# design 1

### config.mk
export PLATFORM = sky130hd
export DESIGN_NAME = calib_sequencer
export DESIGN_NICKNAME = d
export VERILOG_FILES = /design/src/rtl/calib_sequencer.sv
export SDC_FILE = /design/constraint.sdc
export NUM_CORES = 1
export LEC_CHECK = 0
export CAP_MARGIN = 20
export CORE_ASPECT_RATIO = 0.7
export CORE_MARGIN = 3
export CORE_UTILIZATION = 41
export DETAILED_ROUTE_END_ITERATION = 6
export PLACE_DENSITY = 0.58
export SLEW_MARGIN = 40
export SYNTH_ARGS = -nofsm -noshare
export SYNTH_HDL_FRONTEND = slang
export SYNTH_SLANG_ARGS = --single-unit
### constraint.sdc
create_clock -name clk -period 2.2 [get_ports clk]
set_input_delay 0.33 -clock clk [delete_from_list [all_inputs] [get_ports clk]]
set_output_delay 0.33 -clock clk [all_outputs]
set_load 0.01 [all_outputs]
### src/rtl/calib_sequencer.sv
// Colour-calibration controller: arms the calibration unit on a frame boundary, accumulates
// NUM_FRAMES frames, then stores Y and saturated U/V threshold windows into a colour slot.
module calib_sequencer #(
  parameter int NUM_SLOTS  = 4,
  parameter int SLOT_W     = 2,
  parameter int NUM_FRAMES = 2,
  parameter int TOL        = 16,
  parameter int TO_W       = 24
) (
  input  logic                 clk,
  input  logic                 reset_n,
  input  logic                 cal_req,
  input  logic [SLOT_W-1:0]    cal_slot,
  input  logic                 cal_abort,
  input  logic                 clear_all,
  input  logic                 frame_start,
  input  logic [7:0]           Y_in,
  input  logic signed [8:0]    U_in,
  input  logic signed [8:0]    V_in,
  output logic                 cal_start,
  output logic                 busy,
  output logic                 done,
  output logic                 timeout,
  output logic [NUM_SLOTS-1:0] slot_valid,
  input  logic [SLOT_W-1:0]    rd_slot,
  output logic [7:0]           rd_Y,
  output logic signed [8:0]    rd_U_min,
  output logic signed [8:0]    rd_U_max,
  output logic signed [8:0]    rd_V_min,
  output logic signed [8:0]    rd_V_max,
  output logic [2:0]           state_dbg
);

  localparam int FC_W = $clog2(NUM_FRAMES + 1);
  localparam logic signed [9:0] TOL10 = 10'(TOL);

  typedef enum logic [2:0] {
    S_IDLE  = 3'd0,
    S_ARM   = 3'd1,
    S_ACCUM = 3'd2,
    S_LATCH = 3'd3,
    S_DONE  = 3'd4
  } state_t;

  state_t            state_q, state_d;
  logic [SLOT_W-1:0] slot_q;
  logic [FC_W-1:0]   frame_cnt_q;
  logic [TO_W-1:0]   wd_q;
  logic              cal_start_q;
  logic              timeout_q;

  logic cal_slot_ok;
  logic accept, clear, arm_go, frame_inc, expire, wr_en, wd_run, wd_last;

  logic [7:0]        y_q    [NUM_SLOTS];
  logic signed [8:0] umin_q [NUM_SLOTS];
  logic signed [8:0] umax_q [NUM_SLOTS];
  logic signed [8:0] vmin_q [NUM_SLOTS];
  logic signed [8:0] vmax_q [NUM_SLOTS];
  logic [NUM_SLOTS-1:0] valid_q;

  logic signed [9:0] u_ext, v_ext;

  function automatic logic signed [8:0] sat9(input logic signed [9:0] x);
    if (x > 10'sd255)
      return 9'sh0FF;
    else if (x < -10'sd256)
      return 9'sh100;
    else
      return x[8:0];
  endfunction

  always_comb begin
    cal_slot_ok = 1'b0;
    for (int i = 0; i < NUM_SLOTS; i++)
      if (cal_slot == SLOT_W'(i)) cal_slot_ok = 1'b1;
  end

  // The watchdog expires on the increment that would bring it to all ones.
  assign wd_last = (wd_q == {{(TO_W-1){1'b1}}, 1'b0});

  always_ff @(posedge clk or negedge reset_n) begin
    if (!reset_n)
      state_q <= S_IDLE;
    else
      state_q <= state_d;
  end

  // cal_req is a fire-and-forget pulse: accepted only in IDLE with a legal slot,
  // never queued; clear_all likewise acts only in IDLE and loses to a same-cycle cal_req.
  always_comb begin
    state_d   = state_q;
    accept    = 1'b0;
    clear     = 1'b0;
    arm_go    = 1'b0;
    frame_inc = 1'b0;
    expire    = 1'b0;
    wr_en     = 1'b0;
    busy      = (state_q != S_IDLE);
    done      = (state_q == S_DONE);
    case (state_q)
      S_IDLE: begin
        if (cal_req && cal_slot_ok) begin
          accept  = 1'b1;
          state_d = S_ARM;
        end else if (clear_all) begin
          clear = 1'b1;
        end
      end
      S_ARM: begin
        if (cal_abort) begin
          state_d = S_IDLE;
        end else if (frame_start) begin
          arm_go  = 1'b1;
          state_d = S_ACCUM;
        end else if (wd_last) begin
          expire  = 1'b1;
          state_d = S_IDLE;
        end
      end
      S_ACCUM: begin
        if (cal_abort) begin
          state_d = S_IDLE;
        end else if (frame_start) begin
          frame_inc = 1'b1;
          if (frame_cnt_q == FC_W'(NUM_FRAMES - 1)) state_d = S_LATCH;
        end else if (wd_last) begin
          expire  = 1'b1;
          state_d = S_IDLE;
        end
      end
      S_LATCH: begin
        if (cal_abort) begin
          state_d = S_IDLE;
        end else begin
          wr_en   = 1'b1;
          state_d = S_DONE;
        end
      end
      S_DONE:  state_d = S_IDLE;
      default: state_d = S_IDLE;
    endcase
  end

  assign wd_run = ((state_q == S_ARM) || (state_q == S_ACCUM)) &&
                  ((state_d == S_ARM) || (state_d == S_ACCUM));

  always_ff @(posedge clk or negedge reset_n) begin
    if (!reset_n) begin
      slot_q      <= '0;
      frame_cnt_q <= '0;
      wd_q        <= '0;
      cal_start_q <= 1'b0;
      timeout_q   <= 1'b0;
    end else begin
      cal_start_q <= arm_go;
      timeout_q   <= expire;
      if (accept) slot_q <= cal_slot;
      if (arm_go)
        frame_cnt_q <= '0;
      else if (frame_inc)
        frame_cnt_q <= frame_cnt_q + FC_W'(1);
      if (wd_run)
        wd_q <= frame_start ? '0 : wd_q + TO_W'(1);
      else
        wd_q <= '0;
    end
  end

  assign u_ext = {U_in[8], U_in};
  assign v_ext = {V_in[8], V_in};

  always_ff @(posedge clk or negedge reset_n) begin
    if (!reset_n) begin
      for (int i = 0; i < NUM_SLOTS; i++) begin
        y_q[i]    <= '0;
        umin_q[i] <= '0;
        umax_q[i] <= '0;
        vmin_q[i] <= '0;
        vmax_q[i] <= '0;
      end
    end else begin
      for (int i = 0; i < NUM_SLOTS; i++) begin
        if (wr_en && (slot_q == SLOT_W'(i))) begin
          y_q[i]    <= Y_in;
          umin_q[i] <= sat9(u_ext - TOL10);
          umax_q[i] <= sat9(u_ext + TOL10);
          vmin_q[i] <= sat9(v_ext - TOL10);
          vmax_q[i] <= sat9(v_ext + TOL10);
        end
      end
    end
  end

  always_ff @(posedge clk or negedge reset_n) begin
    if (!reset_n) begin
      valid_q <= '0;
    end else if (clear) begin
      valid_q <= '0;
    end else if (wr_en) begin
      for (int i = 0; i < NUM_SLOTS; i++)
        if (slot_q == SLOT_W'(i)) valid_q[i] <= 1'b1;
    end
  end

  // Out-of-range read selects fall through to the zero defaults.
  always_comb begin
    rd_Y     = '0;
    rd_U_min = '0;
    rd_U_max = '0;
    rd_V_min = '0;
    rd_V_max = '0;
    for (int i = 0; i < NUM_SLOTS; i++) begin
      if (rd_slot == SLOT_W'(i)) begin
        rd_Y     = y_q[i];
        rd_U_min = umin_q[i];
        rd_U_max = umax_q[i];
        rd_V_min = vmin_q[i];
        rd_V_max = vmax_q[i];
      end
    end
  end

  assign cal_start  = cal_start_q;
  assign timeout    = timeout_q;
  assign slot_valid = valid_q;
  assign state_dbg  = state_q;

endmodule

# design 2

--- src/rtl/pc_gen_pkg.sv ---
// pc_gen_pkg: shared definitions for the fetch PC generator.
// Holds the FSM state type, the sequential PC step and the default reset PC.
package pc_gen_pkg;

    // Two-state fetch controller
    typedef enum logic {
        ST_RUN    = 1'b0,
        ST_HALTED = 1'b1
    } pc_state_t;

    // Sequential fetch step in bytes (fixed 32-bit instructions)
    localparam int PC_INC = 4;

    // Default PC after reset, truncated to XLEN by the user
    localparam logic [63:0] DEFAULT_RESET_PC = 64'h0000_0000_8000_0000;

endpackage

--- src/rtl/pc_gen_ras.sv ---
// pc_gen_ras: circular return-address stack for pc_gen.
// A push on a full stack overwrites the oldest entry; the count saturates at DEPTH.
// Push and pop in the same cycle replace the top entry and leave the count unchanged.
// A pop on an empty stack is ignored. DEPTH must be a power of two, >= 2.
module pc_gen_ras
    import pc_gen_pkg::*;
#(
    parameter int XLEN  = 64,
    parameter int DEPTH = 4
) (
    input  logic            clk,
    input  logic            reset,
    input  logic            i_push,
    input  logic [XLEN-1:0] i_push_data,
    input  logic            i_pop,
    output logic [XLEN-1:0] o_top,
    output logic            o_empty,
    output logic            o_full
);

    localparam int PTR_W = $clog2(DEPTH);

    logic [PTR_W-1:0] r_ptr;
    logic [PTR_W:0]   r_cnt;
    logic [XLEN-1:0]  r_mem [DEPTH];

    logic             w_pop_ok;
    logic             w_push_only;
    logic [PTR_W-1:0] w_wr_idx;

    assign w_pop_ok    = i_pop && (r_cnt != '0);
    assign w_push_only = i_push && !w_pop_ok;
    // A lone push writes one slot above the top; push+pop overwrites the top itself
    assign w_wr_idx    = w_push_only ? (r_ptr + PTR_W'(1)) : r_ptr;

    assign o_top   = r_mem[r_ptr];
    assign o_empty = (r_cnt == '0);
    assign o_full  = (r_cnt == (PTR_W + 1)'(DEPTH));

    // Track top-of-stack pointer and occupancy
    always_ff @(posedge clk or posedge reset) begin
        if (reset) begin
            r_ptr <= '0;
            r_cnt <= '0;
        end else if (w_push_only) begin
            r_ptr <= r_ptr + PTR_W'(1);
            if (r_cnt != (PTR_W + 1)'(DEPTH)) begin
                r_cnt <= r_cnt + (PTR_W + 1)'(1);
            end
        end else if (w_pop_ok && !i_push) begin
            r_ptr <= r_ptr - PTR_W'(1);
            r_cnt <= r_cnt - (PTR_W + 1)'(1);
        end
    end

    // Store return addresses; storage needs no reset since occupancy guards reads
    always_ff @(posedge clk) begin
        if (i_push) begin
            r_mem[w_wr_idx] <= i_push_data;
        end
    end

endmodule

--- src/rtl/pc_gen.sv ---
// pc_gen: fetch PC generator with RUN/HALTED control.
// Next-PC priority in RUN: jalr > taken branch > halt > return-stack prediction
// > sequential (+4 on handshake) > hold. All outputs are registered.
// Optional return-address stack enabled by defining PC_GEN_RAS_EN; without it the
// call/return ports are ignored and ras_hit_o is tied low.
module pc_gen
    import pc_gen_pkg::*;
#(
    parameter int              XLEN      = 64,
    parameter logic [XLEN-1:0] RESET_PC  = XLEN'(DEFAULT_RESET_PC),
    parameter int              RAS_DEPTH = 4
) (
    input  logic            clk,
    input  logic            reset,
    output logic [XLEN-1:0] pc_o,
    output logic            pc_valid_o,
    input  logic            pc_ready_i,
    input  logic            jalr_i,
    input  logic [XLEN-1:0] jalr_target_i,
    input  logic            br_taken_i,
    input  logic [XLEN-1:0] br_base_i,
    input  logic [XLEN-1:0] imm_i,
    input  logic            halt_i,
    input  logic            resume_i,
    output logic            halted_o,
    output logic            misalign_o,
    input  logic            call_i,
    input  logic [XLEN-1:0] call_addr_i,
    input  logic            pred_ret_i,
    output logic            ras_hit_o
);

    pc_state_t       r_state;
    logic [XLEN-1:0] r_pc;
    logic            r_pc_valid;
    logic            r_halted;
    logic            r_misalign;

    logic            w_run;
    logic            w_fire;
    logic            w_redirect;
    logic [XLEN-1:0] w_jalr_pc;
    logic [XLEN-1:0] w_br_pc;
    logic [XLEN-1:0] w_seq_pc;
    logic            w_ras_take;
    logic [XLEN-1:0] w_ras_top;
    logic            w_unused;

    assign w_run      = (r_state == ST_RUN);
    assign w_fire     = r_pc_valid && pc_ready_i;
    assign w_redirect = jalr_i || br_taken_i;
    assign w_jalr_pc  = {jalr_target_i[XLEN-1:1], 1'b0};
    assign w_br_pc    = br_base_i + imm_i;
    assign w_seq_pc   = r_pc + XLEN'(PC_INC);

`ifdef PC_GEN_RAS_EN
    logic w_ras_pop;
    logic w_ras_empty;
    logic w_ras_full;
    logic r_ras_hit;
    logic w_unused_ras;

    // A return consumed by fetch pops the stack unless a halt holds the PC;
    // a same-cycle redirect still pops but overrides the predicted target
    assign w_ras_pop    = w_run && w_fire && pred_ret_i && !w_ras_empty
                          && (w_redirect || !halt_i);
    assign w_ras_take   = w_ras_pop && !w_redirect;
    assign w_unused_ras = w_ras_full;

    pc_gen_ras #(
        .XLEN  (XLEN),
        .DEPTH (RAS_DEPTH)
    ) u_ras (
        .clk         (clk),
        .reset       (reset),
        .i_push      (call_i),
        .i_push_data (call_addr_i),
        .i_pop       (w_ras_pop),
        .o_top       (w_ras_top),
        .o_empty     (w_ras_empty),
        .o_full      (w_ras_full)
    );

    // Flag for one cycle that the PC was just loaded from the return stack
    always_ff @(posedge clk or posedge reset) begin
        if (reset) begin
            r_ras_hit <= 1'b0;
        end else begin
            r_ras_hit <= w_ras_take;
        end
    end

    assign ras_hit_o = r_ras_hit;
    assign w_unused  = jalr_target_i[0];
`else
    assign w_ras_take = 1'b0;
    assign w_ras_top  = '0;
    assign ras_hit_o  = 1'b0;
    assign w_unused   = ^{jalr_target_i[0], call_i, call_addr_i, pred_ret_i, 1'(RAS_DEPTH)};
`endif

    // Run/halt controller and next-PC selection with registered outputs
    always_ff @(posedge clk or posedge reset) begin
        if (reset) begin
            r_state    <= ST_RUN;
            r_pc       <= RESET_PC;
            r_pc_valid <= 1'b0;
            r_halted   <= 1'b0;
            r_misalign <= 1'b0;
        end else begin
            r_misalign <= 1'b0;
            case (r_state)
                ST_RUN: begin
                    r_pc_valid <= 1'b1;
                    if (jalr_i) begin
                        r_pc       <= w_jalr_pc;
                        r_misalign <= w_jalr_pc[1];
                    end else if (br_taken_i) begin
                        r_pc       <= w_br_pc;
                        r_misalign <= w_br_pc[1];
                    end else if (halt_i) begin
                        r_state    <= ST_HALTED;
                        r_pc_valid <= 1'b0;
                        r_halted   <= 1'b1;
                    end else if (w_ras_take) begin
                        r_pc <= w_ras_top;
                    end else if (w_fire) begin
                        r_pc <= w_seq_pc;
                    end
                end
                ST_HALTED: begin
                    if (resume_i && !halt_i) begin
                        r_state    <= ST_RUN;
                        r_pc_valid <= 1'b1;
                        r_halted   <= 1'b0;
                    end
                end
                default: begin
                    r_state    <= ST_RUN;
                    r_pc_valid <= 1'b1;
                    r_halted   <= 1'b0;
                end
            endcase
        end
    end

    assign pc_o       = r_pc;
    assign pc_valid_o = r_pc_valid;
    assign halted_o   = r_halted;
    assign misalign_o = r_misalign;

endmodule

--- config.mk ---
export PLATFORM = sky130hd
export DESIGN_NAME = pc_gen
export DESIGN_NICKNAME = d
export VERILOG_FILES = /design/src/rtl/pc_gen_pkg.sv /design/src/rtl/pc_gen_ras.sv /design/src/rtl/pc_gen.sv
export SDC_FILE = /design/constraint.sdc
export NUM_CORES = 1
export LEC_CHECK = 0
export CORE_MARGIN = 5
export CORE_UTILIZATION = 45
export CTS_CLUSTER_SIZE = 8
export DETAILED_ROUTE_END_ITERATION = 16
export PLACE_DENSITY = 0.82
export SLEW_MARGIN = 20
export SYNTH_ARGS = -nofsm -noshare
export SYNTH_HDL_FRONTEND = slang
export SYNTH_SLANG_ARGS = --single-unit
export TNS_END_PERCENT = 20
--- constraint.sdc ---
create_clock -name clk -period 6.1 [get_ports clk]
set_input_delay 1.22 -clock clk [delete_from_list [all_inputs] [get_ports clk]]
set_output_delay 1.22 -clock clk [all_outputs]
set_load 0.02 [all_outputs]
# design 3

### src/rtl/alu_pkg.sv
// alu_pkg: shared state encoding and constants for the ALU divider
package alu_pkg;
  typedef enum logic [1:0] {
    IDLE = 2'd0,
    CALC = 2'd1,
    DONE = 2'd2
  } state_t;
  localparam int DIV_W = 4;
  localparam logic [DIV_W-1:0] DIV_ZERO_Q = '1;
endpackage

### src/rtl/seq_div4_div_step.sv
// div_step: one restoring compare-subtract step of the divider
module div_step #(
  parameter int WIDTH = 4
) (
  input  logic [WIDTH-1:0] r,
  input  logic             nb,
  input  logic [WIDTH-1:0] d,
  output logic [WIDTH-1:0] r_out,
  output logic             q_bit
);
  logic [WIDTH:0] t;
  logic [WIDTH:0] diff;
  always_comb begin
    t = {r, nb};
    diff = t - {1'b0, d};
    q_bit = ~diff[WIDTH];
    r_out = diff[WIDTH] ? t[WIDTH-1:0] : diff[WIDTH-1:0];
  end
endmodule

### src/rtl/seq_div4.sv
// seq_div4: sequential unsigned restoring divider, one quotient bit per clock
module seq_div4
  import alu_pkg::*;
#(
  parameter int WIDTH = 4
) (
  input  logic             clk,
  input  logic             rst,
  input  logic             start,
  input  logic [WIDTH-1:0] dividend,
  input  logic [WIDTH-1:0] divisor,
  output logic             busy,
  output logic             done,
  output logic [WIDTH-1:0] quotient,
  output logic [WIDTH-1:0] remainder,
  output logic             div_by_zero
);
  localparam int CW = $clog2(WIDTH);
  state_t state;
  logic [WIDTH-1:0] r, q, d, r_nxt;
  logic [CW-1:0] count;
  logic q_bit, accept;
  assign accept = start && !done;
  div_step #(.WIDTH(WIDTH)) u_step (
    .r(r),
    .nb(q[WIDTH-1]),
    .d(d),
    .r_out(r_nxt),
    .q_bit(q_bit)
  );
  // done trails the DONE state by one edge; a request in that cycle is refused
  always_ff @(posedge clk or posedge rst) begin
    if (rst) begin
      state <= IDLE;
      busy <= 1'b0;
      done <= 1'b0;
      quotient <= '0;
      remainder <= '0;
      div_by_zero <= 1'b0;
      r <= '0;
      q <= '0;
      d <= '0;
      count <= '0;
    end else begin
      case (state)
        IDLE: begin
          done <= 1'b0;
          busy <= accept;
          if (accept) begin
            if (divisor == '0) begin
              quotient <= DIV_ZERO_Q;
              remainder <= dividend;
              div_by_zero <= 1'b1;
              state <= DONE;
            end else begin
              r <= '0;
              q <= dividend;
              d <= divisor;
              count <= '0;
              div_by_zero <= 1'b0;
              state <= CALC;
            end
          end
        end
        CALC: begin
          r <= r_nxt;
          q <= {q[WIDTH-2:0], q_bit};
          count <= count + 1'b1;
          if (count == CW'(WIDTH - 1)) begin
            quotient <= {q[WIDTH-2:0], q_bit};
            remainder <= r_nxt;
            state <= DONE;
          end
        end
        DONE: begin
          done <= 1'b1;
          state <= IDLE;
        end
        default: state <= IDLE;
      endcase
    end
  end
endmodule

### config.mk
export PLATFORM = sky130hd
export DESIGN_NAME = seq_div4
export DESIGN_NICKNAME = d
export VERILOG_FILES = /design/src/rtl/alu_pkg.sv /design/src/rtl/seq_div4_div_step.sv /design/src/rtl/seq_div4.sv
export SDC_FILE = /design/constraint.sdc
export NUM_CORES = 1
export LEC_CHECK = 0
export CAP_MARGIN = 20
export CORE_MARGIN = 3
export CORE_UTILIZATION = 40
export CTS_CLUSTER_SIZE = 24
export DETAILED_ROUTE_END_ITERATION = 7
export SKIP_LAST_GASP = 1
export SLEW_MARGIN = 30
export SYNTH_ARGS = -nofsm -noshare
export SYNTH_HDL_FRONTEND = slang
export SYNTH_SLANG_ARGS = --single-unit
export TNS_END_PERCENT = 100
### constraint.sdc
create_clock -name clk -period 6.5 [get_ports clk]
set_clock_uncertainty 0.2 [all_clocks]
set_input_delay 1.3 -clock clk [delete_from_list [all_inputs] [get_ports clk]]
set_output_delay 1.3 -clock clk [all_outputs]
set_load 0.05 [all_outputs]
==> design_2/layer_met4.png <==
Scale: 2 px per micron. Supply wires on this layer in grey.
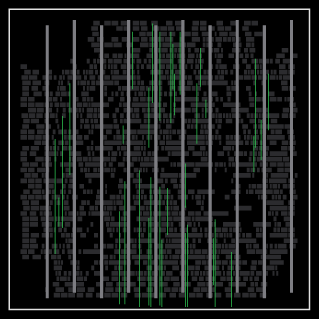
share of all routed wire: 3.7%
longest straight run: 68.0 microns
wire length on this layer: 1200 microns
main direction: vertical

==> impl_metrics.env, design 2 <==
# implementation run metrics
export IMPL_instance_count_of_the_mapped_netlist=1187
export IMPL_die_size_x_microns=149
export IMPL_synth_area_top_cells="sky130_fd_sc_hd__dfrtp_1 19%, sky130_fd_sc_hd__ha_1 9.2%, sky130_fd_sc_hd__a21oi_1 8.4%"
export IMPL_switching_pwr_mw=1.12
export IMPL_max_cap_violations=0
export IMPL_chip_area_sq_um=22300
export IMPL_core_area_sq_um=19300
export IMPL_fin_util=0.605
export IMPL_met3_length_mm=2.81
export IMPL_comb_area_frac=0.561
export IMPL_synth_seq_cells=68
export IMPL_largestPowerGroup="combinational logic"
export IMPL_reg2regPathDepth=11
export IMPL_status="finished clean"
export IMPL_logic_family="AND-OR/OR-AND gates"
export IMPL_postLayoutSetupSlackWorst_ps=1490
export IMPL_grt_first_pass_wirelength_mm=50.3
export IMPL_pin_slew_with_the_least_headroom_to_its_limit_ps=945
export IMPL_gp_congestion=1.00
export IMPL_areaGrowthSynthToFinish_pct=33.5
export IMPL_critPathMaxStageDelay_ps=460
export IMPL_crit_path_end_kind="register"
export IMPL_crit_path_cell_trace="clkdlybuf4s50_1 -> ha_1 -> inv_1 -> fa_1 -> and2b_1 -> o2111ai_2 -> a31oi_4 -> o2111ai_4 -> a311oi_2 -> o21bai_2 -> o21ai_1 -> o221a_1 -> a31oi_1 -> a211o_1"
export IMPL_cts_buffer_depth=2
export IMPL_crit_family="AND-OR/OR-AND gates"
export IMPL_dp_cells=1655
export IMPL_crit_required_ps=6320
export IMPL_critical_path_reg2reg_endpoint="pc_o[54]$_DFFE_PP0P_"
export IMPL_layout_cells_most_common_list="262 x sky130_fd_sc_hd__clkdlybuf4s50_1, 146 x sky130_fd_sc_hd__a21oi_1, 131 x sky130_fd_sc_hd__nand2_1"
export IMPL_hold_bufs_inserted_after_cts=0
export IMPL_synth_cell_area_sq_um=8740
export IMPL_power_share_combinational=0.519
export IMPL_synth_mux_area_fraction=0.00945
design 2: logic make-up (layout without fill, tap and decap cells):
group,Yosys count,count (layout)
compound gates,434,434
xor+xnor,90,90
fa+ha+maj,65,65
buf+inv,97,316
flops,68,68
mux,8,8
other cells,1,4
simple gates,424,424
design 2: routing by layer:
layer  track usage  vias up
met5             0        -
met4         0.112        2
met3        0.0474       71
met2         0.448      476
met1         0.378     4719
li1              -     4817
design 2: sequential cells by signal, summed over array words and instances, names as in the netlist:
register and cells:
pc_valid_o 1, pc_o 64, halted_o 1, r_state 1, misalign_o 1
==> design_3/clk_routes.png <==
Scale: 4 px per micron.
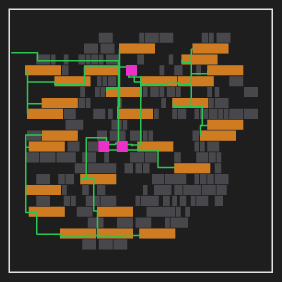
legend:
  orange:
    item: flip-flops
    count: 27
  green:
    item: clock wires
    length: 324 microns
  magenta:
    item: clock drivers
    count: 3
routed clock nets: 4

==> design_3/layer_met1.png <==
Scale: 8 px per micron. Supply wires on this layer in grey.
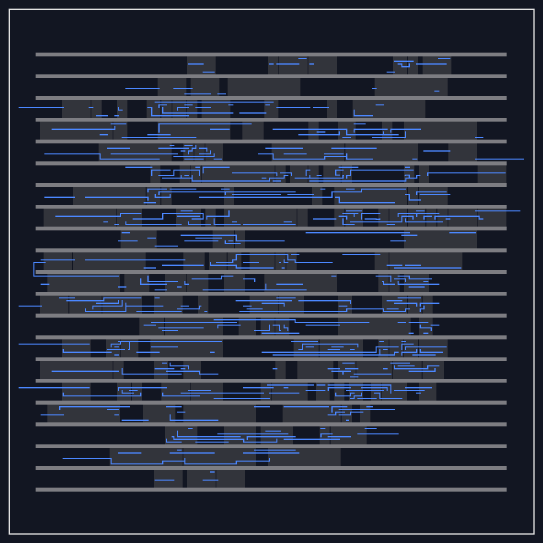
longest straight run: 17.0 microns
wire length on this layer: 1330 microns
nets with wire on the layer: 168
main direction: horizontal
share of all routed wire: 48%

==> impl_metrics.env, design 3 <==
# implementation run metrics
export IMPL_most_frequently_placed_logic_cell_in_the_final_layout="sky130_fd_sc_hd__dfrtp_1"
export IMPL_crit_arrival_ps=3120
export IMPL_tritoncts="built"
export IMPL_syn_avg_cell_area_sq_um=9.80
export IMPL_port_buffers=21
export IMPL_crit_path_end_kind="register"
export IMPL_worst_setup_path_startpoint="divisor[0]"
export IMPL_static_leak_nw=0.710
export IMPL_synth_most_common_cell="sky130_fd_sc_hd__dfrtp_1"
export IMPL_totalNegativeSetupSlack_ps=0
export IMPL_area_sequential_sq_um=676
export IMPL_synth_area_top_cells="sky130_fd_sc_hd__dfrtp_1 48%, sky130_fd_sc_hd__nor2_1 5.9%, sky130_fd_sc_hd__ha_1 4.4%"
export IMPL_min_delay_worst_endpoint="count[0]$_DFFE_PP0P_"
export IMPL_final_min_period_over_clock_period=0.471
export IMPL_fin_util=0.523
export IMPL_nets=181
export IMPL_postRouteAntennaNets=0
export IMPL_postRouteWirelength_mm=2.75
export IMPL_post_layout_total_power_mw=0.962
export IMPL_areaGrowthSynthToFinish_pct=18.6
export IMPL_grt_busiest_layer="met2"
export IMPL_worst_setup_start_kind="input port"
export IMPL_non_clock_buffer_count=21
export IMPL_worst_skew_pair_late_latency_ps=330
export IMPL_dp_final_hpwl_mm=2.06
export IMPL_cts_clk_slew_worst_paths_ps=150
export IMPL_cts_inserted_buffers=3
export IMPL_rsz0062_at_grt="no"
export IMPL_numClockSinks=27
export IMPL_chip_area_sq_um=4280
export IMPL_yosys_area_top_type_share=0.479
export IMPL_synth_seq_share=0.479
export IMPL_core_area_sq_um=3200
export IMPL_vias=1079
export IMPL_cts_buffer_depth=2
export IMPL_via_per_inst=5.21
export IMPL_final_clkbuf_count=3
export IMPL_hold_bufs_inserted_after_cts=0
export IMPL_m1WireLength_mm=1.33
export IMPL_status="finished clean"
export IMPL_clock_fmax_mhz=327
export IMPL_nNonClkInverters=8
export IMPL_dieHeight_microns=65.4
export IMPL_ff_type="sky130_fd_sc_hd__dfrtp_1"
export IMPL_antenna_cells=0
[design 3: flip-flops by register name (all words and copies together), names as in the netlist]
register and flops:
quotient 4, done 1, remainder 4, q 4, state 2, div_by_zero 1, r 4, count 2
d 4, busy 1
[design 3: kinds of logic after synthesis]
kind of cell,Yosys count,share of synthesized area
and+or+nand+nor,56,0.193
AOI/OAI and AO/OA,32,0.158
DFF,27,0.479
buffers and inverters,14,0.0461
muxes,6,0.0470
adders and majority gates,6,0.0585
xor gates and xnor gates,3,0.0186
==> design_1/layer_met3.png <==
Scale: 3 px per micron.
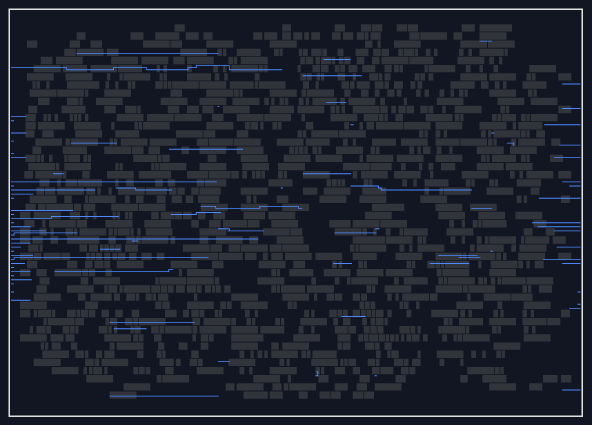
longest straight run: 82.1 microns
share of all routed wire: 4.8%
nets with wire on the layer: 70
wire length on this layer: 1120 microns

==> design_1/layer_met2.png <==
Scale: 2 px per micron.
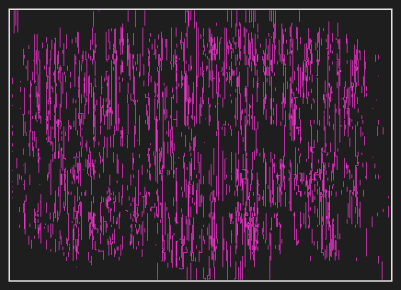
main direction: vertical
share of all routed wire: 42%
nets with wire on the layer: 851
drt total wl: 23.3 mm
met2 Track Usage GR: 0.270
Vias: 7030

==> impl_metrics.env, design 1 <==
# implementation run metrics
export IMPL_cts_inserted_buffers=23
export IMPL_fp_row_count=46
export IMPL_yosys_top_cells_count="213 x sky130_fd_sc_hd__dfrtp_1, 196 x sky130_fd_sc_hd__nand2_1, 146 x sky130_fd_sc_hd__o21ai_0"
export IMPL_timing_final_setup_violations=0
export IMPL_routed_wire_length_per_instance_microns=17.1
export IMPL_worst_setup_path_endpoint="busy"
export IMPL_synth_most_common_cell="sky130_fd_sc_hd__dfrtp_1"
export IMPL_crit_family="buffers and inverters"
export IMPL_antenna_cells=0
export IMPL_dp_final_hpwl_mm=15.2
export IMPL_clock_fmax_mhz=477
export IMPL_port_buffers=90
export IMPL_fill_cells=2109
export IMPL_layout_cells_most_common_list="213 x sky130_fd_sc_hd__dfrtp_1, 196 x sky130_fd_sc_hd__nand2_1, 146 x sky130_fd_sc_hd__o21ai_0"
export IMPL_logic_family="multiplexers"
export IMPL_switching_pwr_mw=3.17
export IMPL_post_place_ws_ps=-128
export IMPL_yosys_area_top_type="sky130_fd_sc_hd__dfrtp_1"
export IMPL_crit_path_cell_trace="nor3_4 -> inv_1 -> clkdlybuf4s50_1"
export IMPL_fraction_of_final_layout_cells_sized_beyond_drive_strength_1=0.207
export IMPL_floorplan_nets=943
export IMPL_cts_setup_buffers=0
export IMPL_via_per_inst=5.17
export IMPL_worstHoldPathType="in2async"
export IMPL_max_cap_violations=0
export IMPL_status="finished clean"
export IMPL_hold_viol_final=0
export IMPL_global_route_congestion_overflow_total=0
export IMPL_m1WireLength_mm=12.1
export IMPL_critical_path_n_buffers_inverters=2
export IMPL_pin_slew_with_the_least_headroom_to_its_limit_ps=556
==> design 1: routing by layer <==
metal,vias up,GRT usage
met4,0,0.0289
met2,110,0.270
met3,25,0.0396
met1,3451,0.296
li1,3444,-
met5,-,0
==> design 1: what timing repair did <==
action                                 in CTS  in global routing
endpoints found under the hold margin      37                  0
hold buffers                                1                  0
gates resized                              29                 18
setup endpoints to repair                  29                 17
==> design 1: layout make-up <==
class	count	area share
multi-input combinational	613	0.335
inverter	14	0.00423
clock inverter	14	0.0197
timing repair buffer	167	0.130
clock buffer	27	0.0507
sequential	213	0.429
tap	312	0.0314

# design 4

==> design_4/layer_met2.png <==
Scale: 4 px per micron.
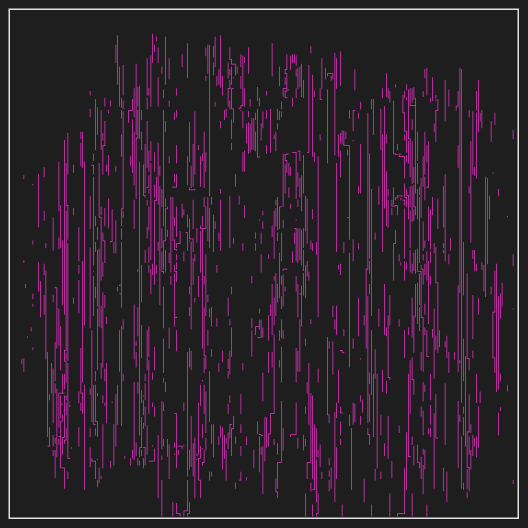

**config.mk**
```make
export PLATFORM = sky130hd
export DESIGN_NAME = tiny_alu_flat
export DESIGN_NICKNAME = d
export VERILOG_FILES = /design/src/rtl/tiny_alu_pkg.sv /design/src/rtl/tiny_alu_if.sv /design/src/rtl/tiny_alu_mult.sv /design/src/rtl/tiny_alu.sv /design/src/flat_wrapper.sv
export SDC_FILE = /design/constraint.sdc
export NUM_CORES = 1
export LEC_CHECK = 0
export CORE_MARGIN = 2
export CORE_UTILIZATION = 40
export DETAILED_ROUTE_END_ITERATION = 16
export PLACE_DENSITY_LB_ADDON = 0.1
export SLEW_MARGIN = 0
export SYNTH_ARGS = -nofsm -noshare
export SYNTH_HDL_FRONTEND = slang
export SYNTH_HIERARCHICAL = 1
export SYNTH_SLANG_ARGS = --single-unit
export TNS_END_PERCENT = 1
```
**constraint.sdc**
```tcl
create_clock -name clk -period 5.3 [get_ports clk]
set_clock_uncertainty 0.2 [all_clocks]
set_input_delay 1.06 -clock clk [delete_from_list [all_inputs] [get_ports clk]]
set_output_delay 1.06 -clock clk [all_outputs]
set_load 0.03 [all_outputs]
```
**src/rtl/tiny_alu_pkg.sv**
```systemverilog
// rtl/tiny_alu_pkg.sv - shared types, widths and decode helpers for the tiny ALU
//
// Purpose: opcode enumeration, fixed data-path widths and small pure functions
//          used by the top-level decode and the single-cycle unit.
// Ports:   none (package)
package tiny_alu_pkg;

  localparam int OPERAND_W = 8;
  localparam int RESULT_W  = 16;
  localparam int OP_W      = 3;

  // 3'b101 and 3'b110 are deliberately left out; they decode as no operation.
  typedef enum logic [OP_W-1:0] {
    no_op  = 3'b000,
    add_op = 3'b001,
    and_op = 3'b010,
    xor_op = 3'b011,
    mul_op = 3'b100,
    rst_op = 3'b111
  } operation_t;

  function automatic logic is_single_cycle(input logic [OP_W-1:0] op);
    logic r;
    r = 1'b0;
    case (op)
      add_op, and_op, xor_op: r = 1'b1;
      default:                r = 1'b0;
    endcase
    return r;
  endfunction

  function automatic logic is_mul(input logic [OP_W-1:0] op);
    return (op == mul_op);
  endfunction

  // Add keeps its carry in bit 8; logic ops are zero-extended.
  function automatic logic [RESULT_W-1:0] single_cycle_result(
    input logic [OP_W-1:0]      op,
    input logic [OPERAND_W-1:0] a,
    input logic [OPERAND_W-1:0] b
  );
    logic [RESULT_W-1:0] r;
    r = '0;
    case (op)
      add_op:  r = {7'b0, ({1'b0, a} + {1'b0, b})};
      and_op:  r = {8'b0, (a & b)};
      xor_op:  r = {8'b0, (a ^ b)};
      default: r = '0;
    endcase
    return r;
  endfunction

endpackage

```
**src/rtl/tiny_alu_if.sv**
```systemverilog
// rtl/tiny_alu_if.sv - requester/ALU handshake bundle for the tiny ALU
//
// Purpose: groups operands, opcode, start/done handshake and result.
// Signals: A, B   operands, unsigned
//          op     opcode (see tiny_alu_pkg::operation_t)
//          start  request, held by the requester until done is seen
//          done   one-cycle completion pulse
//          result operation result, valid when done=1, held afterwards
// Modports: master = requester/BFM, slave = ALU
interface tiny_alu_if;
  import tiny_alu_pkg::*;

  logic [OPERAND_W-1:0] A;
  logic [OPERAND_W-1:0] B;
  logic [OP_W-1:0]      op;
  logic                 start;
  logic                 done;
  logic [RESULT_W-1:0]  result;

  modport master (
    output A, B, op, start,
    input  done, result
  );

  modport slave (
    input  A, B, op, start,
    output done, result
  );

endinterface

```
**src/rtl/tiny_alu_mult.sv**
```systemverilog
// rtl/tiny_alu_mult.sv - 3-stage pipelined 8x8 unsigned multiplier
//
// Purpose: stage 1 captures operands, stage 2 forms two 8x4 partial products,
//          stage 3 sums them. A valid bit travels alongside the data.
// Ports:   clk          rising-edge clock
//          reset_n      asynchronous active-low reset, clears the valid pipeline
//          in_valid     load operands this edge
//          in_a, in_b   operands
//          busy         an operation sits in stage 1 or 2
//          out_valid    product available this cycle (one cycle)
//          out_product  16-bit product, held until the next product
module tiny_alu_mult
  import tiny_alu_pkg::*;
(
  input  logic                 clk,
  input  logic                 reset_n,
  input  logic                 in_valid,
  input  logic [OPERAND_W-1:0] in_a,
  input  logic [OPERAND_W-1:0] in_b,
  output logic                 busy,
  output logic                 out_valid,
  output logic [RESULT_W-1:0]  out_product
);

  logic                 s1_valid;
  logic [OPERAND_W-1:0] s1_a;
  logic [OPERAND_W-1:0] s1_b;

  logic                 s2_valid;
  logic [11:0]          s2_lo;
  logic [11:0]          s2_hi;

  logic                 s3_valid;
  logic [RESULT_W-1:0]  s3_prod;

  // Stage 1: operand capture, so the requester may change A/B after accept.
  always_ff @(posedge clk or negedge reset_n) begin
    if (!reset_n) begin
      s1_valid <= 1'b0;
      s1_a     <= '0;
      s1_b     <= '0;
    end else begin
      s1_valid <= in_valid;
      if (in_valid) begin
        s1_a <= in_a;
        s1_b <= in_b;
      end
    end
  end

  // Stage 2: split B into nibbles to keep each multiplier narrow.
  always_ff @(posedge clk or negedge reset_n) begin
    if (!reset_n) begin
      s2_valid <= 1'b0;
      s2_lo    <= '0;
      s2_hi    <= '0;
    end else begin
      s2_valid <= s1_valid;
      if (s1_valid) begin
        s2_lo <= {4'b0, s1_a} * {8'b0, s1_b[3:0]};
        s2_hi <= {4'b0, s1_a} * {8'b0, s1_b[7:4]};
      end
    end
  end

  // Stage 3: recombine the partial products.
  always_ff @(posedge clk or negedge reset_n) begin
    if (!reset_n) begin
      s3_valid <= 1'b0;
      s3_prod  <= '0;
    end else begin
      s3_valid <= s2_valid;
      if (s2_valid) begin
        s3_prod <= {4'b0, s2_lo} + {s2_hi, 4'b0};
      end
    end
  end

  assign busy        = s1_valid | s2_valid;
  assign out_valid   = s3_valid;
  assign out_product = s3_prod;

endmodule

```
**src/rtl/tiny_alu.sv**
```systemverilog
// rtl/tiny_alu.sv - 8-bit ALU with start/done handshake
//
// Purpose: decodes the request, runs add/and/xor in one cycle or mul through
//          the 3-stage multiplier, and presents a single done pulse plus a
//          result that holds its last completed value.
// Ports:   clk      rising-edge clock
//          reset_n  asynchronous active-low reset; aborts any op in flight
//          bus      tiny_alu_if slave: A, B, op, start in; done, result out
module tiny_alu
  import tiny_alu_pkg::*;
(
  input  logic       clk,
  input  logic       reset_n,
  tiny_alu_if.slave  bus
);

  logic                accept;
  logic                mul_busy;
  logic                mul_valid;
  logic [RESULT_W-1:0] mul_product;

  logic                sc_done;
  logic [RESULT_W-1:0] sc_result;

  logic                done_int;
  logic [RESULT_W-1:0] result_int;
  logic [RESULT_W-1:0] last_result;

  // A request is taken only when idle. The done cycle also blocks acceptance
  // because the requester still holds start high across that edge. Non-ALU
  // opcodes are "accepted" here but launch nothing.
  assign accept = bus.start && !mul_busy && !done_int;

  tiny_alu_mult u_mult (
    .clk         (clk),
    .reset_n     (reset_n),
    .in_valid    (accept && is_mul(bus.op)),
    .in_a        (bus.A),
    .in_b        (bus.B),
    .busy        (mul_busy),
    .out_valid   (mul_valid),
    .out_product (mul_product)
  );

  // Single-cycle unit: result registered at the accept edge.
  always_ff @(posedge clk or negedge reset_n) begin
    if (!reset_n) begin
      sc_done   <= 1'b0;
      sc_result <= '0;
    end else begin
      sc_done <= accept && is_single_cycle(bus.op);
      if (accept && is_single_cycle(bus.op)) begin
        sc_result <= single_cycle_result(bus.op, bus.A, bus.B);
      end
    end
  end

  // Completions from the two units never coincide: accept is blocked while
  // the multiplier is busy, so a simple priority mux suffices.
  always_comb begin
    done_int   = 1'b0;
    result_int = last_result;
    if (mul_valid) begin
      done_int   = 1'b1;
      result_int = mul_product;
    end else if (sc_done) begin
      done_int   = 1'b1;
      result_int = sc_result;
    end
  end

  // Tracks the visible result so it persists after the done pulse.
  always_ff @(posedge clk or negedge reset_n) begin
    if (!reset_n) begin
      last_result <= '0;
    end else begin
      last_result <= result_int;
    end
  end

  assign bus.done   = done_int;
  assign bus.result = result_int;

endmodule

```
**src/flat_wrapper.sv**
```systemverilog
// flat-port wrapper written by rule: the top's interface ports become plain ports
module tiny_alu_flat import tiny_alu_pkg::*;
  (clk, reset_n, bus_A, bus_B, bus_op, bus_start, bus_done, bus_result);
  tiny_alu_if bus_i ();
  input  logic clk;
  input  logic reset_n;
  input wire logic [$bits(bus_i.A)-1:0] bus_A;
  input wire logic [$bits(bus_i.B)-1:0] bus_B;
  input wire logic [$bits(bus_i.op)-1:0] bus_op;
  input wire logic [$bits(bus_i.start)-1:0] bus_start;
  output wire logic [$bits(bus_i.done)-1:0] bus_done;
  output wire logic [$bits(bus_i.result)-1:0] bus_result;
  assign bus_i.A = bus_A;
  assign bus_i.B = bus_B;
  assign bus_i.op = bus_op;
  assign bus_i.start = bus_start;
  assign bus_done = bus_i.done;
  assign bus_result = bus_i.result;
  tiny_alu u_core (.clk(clk), .reset_n(reset_n), .bus(bus_i));
endmodule
```
# design 5

### src/rtl/fwd_pkg.sv
// Shared types and width helpers for the forwarding/hazard unit.
// Entry fields are sized for the largest supported configuration (256 registers, 255-stage latency).
package fwd_pkg;

    localparam int ENT_ADDR_W = 8;
    localparam int ENT_LAT_W  = 8;

    function automatic int reg_aw(input int reg_count);
        return (reg_count <= 2) ? 1 : $clog2(reg_count);
    endfunction

    function automatic int lat_w(input int depth);
        return (depth <= 2) ? 1 : $clog2(depth);
    endfunction

    typedef struct packed {
        logic                  valid;
        logic [ENT_ADDR_W-1:0] addr;
        logic [ENT_LAT_W-1:0]  rdy_cnt;
    } entry_t;

endpackage

### src/rtl/fwd_port_match.sv
// One read operand: find the youngest in-flight producer of its register and decide
// between a one-hot bypass select and a stall request.
module fwd_port_match
    import fwd_pkg::*;
#(
    parameter int FWD_DEPTH = 3,
    parameter int REG_AW    = 3,
    parameter bit ZERO_REG  = 1'b1
) (
    input  entry_t [FWD_DEPTH-1:0] ents,
    input  logic [REG_AW-1:0]      rd_addr,
    input  logic                   rd_used,
    output logic [FWD_DEPTH-1:0]   sel,
    output logic                   stall_req
);

    logic                 zero_hit;
    logic [FWD_DEPTH-1:0] match;
    logic [FWD_DEPTH-1:0] youngest;
    logic                 win_ready;

    assign zero_hit = ZERO_REG && (rd_addr == '0);

    always_comb begin
        match = '0;
        for (int i = 0; i < FWD_DEPTH; i++) begin
            match[i] = ents[i].valid && rd_used && !zero_hit &&
                       (ents[i].addr == ENT_ADDR_W'(rd_addr));
        end
    end

    // Two's-complement trick keeps only the lowest set bit, i.e. the youngest stage.
    assign youngest = match & (-match);

    always_comb begin
        win_ready = 1'b0;
        for (int i = 0; i < FWD_DEPTH; i++) begin
            if (youngest[i]) begin
                win_ready = (ents[i].rdy_cnt == '0);
            end
        end
    end

    assign sel       = win_ready ? youngest : '0;
    assign stall_req = (|youngest) && !win_ready;

endmodule

### src/rtl/fwd_hazard_unit.sv
// Tracks in-flight register writes in a short shift register and drives per-operand
// bypass selects, the issue stall and a saturating stall-cycle counter.
module fwd_hazard_unit
    import fwd_pkg::*;
#(
    parameter int READ_PORTS = 3,
    parameter int FWD_DEPTH  = 3,
    parameter int REG_COUNT  = 8,
    parameter bit ZERO_REG   = 1'b1,
    parameter int CNT_W      = 16,
    localparam int REG_AW    = reg_aw(REG_COUNT),
    localparam int LAT_W     = lat_w(FWD_DEPTH)
) (
    input  logic                                 clk,
    input  logic                                 rst_n,
    input  logic                                 clk_en,
    input  logic [READ_PORTS-1:0][REG_AW-1:0]    rd_addr,
    input  logic [READ_PORTS-1:0]                rd_used,
    input  logic                                 wr_valid,
    input  logic [REG_AW-1:0]                    wr_addr,
    input  logic [LAT_W-1:0]                     wr_lat,
    input  logic [FWD_DEPTH-1:0]                 flush_mask,
    input  logic                                 flush_issue,
    output logic [READ_PORTS-1:0][FWD_DEPTH-1:0] fwd_sel,
    output logic                                 stall,
    output logic [CNT_W-1:0]                     stall_cnt
);

    function automatic logic [ENT_LAT_W-1:0] clamp_lat(input logic [LAT_W-1:0] lat);
        logic [ENT_LAT_W-1:0] ext;
        ext = ENT_LAT_W'(lat);
        return (ext > ENT_LAT_W'(FWD_DEPTH - 1)) ? ENT_LAT_W'(FWD_DEPTH - 1) : ext;
    endfunction

    function automatic logic [ENT_LAT_W-1:0] dec_sat(input logic [ENT_LAT_W-1:0] v);
        return (v == '0) ? v : v - ENT_LAT_W'(1);
    endfunction

    function automatic logic [CNT_W-1:0] inc_sat(input logic [CNT_W-1:0] v);
        return (&v) ? v : v + CNT_W'(1);
    endfunction

    entry_t [FWD_DEPTH-1:0] ents;
    entry_t [FWD_DEPTH-1:0] kept;
    entry_t [FWD_DEPTH-1:0] ents_nxt;
    entry_t                 issue_ent;
    logic [READ_PORTS-1:0]  stall_req;
    logic                   load;

    for (genvar p = 0; p < READ_PORTS; p++) begin : g_port
        fwd_port_match #(
            .FWD_DEPTH (FWD_DEPTH),
            .REG_AW    (REG_AW),
            .ZERO_REG  (ZERO_REG)
        ) u_match (
            .ents      (ents),
            .rd_addr   (rd_addr[p]),
            .rd_used   (rd_used[p]),
            .sel       (fwd_sel[p]),
            .stall_req (stall_req[p])
        );
    end

    assign stall = |stall_req;

    assign load = wr_valid && !stall && !flush_issue && !(ZERO_REG && (wr_addr == '0));

    always_comb begin
        issue_ent = '0;
        if (load) begin
            issue_ent.valid   = 1'b1;
            issue_ent.addr    = ENT_ADDR_W'(wr_addr);
            issue_ent.rdy_cnt = clamp_lat(wr_lat);
        end
    end

    // Flush acts on the entries where they sit now, before any shift.
    always_comb begin
        kept = ents;
        for (int i = 0; i < FWD_DEPTH; i++) begin
            kept[i].valid = ents[i].valid && !flush_mask[i];
        end
    end

    // The oldest stage falls off the end: the register file holds that result now.
    always_comb begin
        ents_nxt = kept;
        if (clk_en) begin
            ents_nxt[0] = issue_ent;
            for (int i = 1; i < FWD_DEPTH; i++) begin
                ents_nxt[i]         = kept[i-1];
                ents_nxt[i].rdy_cnt = dec_sat(kept[i-1].rdy_cnt);
            end
        end
    end

    always_ff @(posedge clk or negedge rst_n) begin
        if (!rst_n) begin
            ents <= '0;
        end else begin
            ents <= ents_nxt;
        end
    end

    always_ff @(posedge clk or negedge rst_n) begin
        if (!rst_n) begin
            stall_cnt <= '0;
        end else if (clk_en && stall) begin
            stall_cnt <= inc_sat(stall_cnt);
        end
    end

endmodule

### config.mk
export PLATFORM = sky130hd
export DESIGN_NAME = fwd_hazard_unit
export DESIGN_NICKNAME = d
export VERILOG_FILES = /design/src/rtl/fwd_pkg.sv /design/src/rtl/fwd_port_match.sv /design/src/rtl/fwd_hazard_unit.sv
export SDC_FILE = /design/constraint.sdc
export NUM_CORES = 1
export LEC_CHECK = 0
export CAP_MARGIN = 0
export CORE_ASPECT_RATIO = 0.5
export CORE_MARGIN = 1
export CORE_UTILIZATION = 49
export DETAILED_ROUTE_END_ITERATION = 8
export DONT_BUFFER_PORTS = 1
export GPL_TIMING_DRIVEN = 0
export SYNTH_ARGS = -nofsm -noshare
export SYNTH_HDL_FRONTEND = slang
export SYNTH_SLANG_ARGS = --single-unit
### constraint.sdc
create_clock -name clk -period 9.75 [get_ports clk]
set_input_delay 2.925 -clock clk [delete_from_list [all_inputs] [get_ports clk]]
set_output_delay 2.925 -clock clk [all_outputs]
set_load 0.1 [all_outputs]
==> design_4/layer_met1.png <==
Scale: 4 px per micron. Supply wires on this layer in grey.
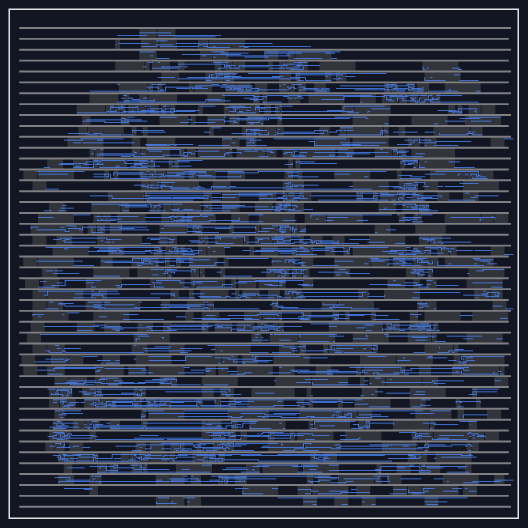
nets with wire on the layer: 667
wire length on this layer: 7190 microns
main direction: horizontal
share of all routed wire: 51%

## Picture notes: design_4/layer_met2.png
longest straight run: 83.3 microns
share of all routed wire: 44%
drt total wl: 14.0 mm
Vias: 4402
met2 Track Usage GR: 0.280

==> impl_metrics.env, design 4 <==
# implementation run metrics
export IMPL_worst_setup_start_kind="register"
export IMPL_critical_path_reg2reg_endpoint="u_core/u_mult/s2_hi[10]$_DFFE_PN0P_"
export IMPL_crit_arrival_ps=2550
export IMPL_placement_stage_cell_area_sq_um=6590
export IMPL_r2r_start="u_core/u_mult/s1_a[2]$_DFFE_PN0P_"
export IMPL_areal_power_density_over_the_cells_nw_per_um2=493
export IMPL_worstHoldPathCells=1
export IMPL_synth_cellmix_adderShare=0.186
export IMPL_fp_row_count=44
export IMPL_dp_cells=805
export IMPL_totalNegativeSetupSlack_ps=0
export IMPL_critPathMaxStageDelay_ps=710
export IMPL_post_cts_resized=0
export IMPL_static_leak_nw=3.19
export IMPL_crit_family="flip-flops"
export IMPL_post_synth_edffs=0
export IMPL_syn_avg_cell_area_sq_um=10.1
export IMPL_post_place_ws_ps=1730
export IMPL_rsz0062_at_grt="no"
export IMPL_postLayoutSetupSlackWorst_ps=1490
export IMPL_dp_final_hpwl_mm=10.9
export IMPL_yosysWarnings=6
export IMPL_clock_fmax_mhz=262
export IMPL_synthXorXnorAreaFrac=0.0217
export IMPL_grt_usage=0.185
export IMPL_layout_cells_non_filler=820
export IMPL_yosys_top_cells_count="85 x sky130_fd_sc_hd__dfrtp_1, 52 x sky130_fd_sc_hd__nand2_1, 48 x sky130_fd_sc_hd__ha_1"
export IMPL_synth_stat_cells=598
export IMPL_timing_max_transition_violations_final=0
export IMPL_uppermost_layer_routed="met4"
export IMPL_drt_drc_violations_left=0
export IMPL_dieHeight_microns=127
export IMPL_timing_setup_critical_path_class="reg2out"
export IMPL_synth_most_common_cell="sky130_fd_sc_hd__dfrtp_1"
export IMPL_crit_required_ps=4040
export IMPL_cts_buffer_depth=2
export IMPL_grt_busiest_layer="met2"
export IMPL_status="finished clean"
export IMPL_crit_path_cell_trace="nor2_1 -> a22o_1 -> clkdlybuf4s50_1"
export IMPL_ff_type="sky130_fd_sc_hd__dfrtp_1"
export IMPL_ys_sh_aoi=0.162
export IMPL_max_cap_violations=0
export IMPL_timing_final_setup_violations=0
export IMPL_final_min_period_over_clock_period=0.720
-- design 4: final cells by class --
| cell class | count | area, sq um |
|---|---|---|
| inverter | 48 | 180 |
| multi-input combinational | 448 | 3660 |
| clock inverter | 5 | 86.3 |
| clock buffer | 10 | 229 |
| fill | 1423 | 7740 |
| tap | 184 | 230 |
| timing repair buffer | 40 | 393 |
| sequential | 85 | 2130 |
-- design 4: report_power, final --
group	internal (mW)	switching [mW]
Clock	0.413	0.260
Sequential	0.856	0.194
Combinational	0.763	0.922
Total	2.03	1.38
==> design_5/clk_routes.png <==
Scale: 4 px per micron.
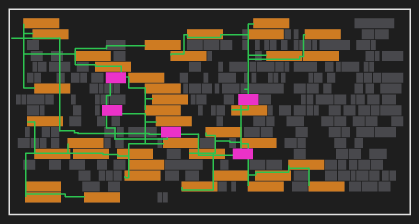
legend:
  magenta:
    item: clock drivers
    count: 5
  orange:
    item: flip-flops
    count: 39
  green:
    item: clock wires
    length: 475 microns
routed clock nets: 6

==> impl_metrics.env, design 5 <==
# implementation run metrics
export IMPL_post_place_ws_ps=1600
export IMPL_power_sequential_mw=0.201
export IMPL_status="finished clean"
export IMPL_fin_util=0.602
export IMPL_gp_congestion=0.772
export IMPL_area_sequential_sq_um=976
export IMPL_non_clock_buffer_area_share=0.0658
export IMPL_static_leak_nw=1.18
export IMPL_rrSetupSlack_ps=6670
export IMPL_instance_count_of_the_mapped_netlist=231
export IMPL_area_share_clock_buf_inv=0.0436
export IMPL_share_of_synthesized_registers_carrying_an_async_set_or_reset=1.00
export IMPL_timing_max_transition_violations_final=0
export IMPL_worst_setup_start_kind="input port"
export IMPL_worst_setup_path_startpoint="rd_addr[6]"
export IMPL_yosys_area_sq_um=2350
export IMPL_synthXorXnorAreaFrac=0.161
export IMPL_post_cts_resized=0
export IMPL_antenna_cells=0
export IMPL_crit_path_end_kind="primary output"
export IMPL_m1WireLength_mm=2.54
export IMPL_ff_type="sky130_fd_sc_hd__dfrtp_1"
export IMPL_clock_fmax_mhz=123
export IMPL_synth_seq_share=0.416
export IMPL_cell_internal_pwr_mw=0.275
export IMPL_routed_wire_length_per_instance_microns=16.6
export IMPL_floorplan_nets=261
export IMPL_areal_power_density_over_the_cells_nw_per_um2=143
export IMPL_placement_stage_cell_area_sq_um=2580
export IMPL_tap_cells=66
export IMPL_top_area_cell_class="logic gates"
export IMPL_clock_skew_ps=5.46
export IMPL_slew_limit_headroom=0.289
export IMPL_crit_required_ps=6830
export IMPL_grt_first_pass_wirelength_mm=8.84
export IMPL_fp_row_count=17
export IMPL_totalNegativeSetupSlack_ps=0
export IMPL_postRouteAntennaNets=0
export IMPL_multi_input_comb_area_sq_um=1310
export IMPL_global_route_usage_met3=0.0629
export IMPL_areaGrowthSynthToFinish_pct=15.1
export IMPL_chip_area_sq_um=5090
==> design 5: critical path, cell delays in order <==
cell and delay (ps):
sky130_fd_sc_hd__buf_2 140, sky130_fd_sc_hd__xor2_1 170, sky130_fd_sc_hd__nor4_2 410, sky130_fd_sc_hd__and2_1 210
sky130_fd_sc_hd__o32ai_1 90, sky130_fd_sc_hd__nor4_2 520, sky130_fd_sc_hd__buf_6 220, sky130_fd_sc_hd__buf_12 140
sky130_fd_sc_hd__inv_1 370
==> design 5: state kept, by name, indices dropped and copies added, names as in the netlist <==
signal / flops
ents: 23
stall_cnt: 16

==> gallery <==
Track usage over the die.
Plate I
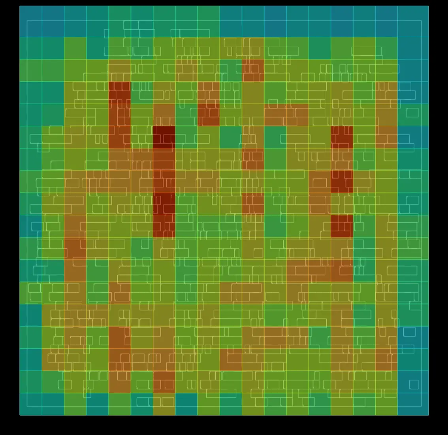
Plate II
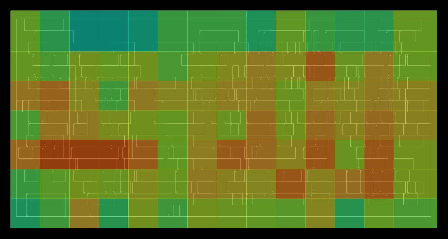
Design 4 is Plate I.
Design 5 is Plate II.
The one with the highest utilization is Plate II.
The one with the highest track usage is Plate II.


# design 6

File: src/rtl/uart_rx_block.sv
// 8N1 UART receiver: two-flop input synchronizer, mid-bit sampling FSM,
// one-deep holding register with read handshake, framing/overrun pulses.
module uart_rx_block #(
  parameter int CLKS_PER_BIT = 8
) (
  input  logic       clk,
  input  logic       reset,
  input  logic       serial_in,
  input  logic       read_rx,
  output logic [7:0] rx_data,
  output logic       rx_ready,
  output logic       rx_busy,
  output logic       framing_error,
  output logic       overrun_error
);

  localparam int CNT_W = $clog2(CLKS_PER_BIT);
  // The edge that enters START already counts as the first half-bit cycle,
  // so the start-bit centre is reached when the counter reads H-2.
  localparam logic [CNT_W-1:0] START_SMP = CNT_W'(CLKS_PER_BIT/2 - 2);
  localparam logic [CNT_W-1:0] BIT_LAST  = CNT_W'(CLKS_PER_BIT - 1);
  localparam logic [CNT_W-1:0] CNT_ONE   = CNT_W'(1);

  typedef enum logic [2:0] {
    IDLE,
    START,
    DATA,
    STOP,
    WAIT_HIGH
  } state_t;

  state_t           state_q;
  logic             sync1_q;
  logic             rxs_q;
  logic [CNT_W-1:0] cnt_q;
  logic [2:0]       bit_idx_q;
  logic [7:0]       shift_q;
  logic [7:0]       rx_data_q;
  logic             rx_ready_q;
  logic             rx_busy_q;
  logic             fe_q;
  logic             oe_q;

  always_ff @(posedge clk) begin
    if (reset) begin
      state_q    <= IDLE;
      sync1_q    <= 1'b1;
      rxs_q      <= 1'b1;
      cnt_q      <= '0;
      bit_idx_q  <= '0;
      shift_q    <= '0;
      rx_data_q  <= '0;
      rx_ready_q <= 1'b0;
      rx_busy_q  <= 1'b0;
      fe_q       <= 1'b0;
      oe_q       <= 1'b0;
    end else begin
      sync1_q <= serial_in;
      rxs_q   <= sync1_q;
      fe_q    <= 1'b0;
      oe_q    <= 1'b0;
      if (read_rx && rx_ready_q) begin
        rx_ready_q <= 1'b0;
      end

      case (state_q)
        IDLE: begin
          if (!rxs_q) begin
            state_q   <= START;
            cnt_q     <= '0;
            rx_busy_q <= 1'b1;
          end
        end

        START: begin
          if (cnt_q == START_SMP) begin
            cnt_q     <= '0;
            bit_idx_q <= '0;
            if (rxs_q) begin
              state_q   <= IDLE;
              rx_busy_q <= 1'b0;
            end else begin
              state_q <= DATA;
            end
          end else begin
            cnt_q <= cnt_q + CNT_ONE;
          end
        end

        DATA: begin
          if (cnt_q == BIT_LAST) begin
            cnt_q     <= '0;
            shift_q   <= {rxs_q, shift_q[7:1]};
            bit_idx_q <= bit_idx_q + 3'd1;
            if (bit_idx_q == 3'd7) begin
              state_q <= STOP;
            end
          end else begin
            cnt_q <= cnt_q + CNT_ONE;
          end
        end

        STOP: begin
          if (cnt_q == BIT_LAST) begin
            cnt_q <= '0;
            if (rxs_q) begin
              // A read in this same cycle frees the register for the new byte.
              if (!rx_ready_q || read_rx) begin
                rx_data_q  <= shift_q;
                rx_ready_q <= 1'b1;
              end else begin
                oe_q <= 1'b1;
              end
              state_q   <= IDLE;
              rx_busy_q <= 1'b0;
            end else begin
              fe_q    <= 1'b1;
              state_q <= WAIT_HIGH;
            end
          end else begin
            cnt_q <= cnt_q + CNT_ONE;
          end
        end

        WAIT_HIGH: begin
          if (rxs_q) begin
            state_q   <= IDLE;
            rx_busy_q <= 1'b0;
          end
        end

        default: begin
          state_q   <= IDLE;
          rx_busy_q <= 1'b0;
        end
      endcase
    end
  end

  assign rx_data       = rx_data_q;
  assign rx_ready      = rx_ready_q;
  assign rx_busy       = rx_busy_q;
  assign framing_error = fe_q;
  assign overrun_error = oe_q;

endmodule

File: config.mk
export PLATFORM = sky130hd
export DESIGN_NAME = uart_rx_block
export DESIGN_NICKNAME = d
export VERILOG_FILES = /design/src/rtl/uart_rx_block.sv
export SDC_FILE = /design/constraint.sdc
export NUM_CORES = 1
export LEC_CHECK = 0
export ABC_AREA = 1
export CORE_MARGIN = 1
export CORE_UTILIZATION = 40
export DETAILED_ROUTE_END_ITERATION = 10
export PLACE_DENSITY = 0.69
export REMOVE_ABC_BUFFERS = 1
export SYNTH_ARGS = -nofsm -noshare
export SYNTH_HDL_FRONTEND = slang
export SYNTH_SLANG_ARGS = --single-unit
File: constraint.sdc
create_clock -name clk -period 3.7 [get_ports clk]
set_clock_uncertainty 0.1 [all_clocks]
set_input_delay 0.74 -clock clk [delete_from_list [all_inputs] [get_ports clk]]
set_output_delay 0.74 -clock clk [all_outputs]
set_load 0.05 [all_outputs]
# design 7

===== config.mk =====
export PLATFORM = sky130hd
export DESIGN_NAME = ro_freq_meter
export DESIGN_NICKNAME = d
export VERILOG_FILES = /design/src/rtl/ro_meas_pkg.sv /design/src/rtl/ro_edge_sync.sv /design/src/rtl/ro_freq_meter.sv
export SDC_FILE = /design/constraint.sdc
export NUM_CORES = 1
export LEC_CHECK = 0
export CELL_PAD_IN_SITES_DETAIL_PLACEMENT = 1
export CELL_PAD_IN_SITES_GLOBAL_PLACEMENT = 2
export CORE_MARGIN = 2
export CORE_UTILIZATION = 40
export CTS_BUF_LIST = sky130_fd_sc_hd__clkbuf_8
export DETAILED_ROUTE_END_ITERATION = 8
export PLACE_DENSITY = 0.9
export SLEW_MARGIN = 25
export SYNTH_ARGS = -nofsm -noshare
export SYNTH_HDL_FRONTEND = slang
export SYNTH_HIERARCHICAL = 1
export SYNTH_SLANG_ARGS = --single-unit

===== constraint.sdc =====
create_clock -name clk -period 4.7 [get_ports clk]
set_input_delay 0.47 -clock clk [delete_from_list [all_inputs] [get_ports clk]]
set_output_delay 0.47 -clock clk [all_outputs]
set_load 0.01 [all_outputs]

===== src/rtl/ro_meas_pkg.sv =====
// Shared types and defaults for the ring-oscillator frequency meter.
// Holds the measurement FSM encoding and the result byte-select helper.
package ro_meas_pkg;

  typedef enum logic [1:0] {
    IDLE = 2'd0,
    ARM  = 2'd1,
    GATE = 2'd2,
    DONE = 2'd3
  } meas_state_t;

  localparam int GATE_LOG2_DEF   = 10;
  localparam int CNT_W_DEF       = 16;
  localparam int SYNC_STAGES_DEF = 2;

  // Picks byte 'sel' of a result word; bytes beyond the result width read as zero.
  function automatic logic [7:0] byte_of(input logic [31:0] word,
                                         input logic [1:0]  sel,
                                         input int          nbytes);
    logic [7:0] b;
    b = word[{sel, 3'b000} +: 8];
    if (int'(sel) >= nbytes) b = 8'h00;
    return b;
  endfunction

endpackage


===== src/rtl/ro_edge_sync.sv =====
// Multi-flop synchroniser for an asynchronous level, followed by a history flop
// that turns each synchronised rising transition into a one-cycle pulse.
module ro_edge_sync #(
  parameter int STAGES = 2
) (
  input  logic clk,
  input  logic rst,
  input  logic din,
  output logic rise
);

  logic [STAGES-1:0] sync_reg;
  logic              hist_reg;

  always_ff @(posedge clk or posedge rst) begin
    if (rst) begin
      sync_reg <= '0;
      hist_reg <= 1'b0;
    end else begin
      sync_reg[0] <= din;
      for (int i = 1; i < STAGES; i++) begin
        sync_reg[i] <= sync_reg[i-1];
      end
      hist_reg <= sync_reg[STAGES-1];
    end
  end

  assign rise = sync_reg[STAGES-1] & ~hist_reg;

endmodule


===== src/rtl/ro_freq_meter.sv =====
// Counts rising edges of an asynchronous oscillator over a 2**GATE_LOG2 cycle gate
// and holds the count for byte-wise readout on an 8-bit bus.
module ro_freq_meter
  import ro_meas_pkg::*;
#(
  parameter int GATE_LOG2   = GATE_LOG2_DEF,
  parameter int CNT_W       = CNT_W_DEF,
  parameter int SYNC_STAGES = SYNC_STAGES_DEF
) (
  input  logic       clk,
  input  logic       rst,
  input  logic       osc_in,
  input  logic       start,
  input  logic [1:0] byte_sel,
  output logic [7:0] out_byte,
  output logic       busy,
  output logic       valid,
  output logic       overflow
);

  localparam int ARM_W  = $clog2(SYNC_STAGES + 1);
  localparam int NBYTES = CNT_W / 8;

  localparam logic [ARM_W-1:0]     ARM_LAST   = ARM_W'(SYNC_STAGES);
  localparam logic [GATE_LOG2-1:0] TIMER_LAST = '1;
  localparam logic [CNT_W-1:0]     CNT_MAX    = '1;

  logic osc_rise;
  logic start_rise;

  meas_state_t          state_reg, state_next;
  logic [ARM_W-1:0]     arm_reg, arm_next;
  logic [GATE_LOG2-1:0] timer_reg, timer_next;
  logic [CNT_W-1:0]     count_reg, count_next;
  logic [CNT_W-1:0]     result_reg, result_next;
  logic                 valid_reg, valid_next;
  logic                 overflow_reg, overflow_next;
  logic [31:0]          result_wide;

  ro_edge_sync #(
    .STAGES (SYNC_STAGES)
  ) u_osc_sync (
    .clk  (clk),
    .rst  (rst),
    .din  (osc_in),
    .rise (osc_rise)
  );

  // start is a slow host level: one flop plus history is enough.
  ro_edge_sync #(
    .STAGES (1)
  ) u_start_sync (
    .clk  (clk),
    .rst  (rst),
    .din  (start),
    .rise (start_rise)
  );

  always_ff @(posedge clk or posedge rst) begin
    if (rst) begin
      state_reg    <= IDLE;
      arm_reg      <= '0;
      timer_reg    <= '0;
      count_reg    <= '0;
      result_reg   <= '0;
      valid_reg    <= 1'b0;
      overflow_reg <= 1'b0;
    end else begin
      state_reg    <= state_next;
      arm_reg      <= arm_next;
      timer_reg    <= timer_next;
      count_reg    <= count_next;
      result_reg   <= result_next;
      valid_reg    <= valid_next;
      overflow_reg <= overflow_next;
    end
  end

  always_comb begin
    state_next    = state_reg;
    arm_next      = arm_reg;
    timer_next    = timer_reg;
    count_next    = count_reg;
    result_next   = result_reg;
    valid_next    = valid_reg;
    overflow_next = overflow_reg;

    case (state_reg)
      IDLE, DONE: begin
        if (start_rise) begin
          state_next    = ARM;
          arm_next      = '0;
          timer_next    = '0;
          count_next    = '0;
          valid_next    = 1'b0;
          overflow_next = 1'b0;
        end
      end

      // Let the synchroniser drain whatever it held before the gate opens.
      ARM: begin
        if (arm_reg == ARM_LAST) begin
          state_next = GATE;
        end else begin
          arm_next = arm_reg + 1'b1;
        end
      end

      GATE: begin
        timer_next = timer_reg + 1'b1;
        if (osc_rise) begin
          if (count_reg == CNT_MAX) begin
            overflow_next = 1'b1;
          end else begin
            count_next = count_reg + 1'b1;
          end
        end
        // The edge on the final gate cycle is folded into the stored result.
        if (timer_reg == TIMER_LAST) begin
          state_next  = DONE;
          result_next = count_next;
          valid_next  = 1'b1;
        end
      end

      default: begin
        state_next = IDLE;
      end
    endcase
  end

  assign busy        = (state_reg == ARM) || (state_reg == GATE);
  assign valid       = valid_reg;
  assign overflow    = overflow_reg;
  assign result_wide = 32'(result_reg);
  assign out_byte    = byte_of(result_wide, byte_sel, NBYTES);

endmodule


# design 8

**src/rtl/wb_pkg.sv**
```systemverilog
`default_nettype none
//==============================================================================
// Module      : wb_pkg
// Description : Shared definitions for the write-back stage: FSM state
//               encoding and default datapath widths.
// Revision    : 1.0 - initial release
//==============================================================================
package wb_pkg;

    // Default widths of the integer/FP register-file datapath.
    localparam int WB_DATA_W_DEFAULT  = 32;
    localparam int WB_RADDR_W_DEFAULT = 5;

    // Write-back FSM: IDLE accepts instructions, WAIT_MEM stalls upstream
    // until load data returns.
    typedef enum logic [0:0] {
        WB_IDLE     = 1'b0,
        WB_WAIT_MEM = 1'b1
    } wb_state_e;

endpackage : wb_pkg
`default_nettype wire

```
**src/rtl/wb_src_mux.sv**
```systemverilog
`default_nettype none
//==============================================================================
// Module      : wb_src_mux
// Description : Combinational priority select of the next integer and FP
//               write-back values. Shared by the immediate-retire path and
//               the load-return path of wb_stage.
// Ports       : i_busWCtrl/i_movInstr/i_memToReg - source selects
//               i_jalOut/i_aluOut/i_fbusA         - integer candidates
//               i_busA/i_fpuOut                   - FP candidates
//               i_loadData                        - memory load data
//               o_busWNext/o_fbusWNext            - selected values
// Revision    : 1.0 - initial release
//==============================================================================
module wb_src_mux
    import wb_pkg::*;
#(
    parameter int DATA_W = WB_DATA_W_DEFAULT
) (
    input  logic              i_busWCtrl,
    input  logic              i_movInstr,
    input  logic              i_memToReg,
    input  logic [DATA_W-1:0] i_jalOut,
    input  logic [DATA_W-1:0] i_aluOut,
    input  logic [DATA_W-1:0] i_fpuOut,
    input  logic [DATA_W-1:0] i_busA,
    input  logic [DATA_W-1:0] i_fbusA,
    input  logic [DATA_W-1:0] i_loadData,
    output logic [DATA_W-1:0] o_busWNext,
    output logic [DATA_W-1:0] o_fbusWNext
);

    // Integer: JAL link > cross-file move > load > ALU.
    always_comb begin
        o_busWNext = i_aluOut;
        if (i_busWCtrl) begin
            o_busWNext = i_jalOut;
        end else if (i_movInstr) begin
            o_busWNext = i_fbusA;
        end else if (i_memToReg) begin
            o_busWNext = i_loadData;
        end
    end

    // FP: cross-file move > load > FPU.
    always_comb begin
        o_fbusWNext = i_fpuOut;
        if (i_movInstr) begin
            o_fbusWNext = i_busA;
        end else if (i_memToReg) begin
            o_fbusWNext = i_loadData;
        end
    end

endmodule : wb_src_mux
`default_nettype wire

```
**src/rtl/wb_stage.sv**
```systemverilog
`default_nettype none
//==============================================================================
// Module      : wb_stage
// Description : Pipelined write-back stage. Selects integer/FP write-back
//               data, drives registered one-cycle write strobes and stalls
//               upstream while a variable-latency load is outstanding.
// Ports       : clk, reset (async, active-high)
//               in_valid/in_ready  - upstream handshake
//               flush              - squash pending load
//               alu_out, fpu_out, busA, fbusA, jal_out - data sources
//               mem_to_reg, mov_instr, busW_ctrl       - source selects
//               reg_wr, freg_wr, rd, frd               - destinations
//               mem_rdata, mem_rvalid                  - load return
//               busW, fbusW, rw, frw, reg_we, freg_we  - register-file writes
// Options     : WB_PENDING_EN adds pend_valid/pend_rd/pend_frd/pend_is_f
//               for the hazard unit.
// Revision    : 1.0 - initial release
//==============================================================================
module wb_stage
    import wb_pkg::*;
#(
    parameter int DATA_W  = WB_DATA_W_DEFAULT,
    parameter int RADDR_W = WB_RADDR_W_DEFAULT
) (
    input  logic               clk,
    input  logic               reset,
    input  logic               in_valid,
    output logic               in_ready,
    input  logic               flush,
    input  logic [DATA_W-1:0]  alu_out,
    input  logic [DATA_W-1:0]  fpu_out,
    input  logic [DATA_W-1:0]  busA,
    input  logic [DATA_W-1:0]  fbusA,
    input  logic [DATA_W-1:0]  jal_out,
    input  logic               mem_to_reg,
    input  logic               mov_instr,
    input  logic               busW_ctrl,
    input  logic               reg_wr,
    input  logic               freg_wr,
    input  logic [RADDR_W-1:0] rd,
    input  logic [RADDR_W-1:0] frd,
    input  logic [DATA_W-1:0]  mem_rdata,
    input  logic               mem_rvalid,
    output logic [DATA_W-1:0]  busW,
    output logic [DATA_W-1:0]  fbusW,
    output logic [RADDR_W-1:0] rw,
    output logic [RADDR_W-1:0] frw,
    output logic               reg_we,
    output logic               freg_we
`ifdef WB_PENDING_EN
    ,
    output logic               pend_valid,
    output logic [RADDR_W-1:0] pend_rd,
    output logic [RADDR_W-1:0] pend_frd,
    output logic               pend_is_f
`endif
);

    wb_state_e          r_state;
    wb_state_e          w_nextState;

    // Fields captured from an accepted load-wait instruction.
    logic               r_lBusWCtrl;
    logic               r_lRegWr;
    logic               r_lFregWr;
    logic [RADDR_W-1:0] r_lRd;
    logic [RADDR_W-1:0] r_lFrd;
    logic [DATA_W-1:0]  r_lJalOut;

    logic [DATA_W-1:0]  r_busW;
    logic [DATA_W-1:0]  r_fbusW;
    logic [RADDR_W-1:0] r_rw;
    logic [RADDR_W-1:0] r_frw;
    logic               r_regWe;
    logic               r_fregWe;

    logic               w_waiting;
    logic               w_accept;
    logic               w_loadWait;
    logic               w_latch;
    logic               w_retire;
    logic               w_retRegWr;
    logic               w_retFregWr;
    logic [RADDR_W-1:0] w_retRd;
    logic [RADDR_W-1:0] w_retFrd;
    logic [DATA_W-1:0]  w_busWNext;
    logic [DATA_W-1:0]  w_fbusWNext;

    assign w_waiting  = (r_state == WB_WAIT_MEM);
    assign in_ready   = !w_waiting;
    assign w_accept   = in_valid && in_ready;
    assign w_loadWait = mem_to_reg && !mov_instr;

    // A load-wait is never a move, so on the return path the move select is
    // forced low and the live busA/fbusA inputs are don't-care.
    wb_src_mux #(
        .DATA_W (DATA_W)
    ) u_srcMux (
        .i_busWCtrl  (w_waiting ? r_lBusWCtrl : busW_ctrl),
        .i_movInstr  (w_waiting ? 1'b0        : mov_instr),
        .i_memToReg  (w_waiting ? 1'b1        : mem_to_reg),
        .i_jalOut    (w_waiting ? r_lJalOut   : jal_out),
        .i_aluOut    (alu_out),
        .i_fpuOut    (fpu_out),
        .i_busA      (busA),
        .i_fbusA     (fbusA),
        .i_loadData  (mem_rdata),
        .o_busWNext  (w_busWNext),
        .o_fbusWNext (w_fbusWNext)
    );

    // Next-state and retirement decode.
    always_comb begin
        w_nextState = r_state;
        w_latch     = 1'b0;
        w_retire    = 1'b0;
        w_retRegWr  = reg_wr;
        w_retFregWr = freg_wr;
        w_retRd     = rd;
        w_retFrd    = frd;
        case (r_state)
            WB_IDLE: begin
                // flush has no meaning here; acceptance proceeds normally.
                if (w_accept) begin
                    if (w_loadWait) begin
                        w_latch     = 1'b1;
                        w_nextState = WB_WAIT_MEM;
                    end else begin
                        w_retire = 1'b1;
                    end
                end
            end
            WB_WAIT_MEM: begin
                w_retRegWr  = r_lRegWr;
                w_retFregWr = r_lFregWr;
                w_retRd     = r_lRd;
                w_retFrd    = r_lFrd;
                // flush beats a simultaneous data return.
                if (flush) begin
                    w_nextState = WB_IDLE;
                end else if (mem_rvalid) begin
                    w_retire    = 1'b1;
                    w_nextState = WB_IDLE;
                end
            end
            default: begin
                w_nextState = WB_IDLE;
            end
        endcase
    end

    always_ff @(posedge clk or posedge reset) begin
        if (reset) begin
            r_state <= WB_IDLE;
        end else begin
            r_state <= w_nextState;
        end
    end

    // Load-wait capture.
    always_ff @(posedge clk or posedge reset) begin
        if (reset) begin
            r_lBusWCtrl <= 1'b0;
            r_lRegWr    <= 1'b0;
            r_lFregWr   <= 1'b0;
            r_lRd       <= '0;
            r_lFrd      <= '0;
            r_lJalOut   <= '0;
        end else if (w_latch) begin
            r_lBusWCtrl <= busW_ctrl;
            r_lRegWr    <= reg_wr;
            r_lFregWr   <= freg_wr;
            r_lRd       <= rd;
            r_lFrd      <= frd;
            r_lJalOut   <= jal_out;
        end
    end

    // Write-port registers. Strobes last one cycle; data/address are only
    // updated for the file actually being written so they hold otherwise.
    always_ff @(posedge clk or posedge reset) begin
        if (reset) begin
            r_busW   <= '0;
            r_fbusW  <= '0;
            r_rw     <= '0;
            r_frw    <= '0;
            r_regWe  <= 1'b0;
            r_fregWe <= 1'b0;
        end else begin
            r_regWe  <= w_retire && w_retRegWr;
            r_fregWe <= w_retire && w_retFregWr;
            if (w_retire && w_retRegWr) begin
                r_busW <= w_busWNext;
                r_rw   <= w_retRd;
            end
            if (w_retire && w_retFregWr) begin
                r_fbusW <= w_fbusWNext;
                r_frw   <= w_retFrd;
            end
        end
    end

    assign busW    = r_busW;
    assign fbusW   = r_fbusW;
    assign rw      = r_rw;
    assign frw     = r_frw;
    assign reg_we  = r_regWe;
    assign freg_we = r_fregWe;

`ifdef WB_PENDING_EN
    assign pend_valid = w_waiting;
    assign pend_rd    = r_lRd;
    assign pend_frd   = r_lFrd;
    assign pend_is_f  = r_lFregWr;
`endif

endmodule : wb_stage
`default_nettype wire

```
**config.mk**
```make
export PLATFORM = sky130hd
export DESIGN_NAME = wb_stage
export DESIGN_NICKNAME = d
export VERILOG_FILES = /design/src/rtl/wb_pkg.sv /design/src/rtl/wb_src_mux.sv /design/src/rtl/wb_stage.sv
export SDC_FILE = /design/constraint.sdc
export NUM_CORES = 1
export LEC_CHECK = 0
export CORE_ASPECT_RATIO = 0.8
export CORE_MARGIN = 2
export CORE_UTILIZATION = 47
export CTS_CLUSTER_DIAMETER = 200
export DETAILED_ROUTE_END_ITERATION = 7
export GPL_TIMING_DRIVEN = 0
export PLACE_DENSITY = 0.86
export SYNTH_ARGS = -nofsm -noshare
export SYNTH_HDL_FRONTEND = slang
export SYNTH_SLANG_ARGS = --single-unit
```
**constraint.sdc**
```tcl
create_clock -name clk -period 7.1 [get_ports clk]
set_clock_uncertainty 0.2 [all_clocks]
set_input_delay 1.42 -clock clk [delete_from_list [all_inputs] [get_ports clk]]
set_output_delay 1.42 -clock clk [all_outputs]
set_load 0.1 [all_outputs]
```
# design 9

$ cat src/rtl/seg7_pkg.sv
// Shared BCD and seven-segment types, segment constants and the digit pattern table.
// Segment order is {g,f,e,d,c,b,a}, active-low.
package seg7_pkg;

    typedef logic [3:0] bcd_t;
    typedef logic [6:0] seg7_t;

    localparam seg7_t SEG_BLANK = 7'h7F;
    localparam seg7_t SEG_DASH  = 7'b0111111;

    localparam seg7_t SEG_TABLE [10] = '{
        7'b1000000,  // 0
        7'b1111001,  // 1
        7'b0100100,  // 2
        7'b0110000,  // 3
        7'b0011001,  // 4
        7'b0010010,  // 5
        7'b0000010,  // 6
        7'b1111000,  // 7
        7'b0000000,  // 8
        7'b0010000   // 9
    };

endpackage

$ cat src/rtl/bcd_to_seg7.sv
// Combinational BCD to active-low seven-segment decoder.
// Codes 10-15 are not valid BCD and show a dash.
module bcd_to_seg7
    import seg7_pkg::*;
(
    input  logic [3:0] bcd,
    output logic [6:0] seg
);

    always_comb begin
        seg = SEG_DASH;
        if (bcd < 4'd10) begin
            seg = SEG_TABLE[bcd];
        end
    end

endmodule

$ cat src/rtl/bcd_digit_scanner.sv
// Scans N BCD digits onto one common-anode display: one slot per digit, slot cycle 0 dark.
// Outputs are registered one cycle after cnt/idx/snap; no flow control, free-running.
// Optional LEADING_ZERO_BLANK_EN suppresses the segments of leading zero digits.
module bcd_digit_scanner
    import seg7_pkg::*;
#(
    parameter int N_DIGITS = 4,
    parameter int PRESCALE = 1000
) (
    input  logic                  clk,
    input  logic                  reset,
    input  logic [4*N_DIGITS-1:0] digits,
    output logic [6:0]            seg,
    output logic [N_DIGITS-1:0]   an
);

    localparam int CW = $clog2(PRESCALE);
    localparam int IW = $clog2(N_DIGITS);
    localparam logic [CW-1:0] CNT_LAST = CW'(PRESCALE - 1);
    localparam logic [IW-1:0] IDX_LAST = IW'(N_DIGITS - 1);

    logic [CW-1:0]         cnt;
    logic [IW-1:0]         idx;
    bcd_t                  snap [N_DIGITS];
    bcd_t                  cur;
    seg7_t                 dec_seg;
    seg7_t                 seg_next;
    logic [N_DIGITS-1:0]   an_next;

    always_ff @(posedge clk or posedge reset) begin
        if (reset) begin
            cnt <= '0;
            idx <= '0;
        end else if (cnt == CNT_LAST) begin
            cnt <= '0;
            idx <= (idx == IDX_LAST) ? '0 : idx + 1'b1;
        end else begin
            cnt <= cnt + 1'b1;
        end
    end

    // Whole-frame snapshot at the start of digit 0's slot keeps a frame from showing a torn count.
    always_ff @(posedge clk or posedge reset) begin
        if (reset) begin
            for (int i = 0; i < N_DIGITS; i++) begin
                snap[i] <= '0;
            end
        end else if (cnt == '0 && idx == '0) begin
            for (int i = 0; i < N_DIGITS; i++) begin
                snap[i] <= digits[4*i +: 4];
            end
        end
    end

    assign cur = snap[idx];

    bcd_to_seg7 u_dec (
        .bcd (cur),
        .seg (dec_seg)
    );

`ifdef LEADING_ZERO_BLANK_EN
    logic [N_DIGITS-1:0] lz;
    logic                run;

    // lz[i]: digit i and every more significant digit are zero; digit 0 always shows.
    always_comb begin
        lz  = '0;
        run = 1'b1;
        for (int i = N_DIGITS - 1; i >= 1; i--) begin
            run   = run & (snap[i] == 4'd0);
            lz[i] = run;
        end
    end
`endif

    always_comb begin
        seg_next = SEG_BLANK;
        an_next  = '1;
        if (cnt != '0) begin
            an_next[idx] = 1'b0;
            seg_next     = dec_seg;
`ifdef LEADING_ZERO_BLANK_EN
            if (lz[idx]) begin
                seg_next = SEG_BLANK;
            end
`endif
        end
    end

    always_ff @(posedge clk or posedge reset) begin
        if (reset) begin
            seg <= SEG_BLANK;
            an  <= '1;
        end else begin
            seg <= seg_next;
            an  <= an_next;
        end
    end

endmodule
$ cat config.mk
export PLATFORM = sky130hd
export DESIGN_NAME = bcd_digit_scanner
export DESIGN_NICKNAME = d
export VERILOG_FILES = /design/src/rtl/seg7_pkg.sv /design/src/rtl/bcd_to_seg7.sv /design/src/rtl/bcd_digit_scanner.sv
export SDC_FILE = /design/constraint.sdc
export NUM_CORES = 1
export LEC_CHECK = 0
export CORE_MARGIN = 5
export CORE_UTILIZATION = 48
export DETAILED_ROUTE_END_ITERATION = 7
export PLACE_DENSITY_LB_ADDON = 0.12
export SLEW_MARGIN = 25
export SYNTH_ARGS = -nofsm -noshare
export SYNTH_HDL_FRONTEND = slang
export SYNTH_SLANG_ARGS = --single-unit
$ cat constraint.sdc
create_clock -name clk -period 1.8 [get_ports clk]
set_input_delay 0.27 -clock clk [delete_from_list [all_inputs] [get_ports clk]]
set_output_delay 0.27 -clock clk [all_outputs]
set_load 0.02 [all_outputs]
==> design_7/congestion.png <==
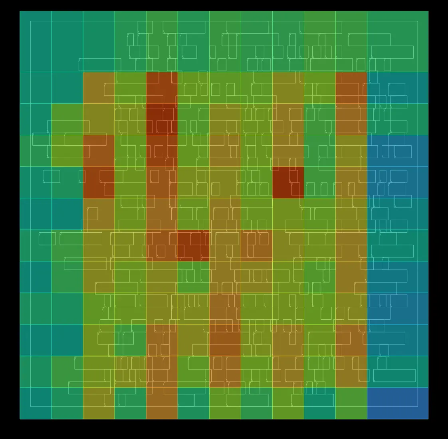
most utilized layer in the global route result: met2
met2 Track Usage GR: 0.284
GR Util All Layers: 0.182
Routed WL per cell: 16.1 microns

==> design_7/layer_met1.png <==
Scale: 6 px per micron. Supply wires on this layer in grey.
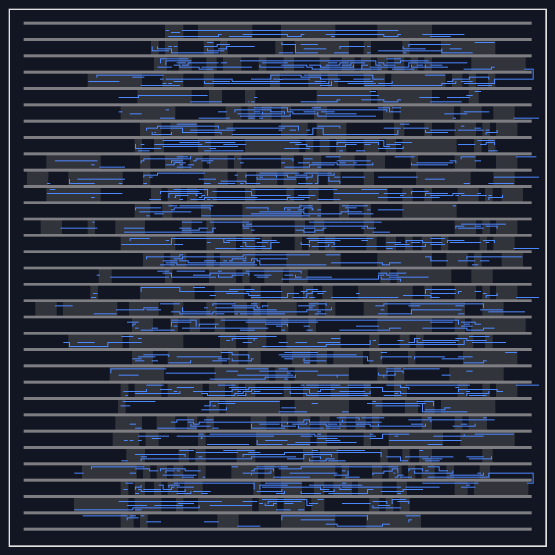
wire length on this layer: 3570 microns
main direction: horizontal

==> impl_metrics.env, design 7 <==
# implementation run metrics
export IMPL_final_area_sq_um=3220
export IMPL_cell_internal_pwr_mw=0.753
export IMPL_critical_path_reg2reg_endpoint="timer_reg[5]$_DFFE_PP0P_"
export IMPL_yosys_top_cells_count="53 x sky130_fd_sc_hd__dfrtp_1, 36 x sky130_fd_sc_hd__o21ai_0, 35 x sky130_fd_sc_hd__nand2_1"
export IMPL_yosysWarnings=6
export IMPL_floorplan_nets=327
export IMPL_tritoncts="built"
export IMPL_synth_seq_cells=53
export IMPL_vdd_ir_drop_max_v=0.000223
export IMPL_instance_count_of_the_mapped_netlist=315
export IMPL_m1WireLength_mm=3.57
export IMPL_cts_root_buffer="sky130_fd_sc_hd__clkbuf_8"
export IMPL_drt_drc_violations_left=0
export IMPL_crit_path_cell_trace="inv_1 -> ha_1 -> nor2b_1 -> nor2_1 -> buf_4 -> nor2_1 -> nor2_1"
export IMPL_vias=2321
export IMPL_fraction_of_final_layout_cells_sized_beyond_drive_strength_1=0.0706
export IMPL_post_layout_total_power_mw=1.29
export IMPL_synth_seq_share=0.456
export IMPL_post_synth_edffs=0
export IMPL_core_area_sq_um=7140
export IMPL_layout_cells_most_common_list="53 x sky130_fd_sc_hd__dfrtp_1, 36 x sky130_fd_sc_hd__o21ai_0, 35 x sky130_fd_sc_hd__nand2_1"
export IMPL_yosys_area_top_type_share=0.456
export IMPL_hold_bufs_inserted_after_cts=0
export IMPL_rrSetupSlack_ps=2230
export IMPL_grt_first_pass_wirelength_mm=11.3
export IMPL_worst_setup_start_kind="register"
export IMPL_share_of_synthesized_registers_carrying_an_async_set_or_reset=1.00
export IMPL_status="finished clean"
export IMPL_grt_start_max_net_pins=49
export IMPL_critical_path_n_buffers_inverters=2
export IMPL_worst_skew_pair_late_latency_ps=310
export IMPL_clock_power_share=0.211
export IMPL_yosys_area_sq_um=2910
export IMPL_met2WireLength_mm=3.03
export IMPL_crit_family="simple AND/OR/NAND/NOR gates"
export IMPL_postRouteWirelength_mm=6.83
==> design 7: cells by family (layout without fill, tap and decap cells) <==
kind of cell / after synthesis / count (layout)
buf+inv: 27 / 38
xor+xnor: 8 / 8
mux: 13 / 13
compound gates: 92 / 92
simple gates: 116 / 116
flops: 53 / 53
fa+ha+maj: 6 / 6
==> design 7: layout make-up <==
type | count | area [sq um]
multi-input combinational | 235 | 1460
tap | 99 | 124
sequential | 53 | 1330
timing repair buffer | 17 | 168
inverter | 13 | 51.3
clock buffer | 5 | 68.8
fill | 867 | 3920
clock inverter | 3 | 21.3
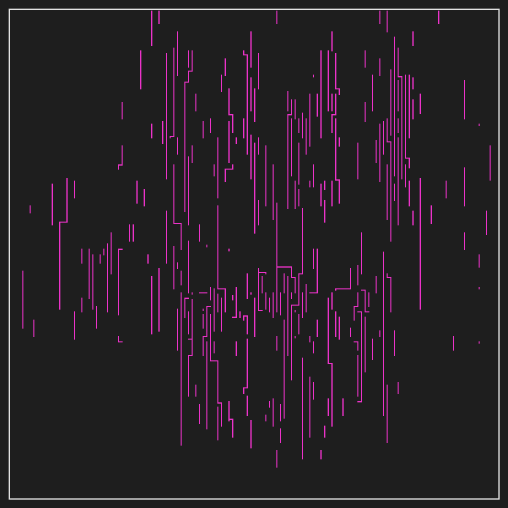
(design_6/layer_met2.png)
Scale: 8 px per micron.
share of all routed wire: 40%
wire length on this layer: 1060 microns
nets with wire on the layer: 154
longest straight run: 20.4 microns
main direction: vertical

==> impl_metrics.env, design 6 <==
# implementation run metrics
export IMPL_via_per_inst=4.87
export IMPL_synth_seq_cells=31
export IMPL_totalNegativeSetupSlack_ps=0
export IMPL_yosys_area_sq_um=1390
export IMPL_cp_depth=1
export IMPL_comb_area_frac=0.414
export IMPL_most_frequently_placed_logic_cell_in_the_final_layout="sky130_fd_sc_hd__nand2_1"
export IMPL_cts_setup_buffers=0
export IMPL_timing_final_setup_violations=0
export IMPL_chip_area_sq_um=3720
export IMPL_timing_setup_critical_path_class="reg2out"
export IMPL_grt_first_pass_wirelength_mm=4.44
export IMPL_gp_congestion=0.915
export IMPL_status="finished clean"
export IMPL_nFlopsAndLatches=31
-- design 6: per-layer routing --
| metal | GRT usage | vias to the layer above |
|---|---|---|
| met4 | 0.0779 | 0 |
| met1 | 0.230 | 532 |
| met2 | 0.228 | 31 |
| li1 | - | 654 |
| met5 | 0 | - |
| met3 | 0.0609 | 5 |
-- design 6: cell families after synthesis --
kind of cell	after synthesis	share of synthesized area
buffers and inverters	25	0.0691
and+or+nand+nor	98	0.320
adders and majority gates	7	0.0628
AOI/OAI and AO/OA	28	0.103
DFF	31	0.445
==> design_9/congestion.png <==
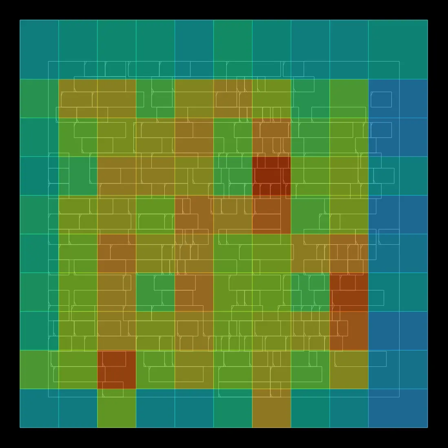
GR Util All Layers: 0.147
met2 Track Usage GR: 0.232
final core utilization: 0.641

==> design_9/layer_met1.png <==
Scale: 6 px per micron. Supply wires on this layer in grey.
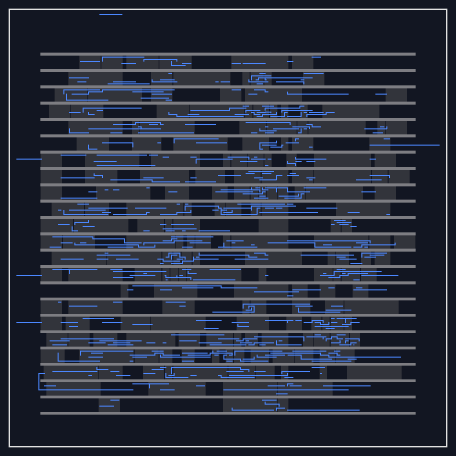
share of all routed wire: 45%
wire length on this layer: 1490 microns
longest straight run: 20.7 microns
nets with wire on the layer: 197
main direction: horizontal

==> impl_metrics.env, design 9 <==
# implementation run metrics
export IMPL_status="finished clean"
export IMPL_cts_inserted_buffers=5
export IMPL_pin_slew_with_the_least_headroom_to_its_limit_ps=481
export IMPL_nets=223
export IMPL_floorplan_nets=177
export IMPL_ff_type="sky130_fd_sc_hd__dfrtp_1"
export IMPL_multi_input_comb_area_sq_um=816
export IMPL_clock_power_share=0.333
export IMPL_dp_final_hpwl_mm=2.57
export IMPL_port_buffers=28
export IMPL_crit_path_top_delay_cell="sky130_fd_sc_hd__dfrtp_1"
export IMPL_yosys_top_cells_count="28 x sky130_fd_sc_hd__dfrtp_1, 13 x sky130_fd_sc_hd__nand2_1, 11 x sky130_fd_sc_hd__dfstp_2, 11 x sky130_fd_sc_hd__ha_1"
export IMPL_drt_iter0_markers=38
export IMPL_synth_most_common_cell="sky130_fd_sc_hd__dfrtp_1"
export IMPL_first_global_vias=1272
export IMPL_firstDrtPassIters=4
export IMPL_dieHeight_microns=72.7
export IMPL_grt_first_pass_wirelength_mm=6.04
export IMPL_timing_setup_critical_path_class="reg2reg"
export IMPL_worst_setup_path_endpoint="snap[12]$_DFFE_PP0P_"
export IMPL_totalNegativeSetupSlack_ps=0
export IMPL_cell_internal_pwr_mw=1.29
export IMPL_antenna_cells=0
export IMPL_crit_family="simple AND/OR/NAND/NOR gates"
export IMPL_post_synth_edffs=0
export IMPL_cp_depth=5
export IMPL_whs_ps=411
export IMPL_grt_busiest_layer="met2"
export IMPL_yosys_area_top_type="sky130_fd_sc_hd__dfrtp_1"
export IMPL_finalWorstPathRequiredPeriod_ps=1730
export IMPL_crit_required_ps=1960
export IMPL_post_cts_resized=0
export IMPL_number_of_flip_flops_under_the_largest_register_name=16
export IMPL_clock_skew_ps=7.24
export IMPL_top_regs="snap (16), cnt (10), seg (7)"
export IMPL_placement_stage_cell_area_sq_um=2310
export IMPL_r2r_start="cnt[4]$_DFF_PP0_"
export IMPL_critical_path_n_buffers_inverters=1
export IMPL_static_leak_nw=1.10
export IMPL_vdd_ir_drop_max_v=0.000483
==> design 9: area by class of cell <==
class / count / share of cell area
flip-flops and latches: 39 / 0.413
repair buffers: 44 / 0.174
well taps: 48 / 0.0250
multi-input cells: 94 / 0.340
clock buffers: 8 / 0.0334
inverters: 10 / 0.0156
==> design 9: cells by family after synthesis <==
| logic type | synth area share |
|---|---|
| AOI/OAI and AO/OA | 0.0452 |
| DFF | 0.525 |
| adders and majority gates | 0.0730 |
| buffers and inverters | 0.0438 |
| muxes | 0.174 |
| and+or+nand+nor | 0.111 |
| xor gates and xnor gates | 0.0279 |
==> design_8/layer_met1.png <==
Scale: 3 px per micron. Supply wires on this layer in grey.
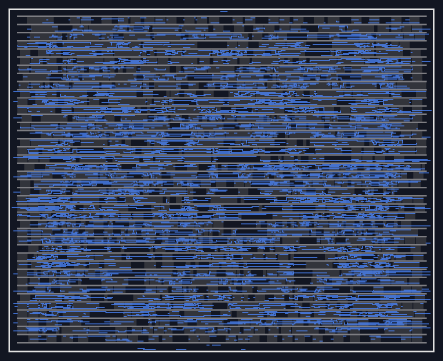
share of all routed wire: 38%
nets with wire on the layer: 1093
main direction: horizontal
longest straight run: 56.6 microns
wire length on this layer: 11000 microns
Vias: 7502
met1 GRT Util: 0.433
drt total wl: 28.9 mm

==> impl_metrics.env, design 8 <==
# implementation run metrics
export IMPL_dieHeight_microns=114
export IMPL_antenna_cells=3
export IMPL_share_of_synthesized_registers_carrying_an_async_set_or_reset=1.00
export IMPL_status="finished clean"
export IMPL_non_clock_buffer_area_share=0.300
export IMPL_post_layout_total_power_mw=3.63
export IMPL_area_share_clock_buf_inv=0.0535
export IMPL_synthXorXnorAreaFrac=0
export IMPL_die_size_x_microns=141
export IMPL_holdCritStartpoint="r_lJalOut[1]$_DFFE_PP0P_"
export IMPL_grt_first_pass_wirelength_mm=43.0
export IMPL_warnings=26
export IMPL_grt_busiest_layer="met2"
export IMPL_comb_area_frac=0.328
export IMPL_worst_setup_path_startpoint="r_state$_DFF_PP0_"
export IMPL_max_cap_violations=0
export IMPL_timing_setup_critical_path_class="reg2out"
export IMPL_ys_sh_aoi=0.273
export IMPL_power_sequential_mw=0.979
export IMPL_worstHoldPathCells=1
export IMPL_synth_stat_cells=717
export IMPL_critical_path_n_buffers_inverters=5
export IMPL_crit_family="buffers and inverters"
export IMPL_final_area_sq_um=10800
export IMPL_areaGrowthSynthToFinish_pct=52.8
export IMPL_tritoncts="built"
export IMPL_cp_depth=5
export IMPL_dp_cells=1194
export IMPL_final_clkbuf_count=17
export IMPL_critPathMaxStageDelay_ps=1250
export IMPL_hold_viol_final=0
export IMPL_tap_cells=189
export IMPL_cts_inserted_buffers=17
export IMPL_clock_power_share=0.236
export IMPL_totalNegativeSetupSlack_ps=0
export IMPL_multiInputCombCellCount=485
==> design 8: state kept, by name, indices dropped and copies added, names as in the netlist <==
| name | count |
|---|---|
| frw | 5 |
| r_state | 1 |
| rw | 5 |
| fbusW | 32 |
| freg_we | 1 |
| r_lFrd | 5 |
| reg_we | 1 |
| r_lRd | 5 |
| busW | 32 |
| r_lJalOut | 32 |
| r_lFregWr | 1 |
| r_lRegWr | 1 |
| r_lBusWCtrl | 1 |

==> screenshots <==
Clock wires, drivers and flops.
picture 1
Scale: 4 px per micron.
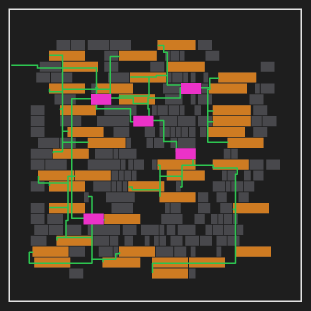
picture 2
Scale: 3 px per micron.
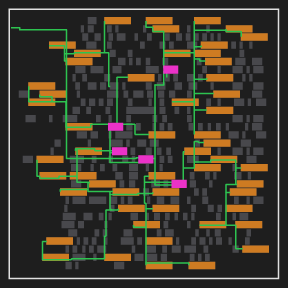
picture 3
Scale: 4 px per micron.
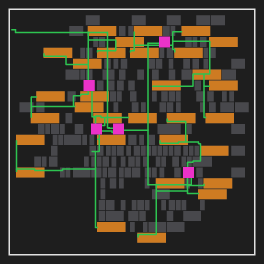
- most sequential cells: picture 2
picture 3 -> design 6
picture 1 -> design 9
picture 2 -> design 7

Key to picture 1:
legend:
  green:
    item: clock wires
    length: 455 microns
  orange:
    item: flip-flops
    count: 39
  magenta:
    item: clock drivers
    count: 5
routed clock nets: 6



==> screenshots <==
Signal wires on met4.
image #1
Scale: 3 px per micron. Supply wires on this layer in grey.
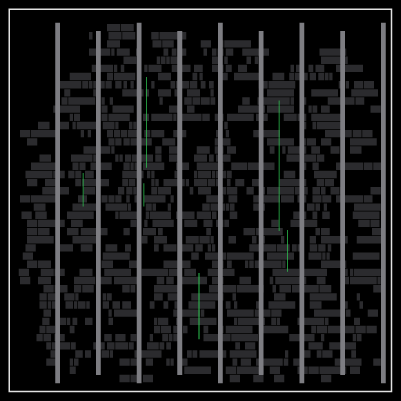
image #2
Scale: 2 px per micron. Supply wires on this layer in grey.
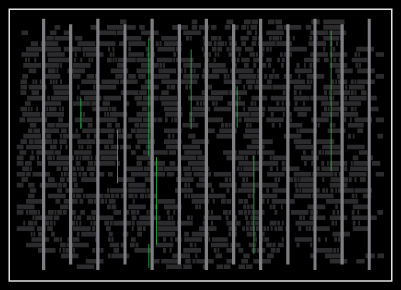
image #3
Scale: 3 px per micron. Supply wires on this layer in grey.
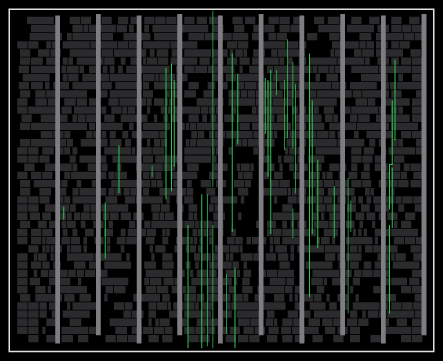
| picture | from |
|---|---|
| image #1 | design 4 |
| image #2 | design 1 |
| image #3 | design 8 |
Of these, largest die: image #2


==> gallery <==
Signal wires on met1.
(a)
Scale: 8 px per micron. Supply wires on this layer in grey.
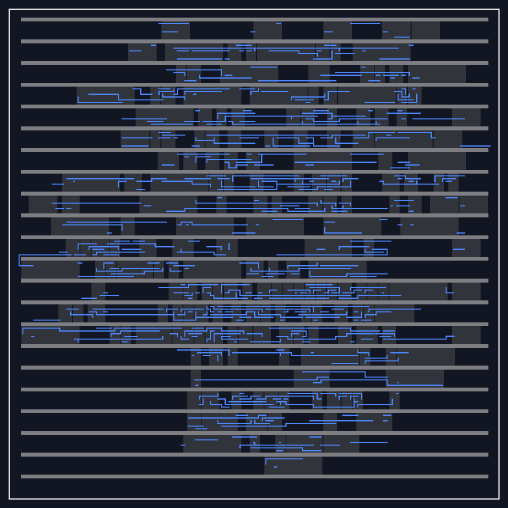
(b)
Scale: 6 px per micron. Supply wires on this layer in grey.
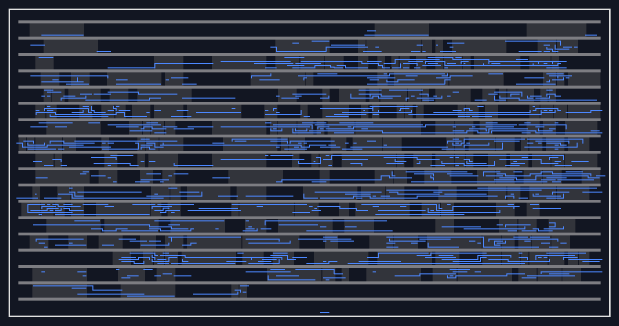
(c)
Scale: 2 px per micron. Supply wires on this layer in grey.
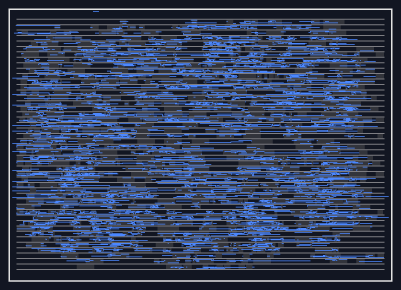
(d)
Scale: 3 px per micron. Supply wires on this layer in grey.
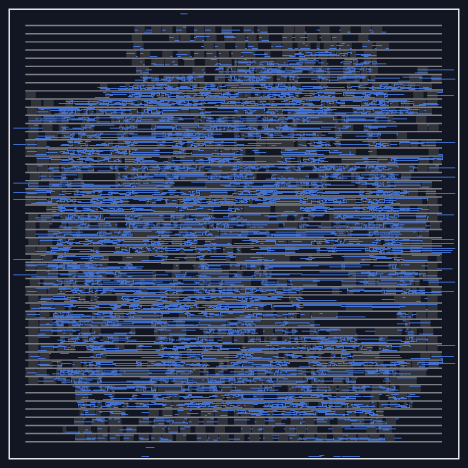
- smallest die: (a)
- largest die: (c)
For design 5, see (b).
For design 2, see (d).
For design 6, see (a).
For design 1, see (c).

Key to (b):
longest straight run: 38.6 microns
main direction: horizontal
nets with wire on the layer: 257
wire length on this layer: 2540 microns
share of all routed wire: 49%

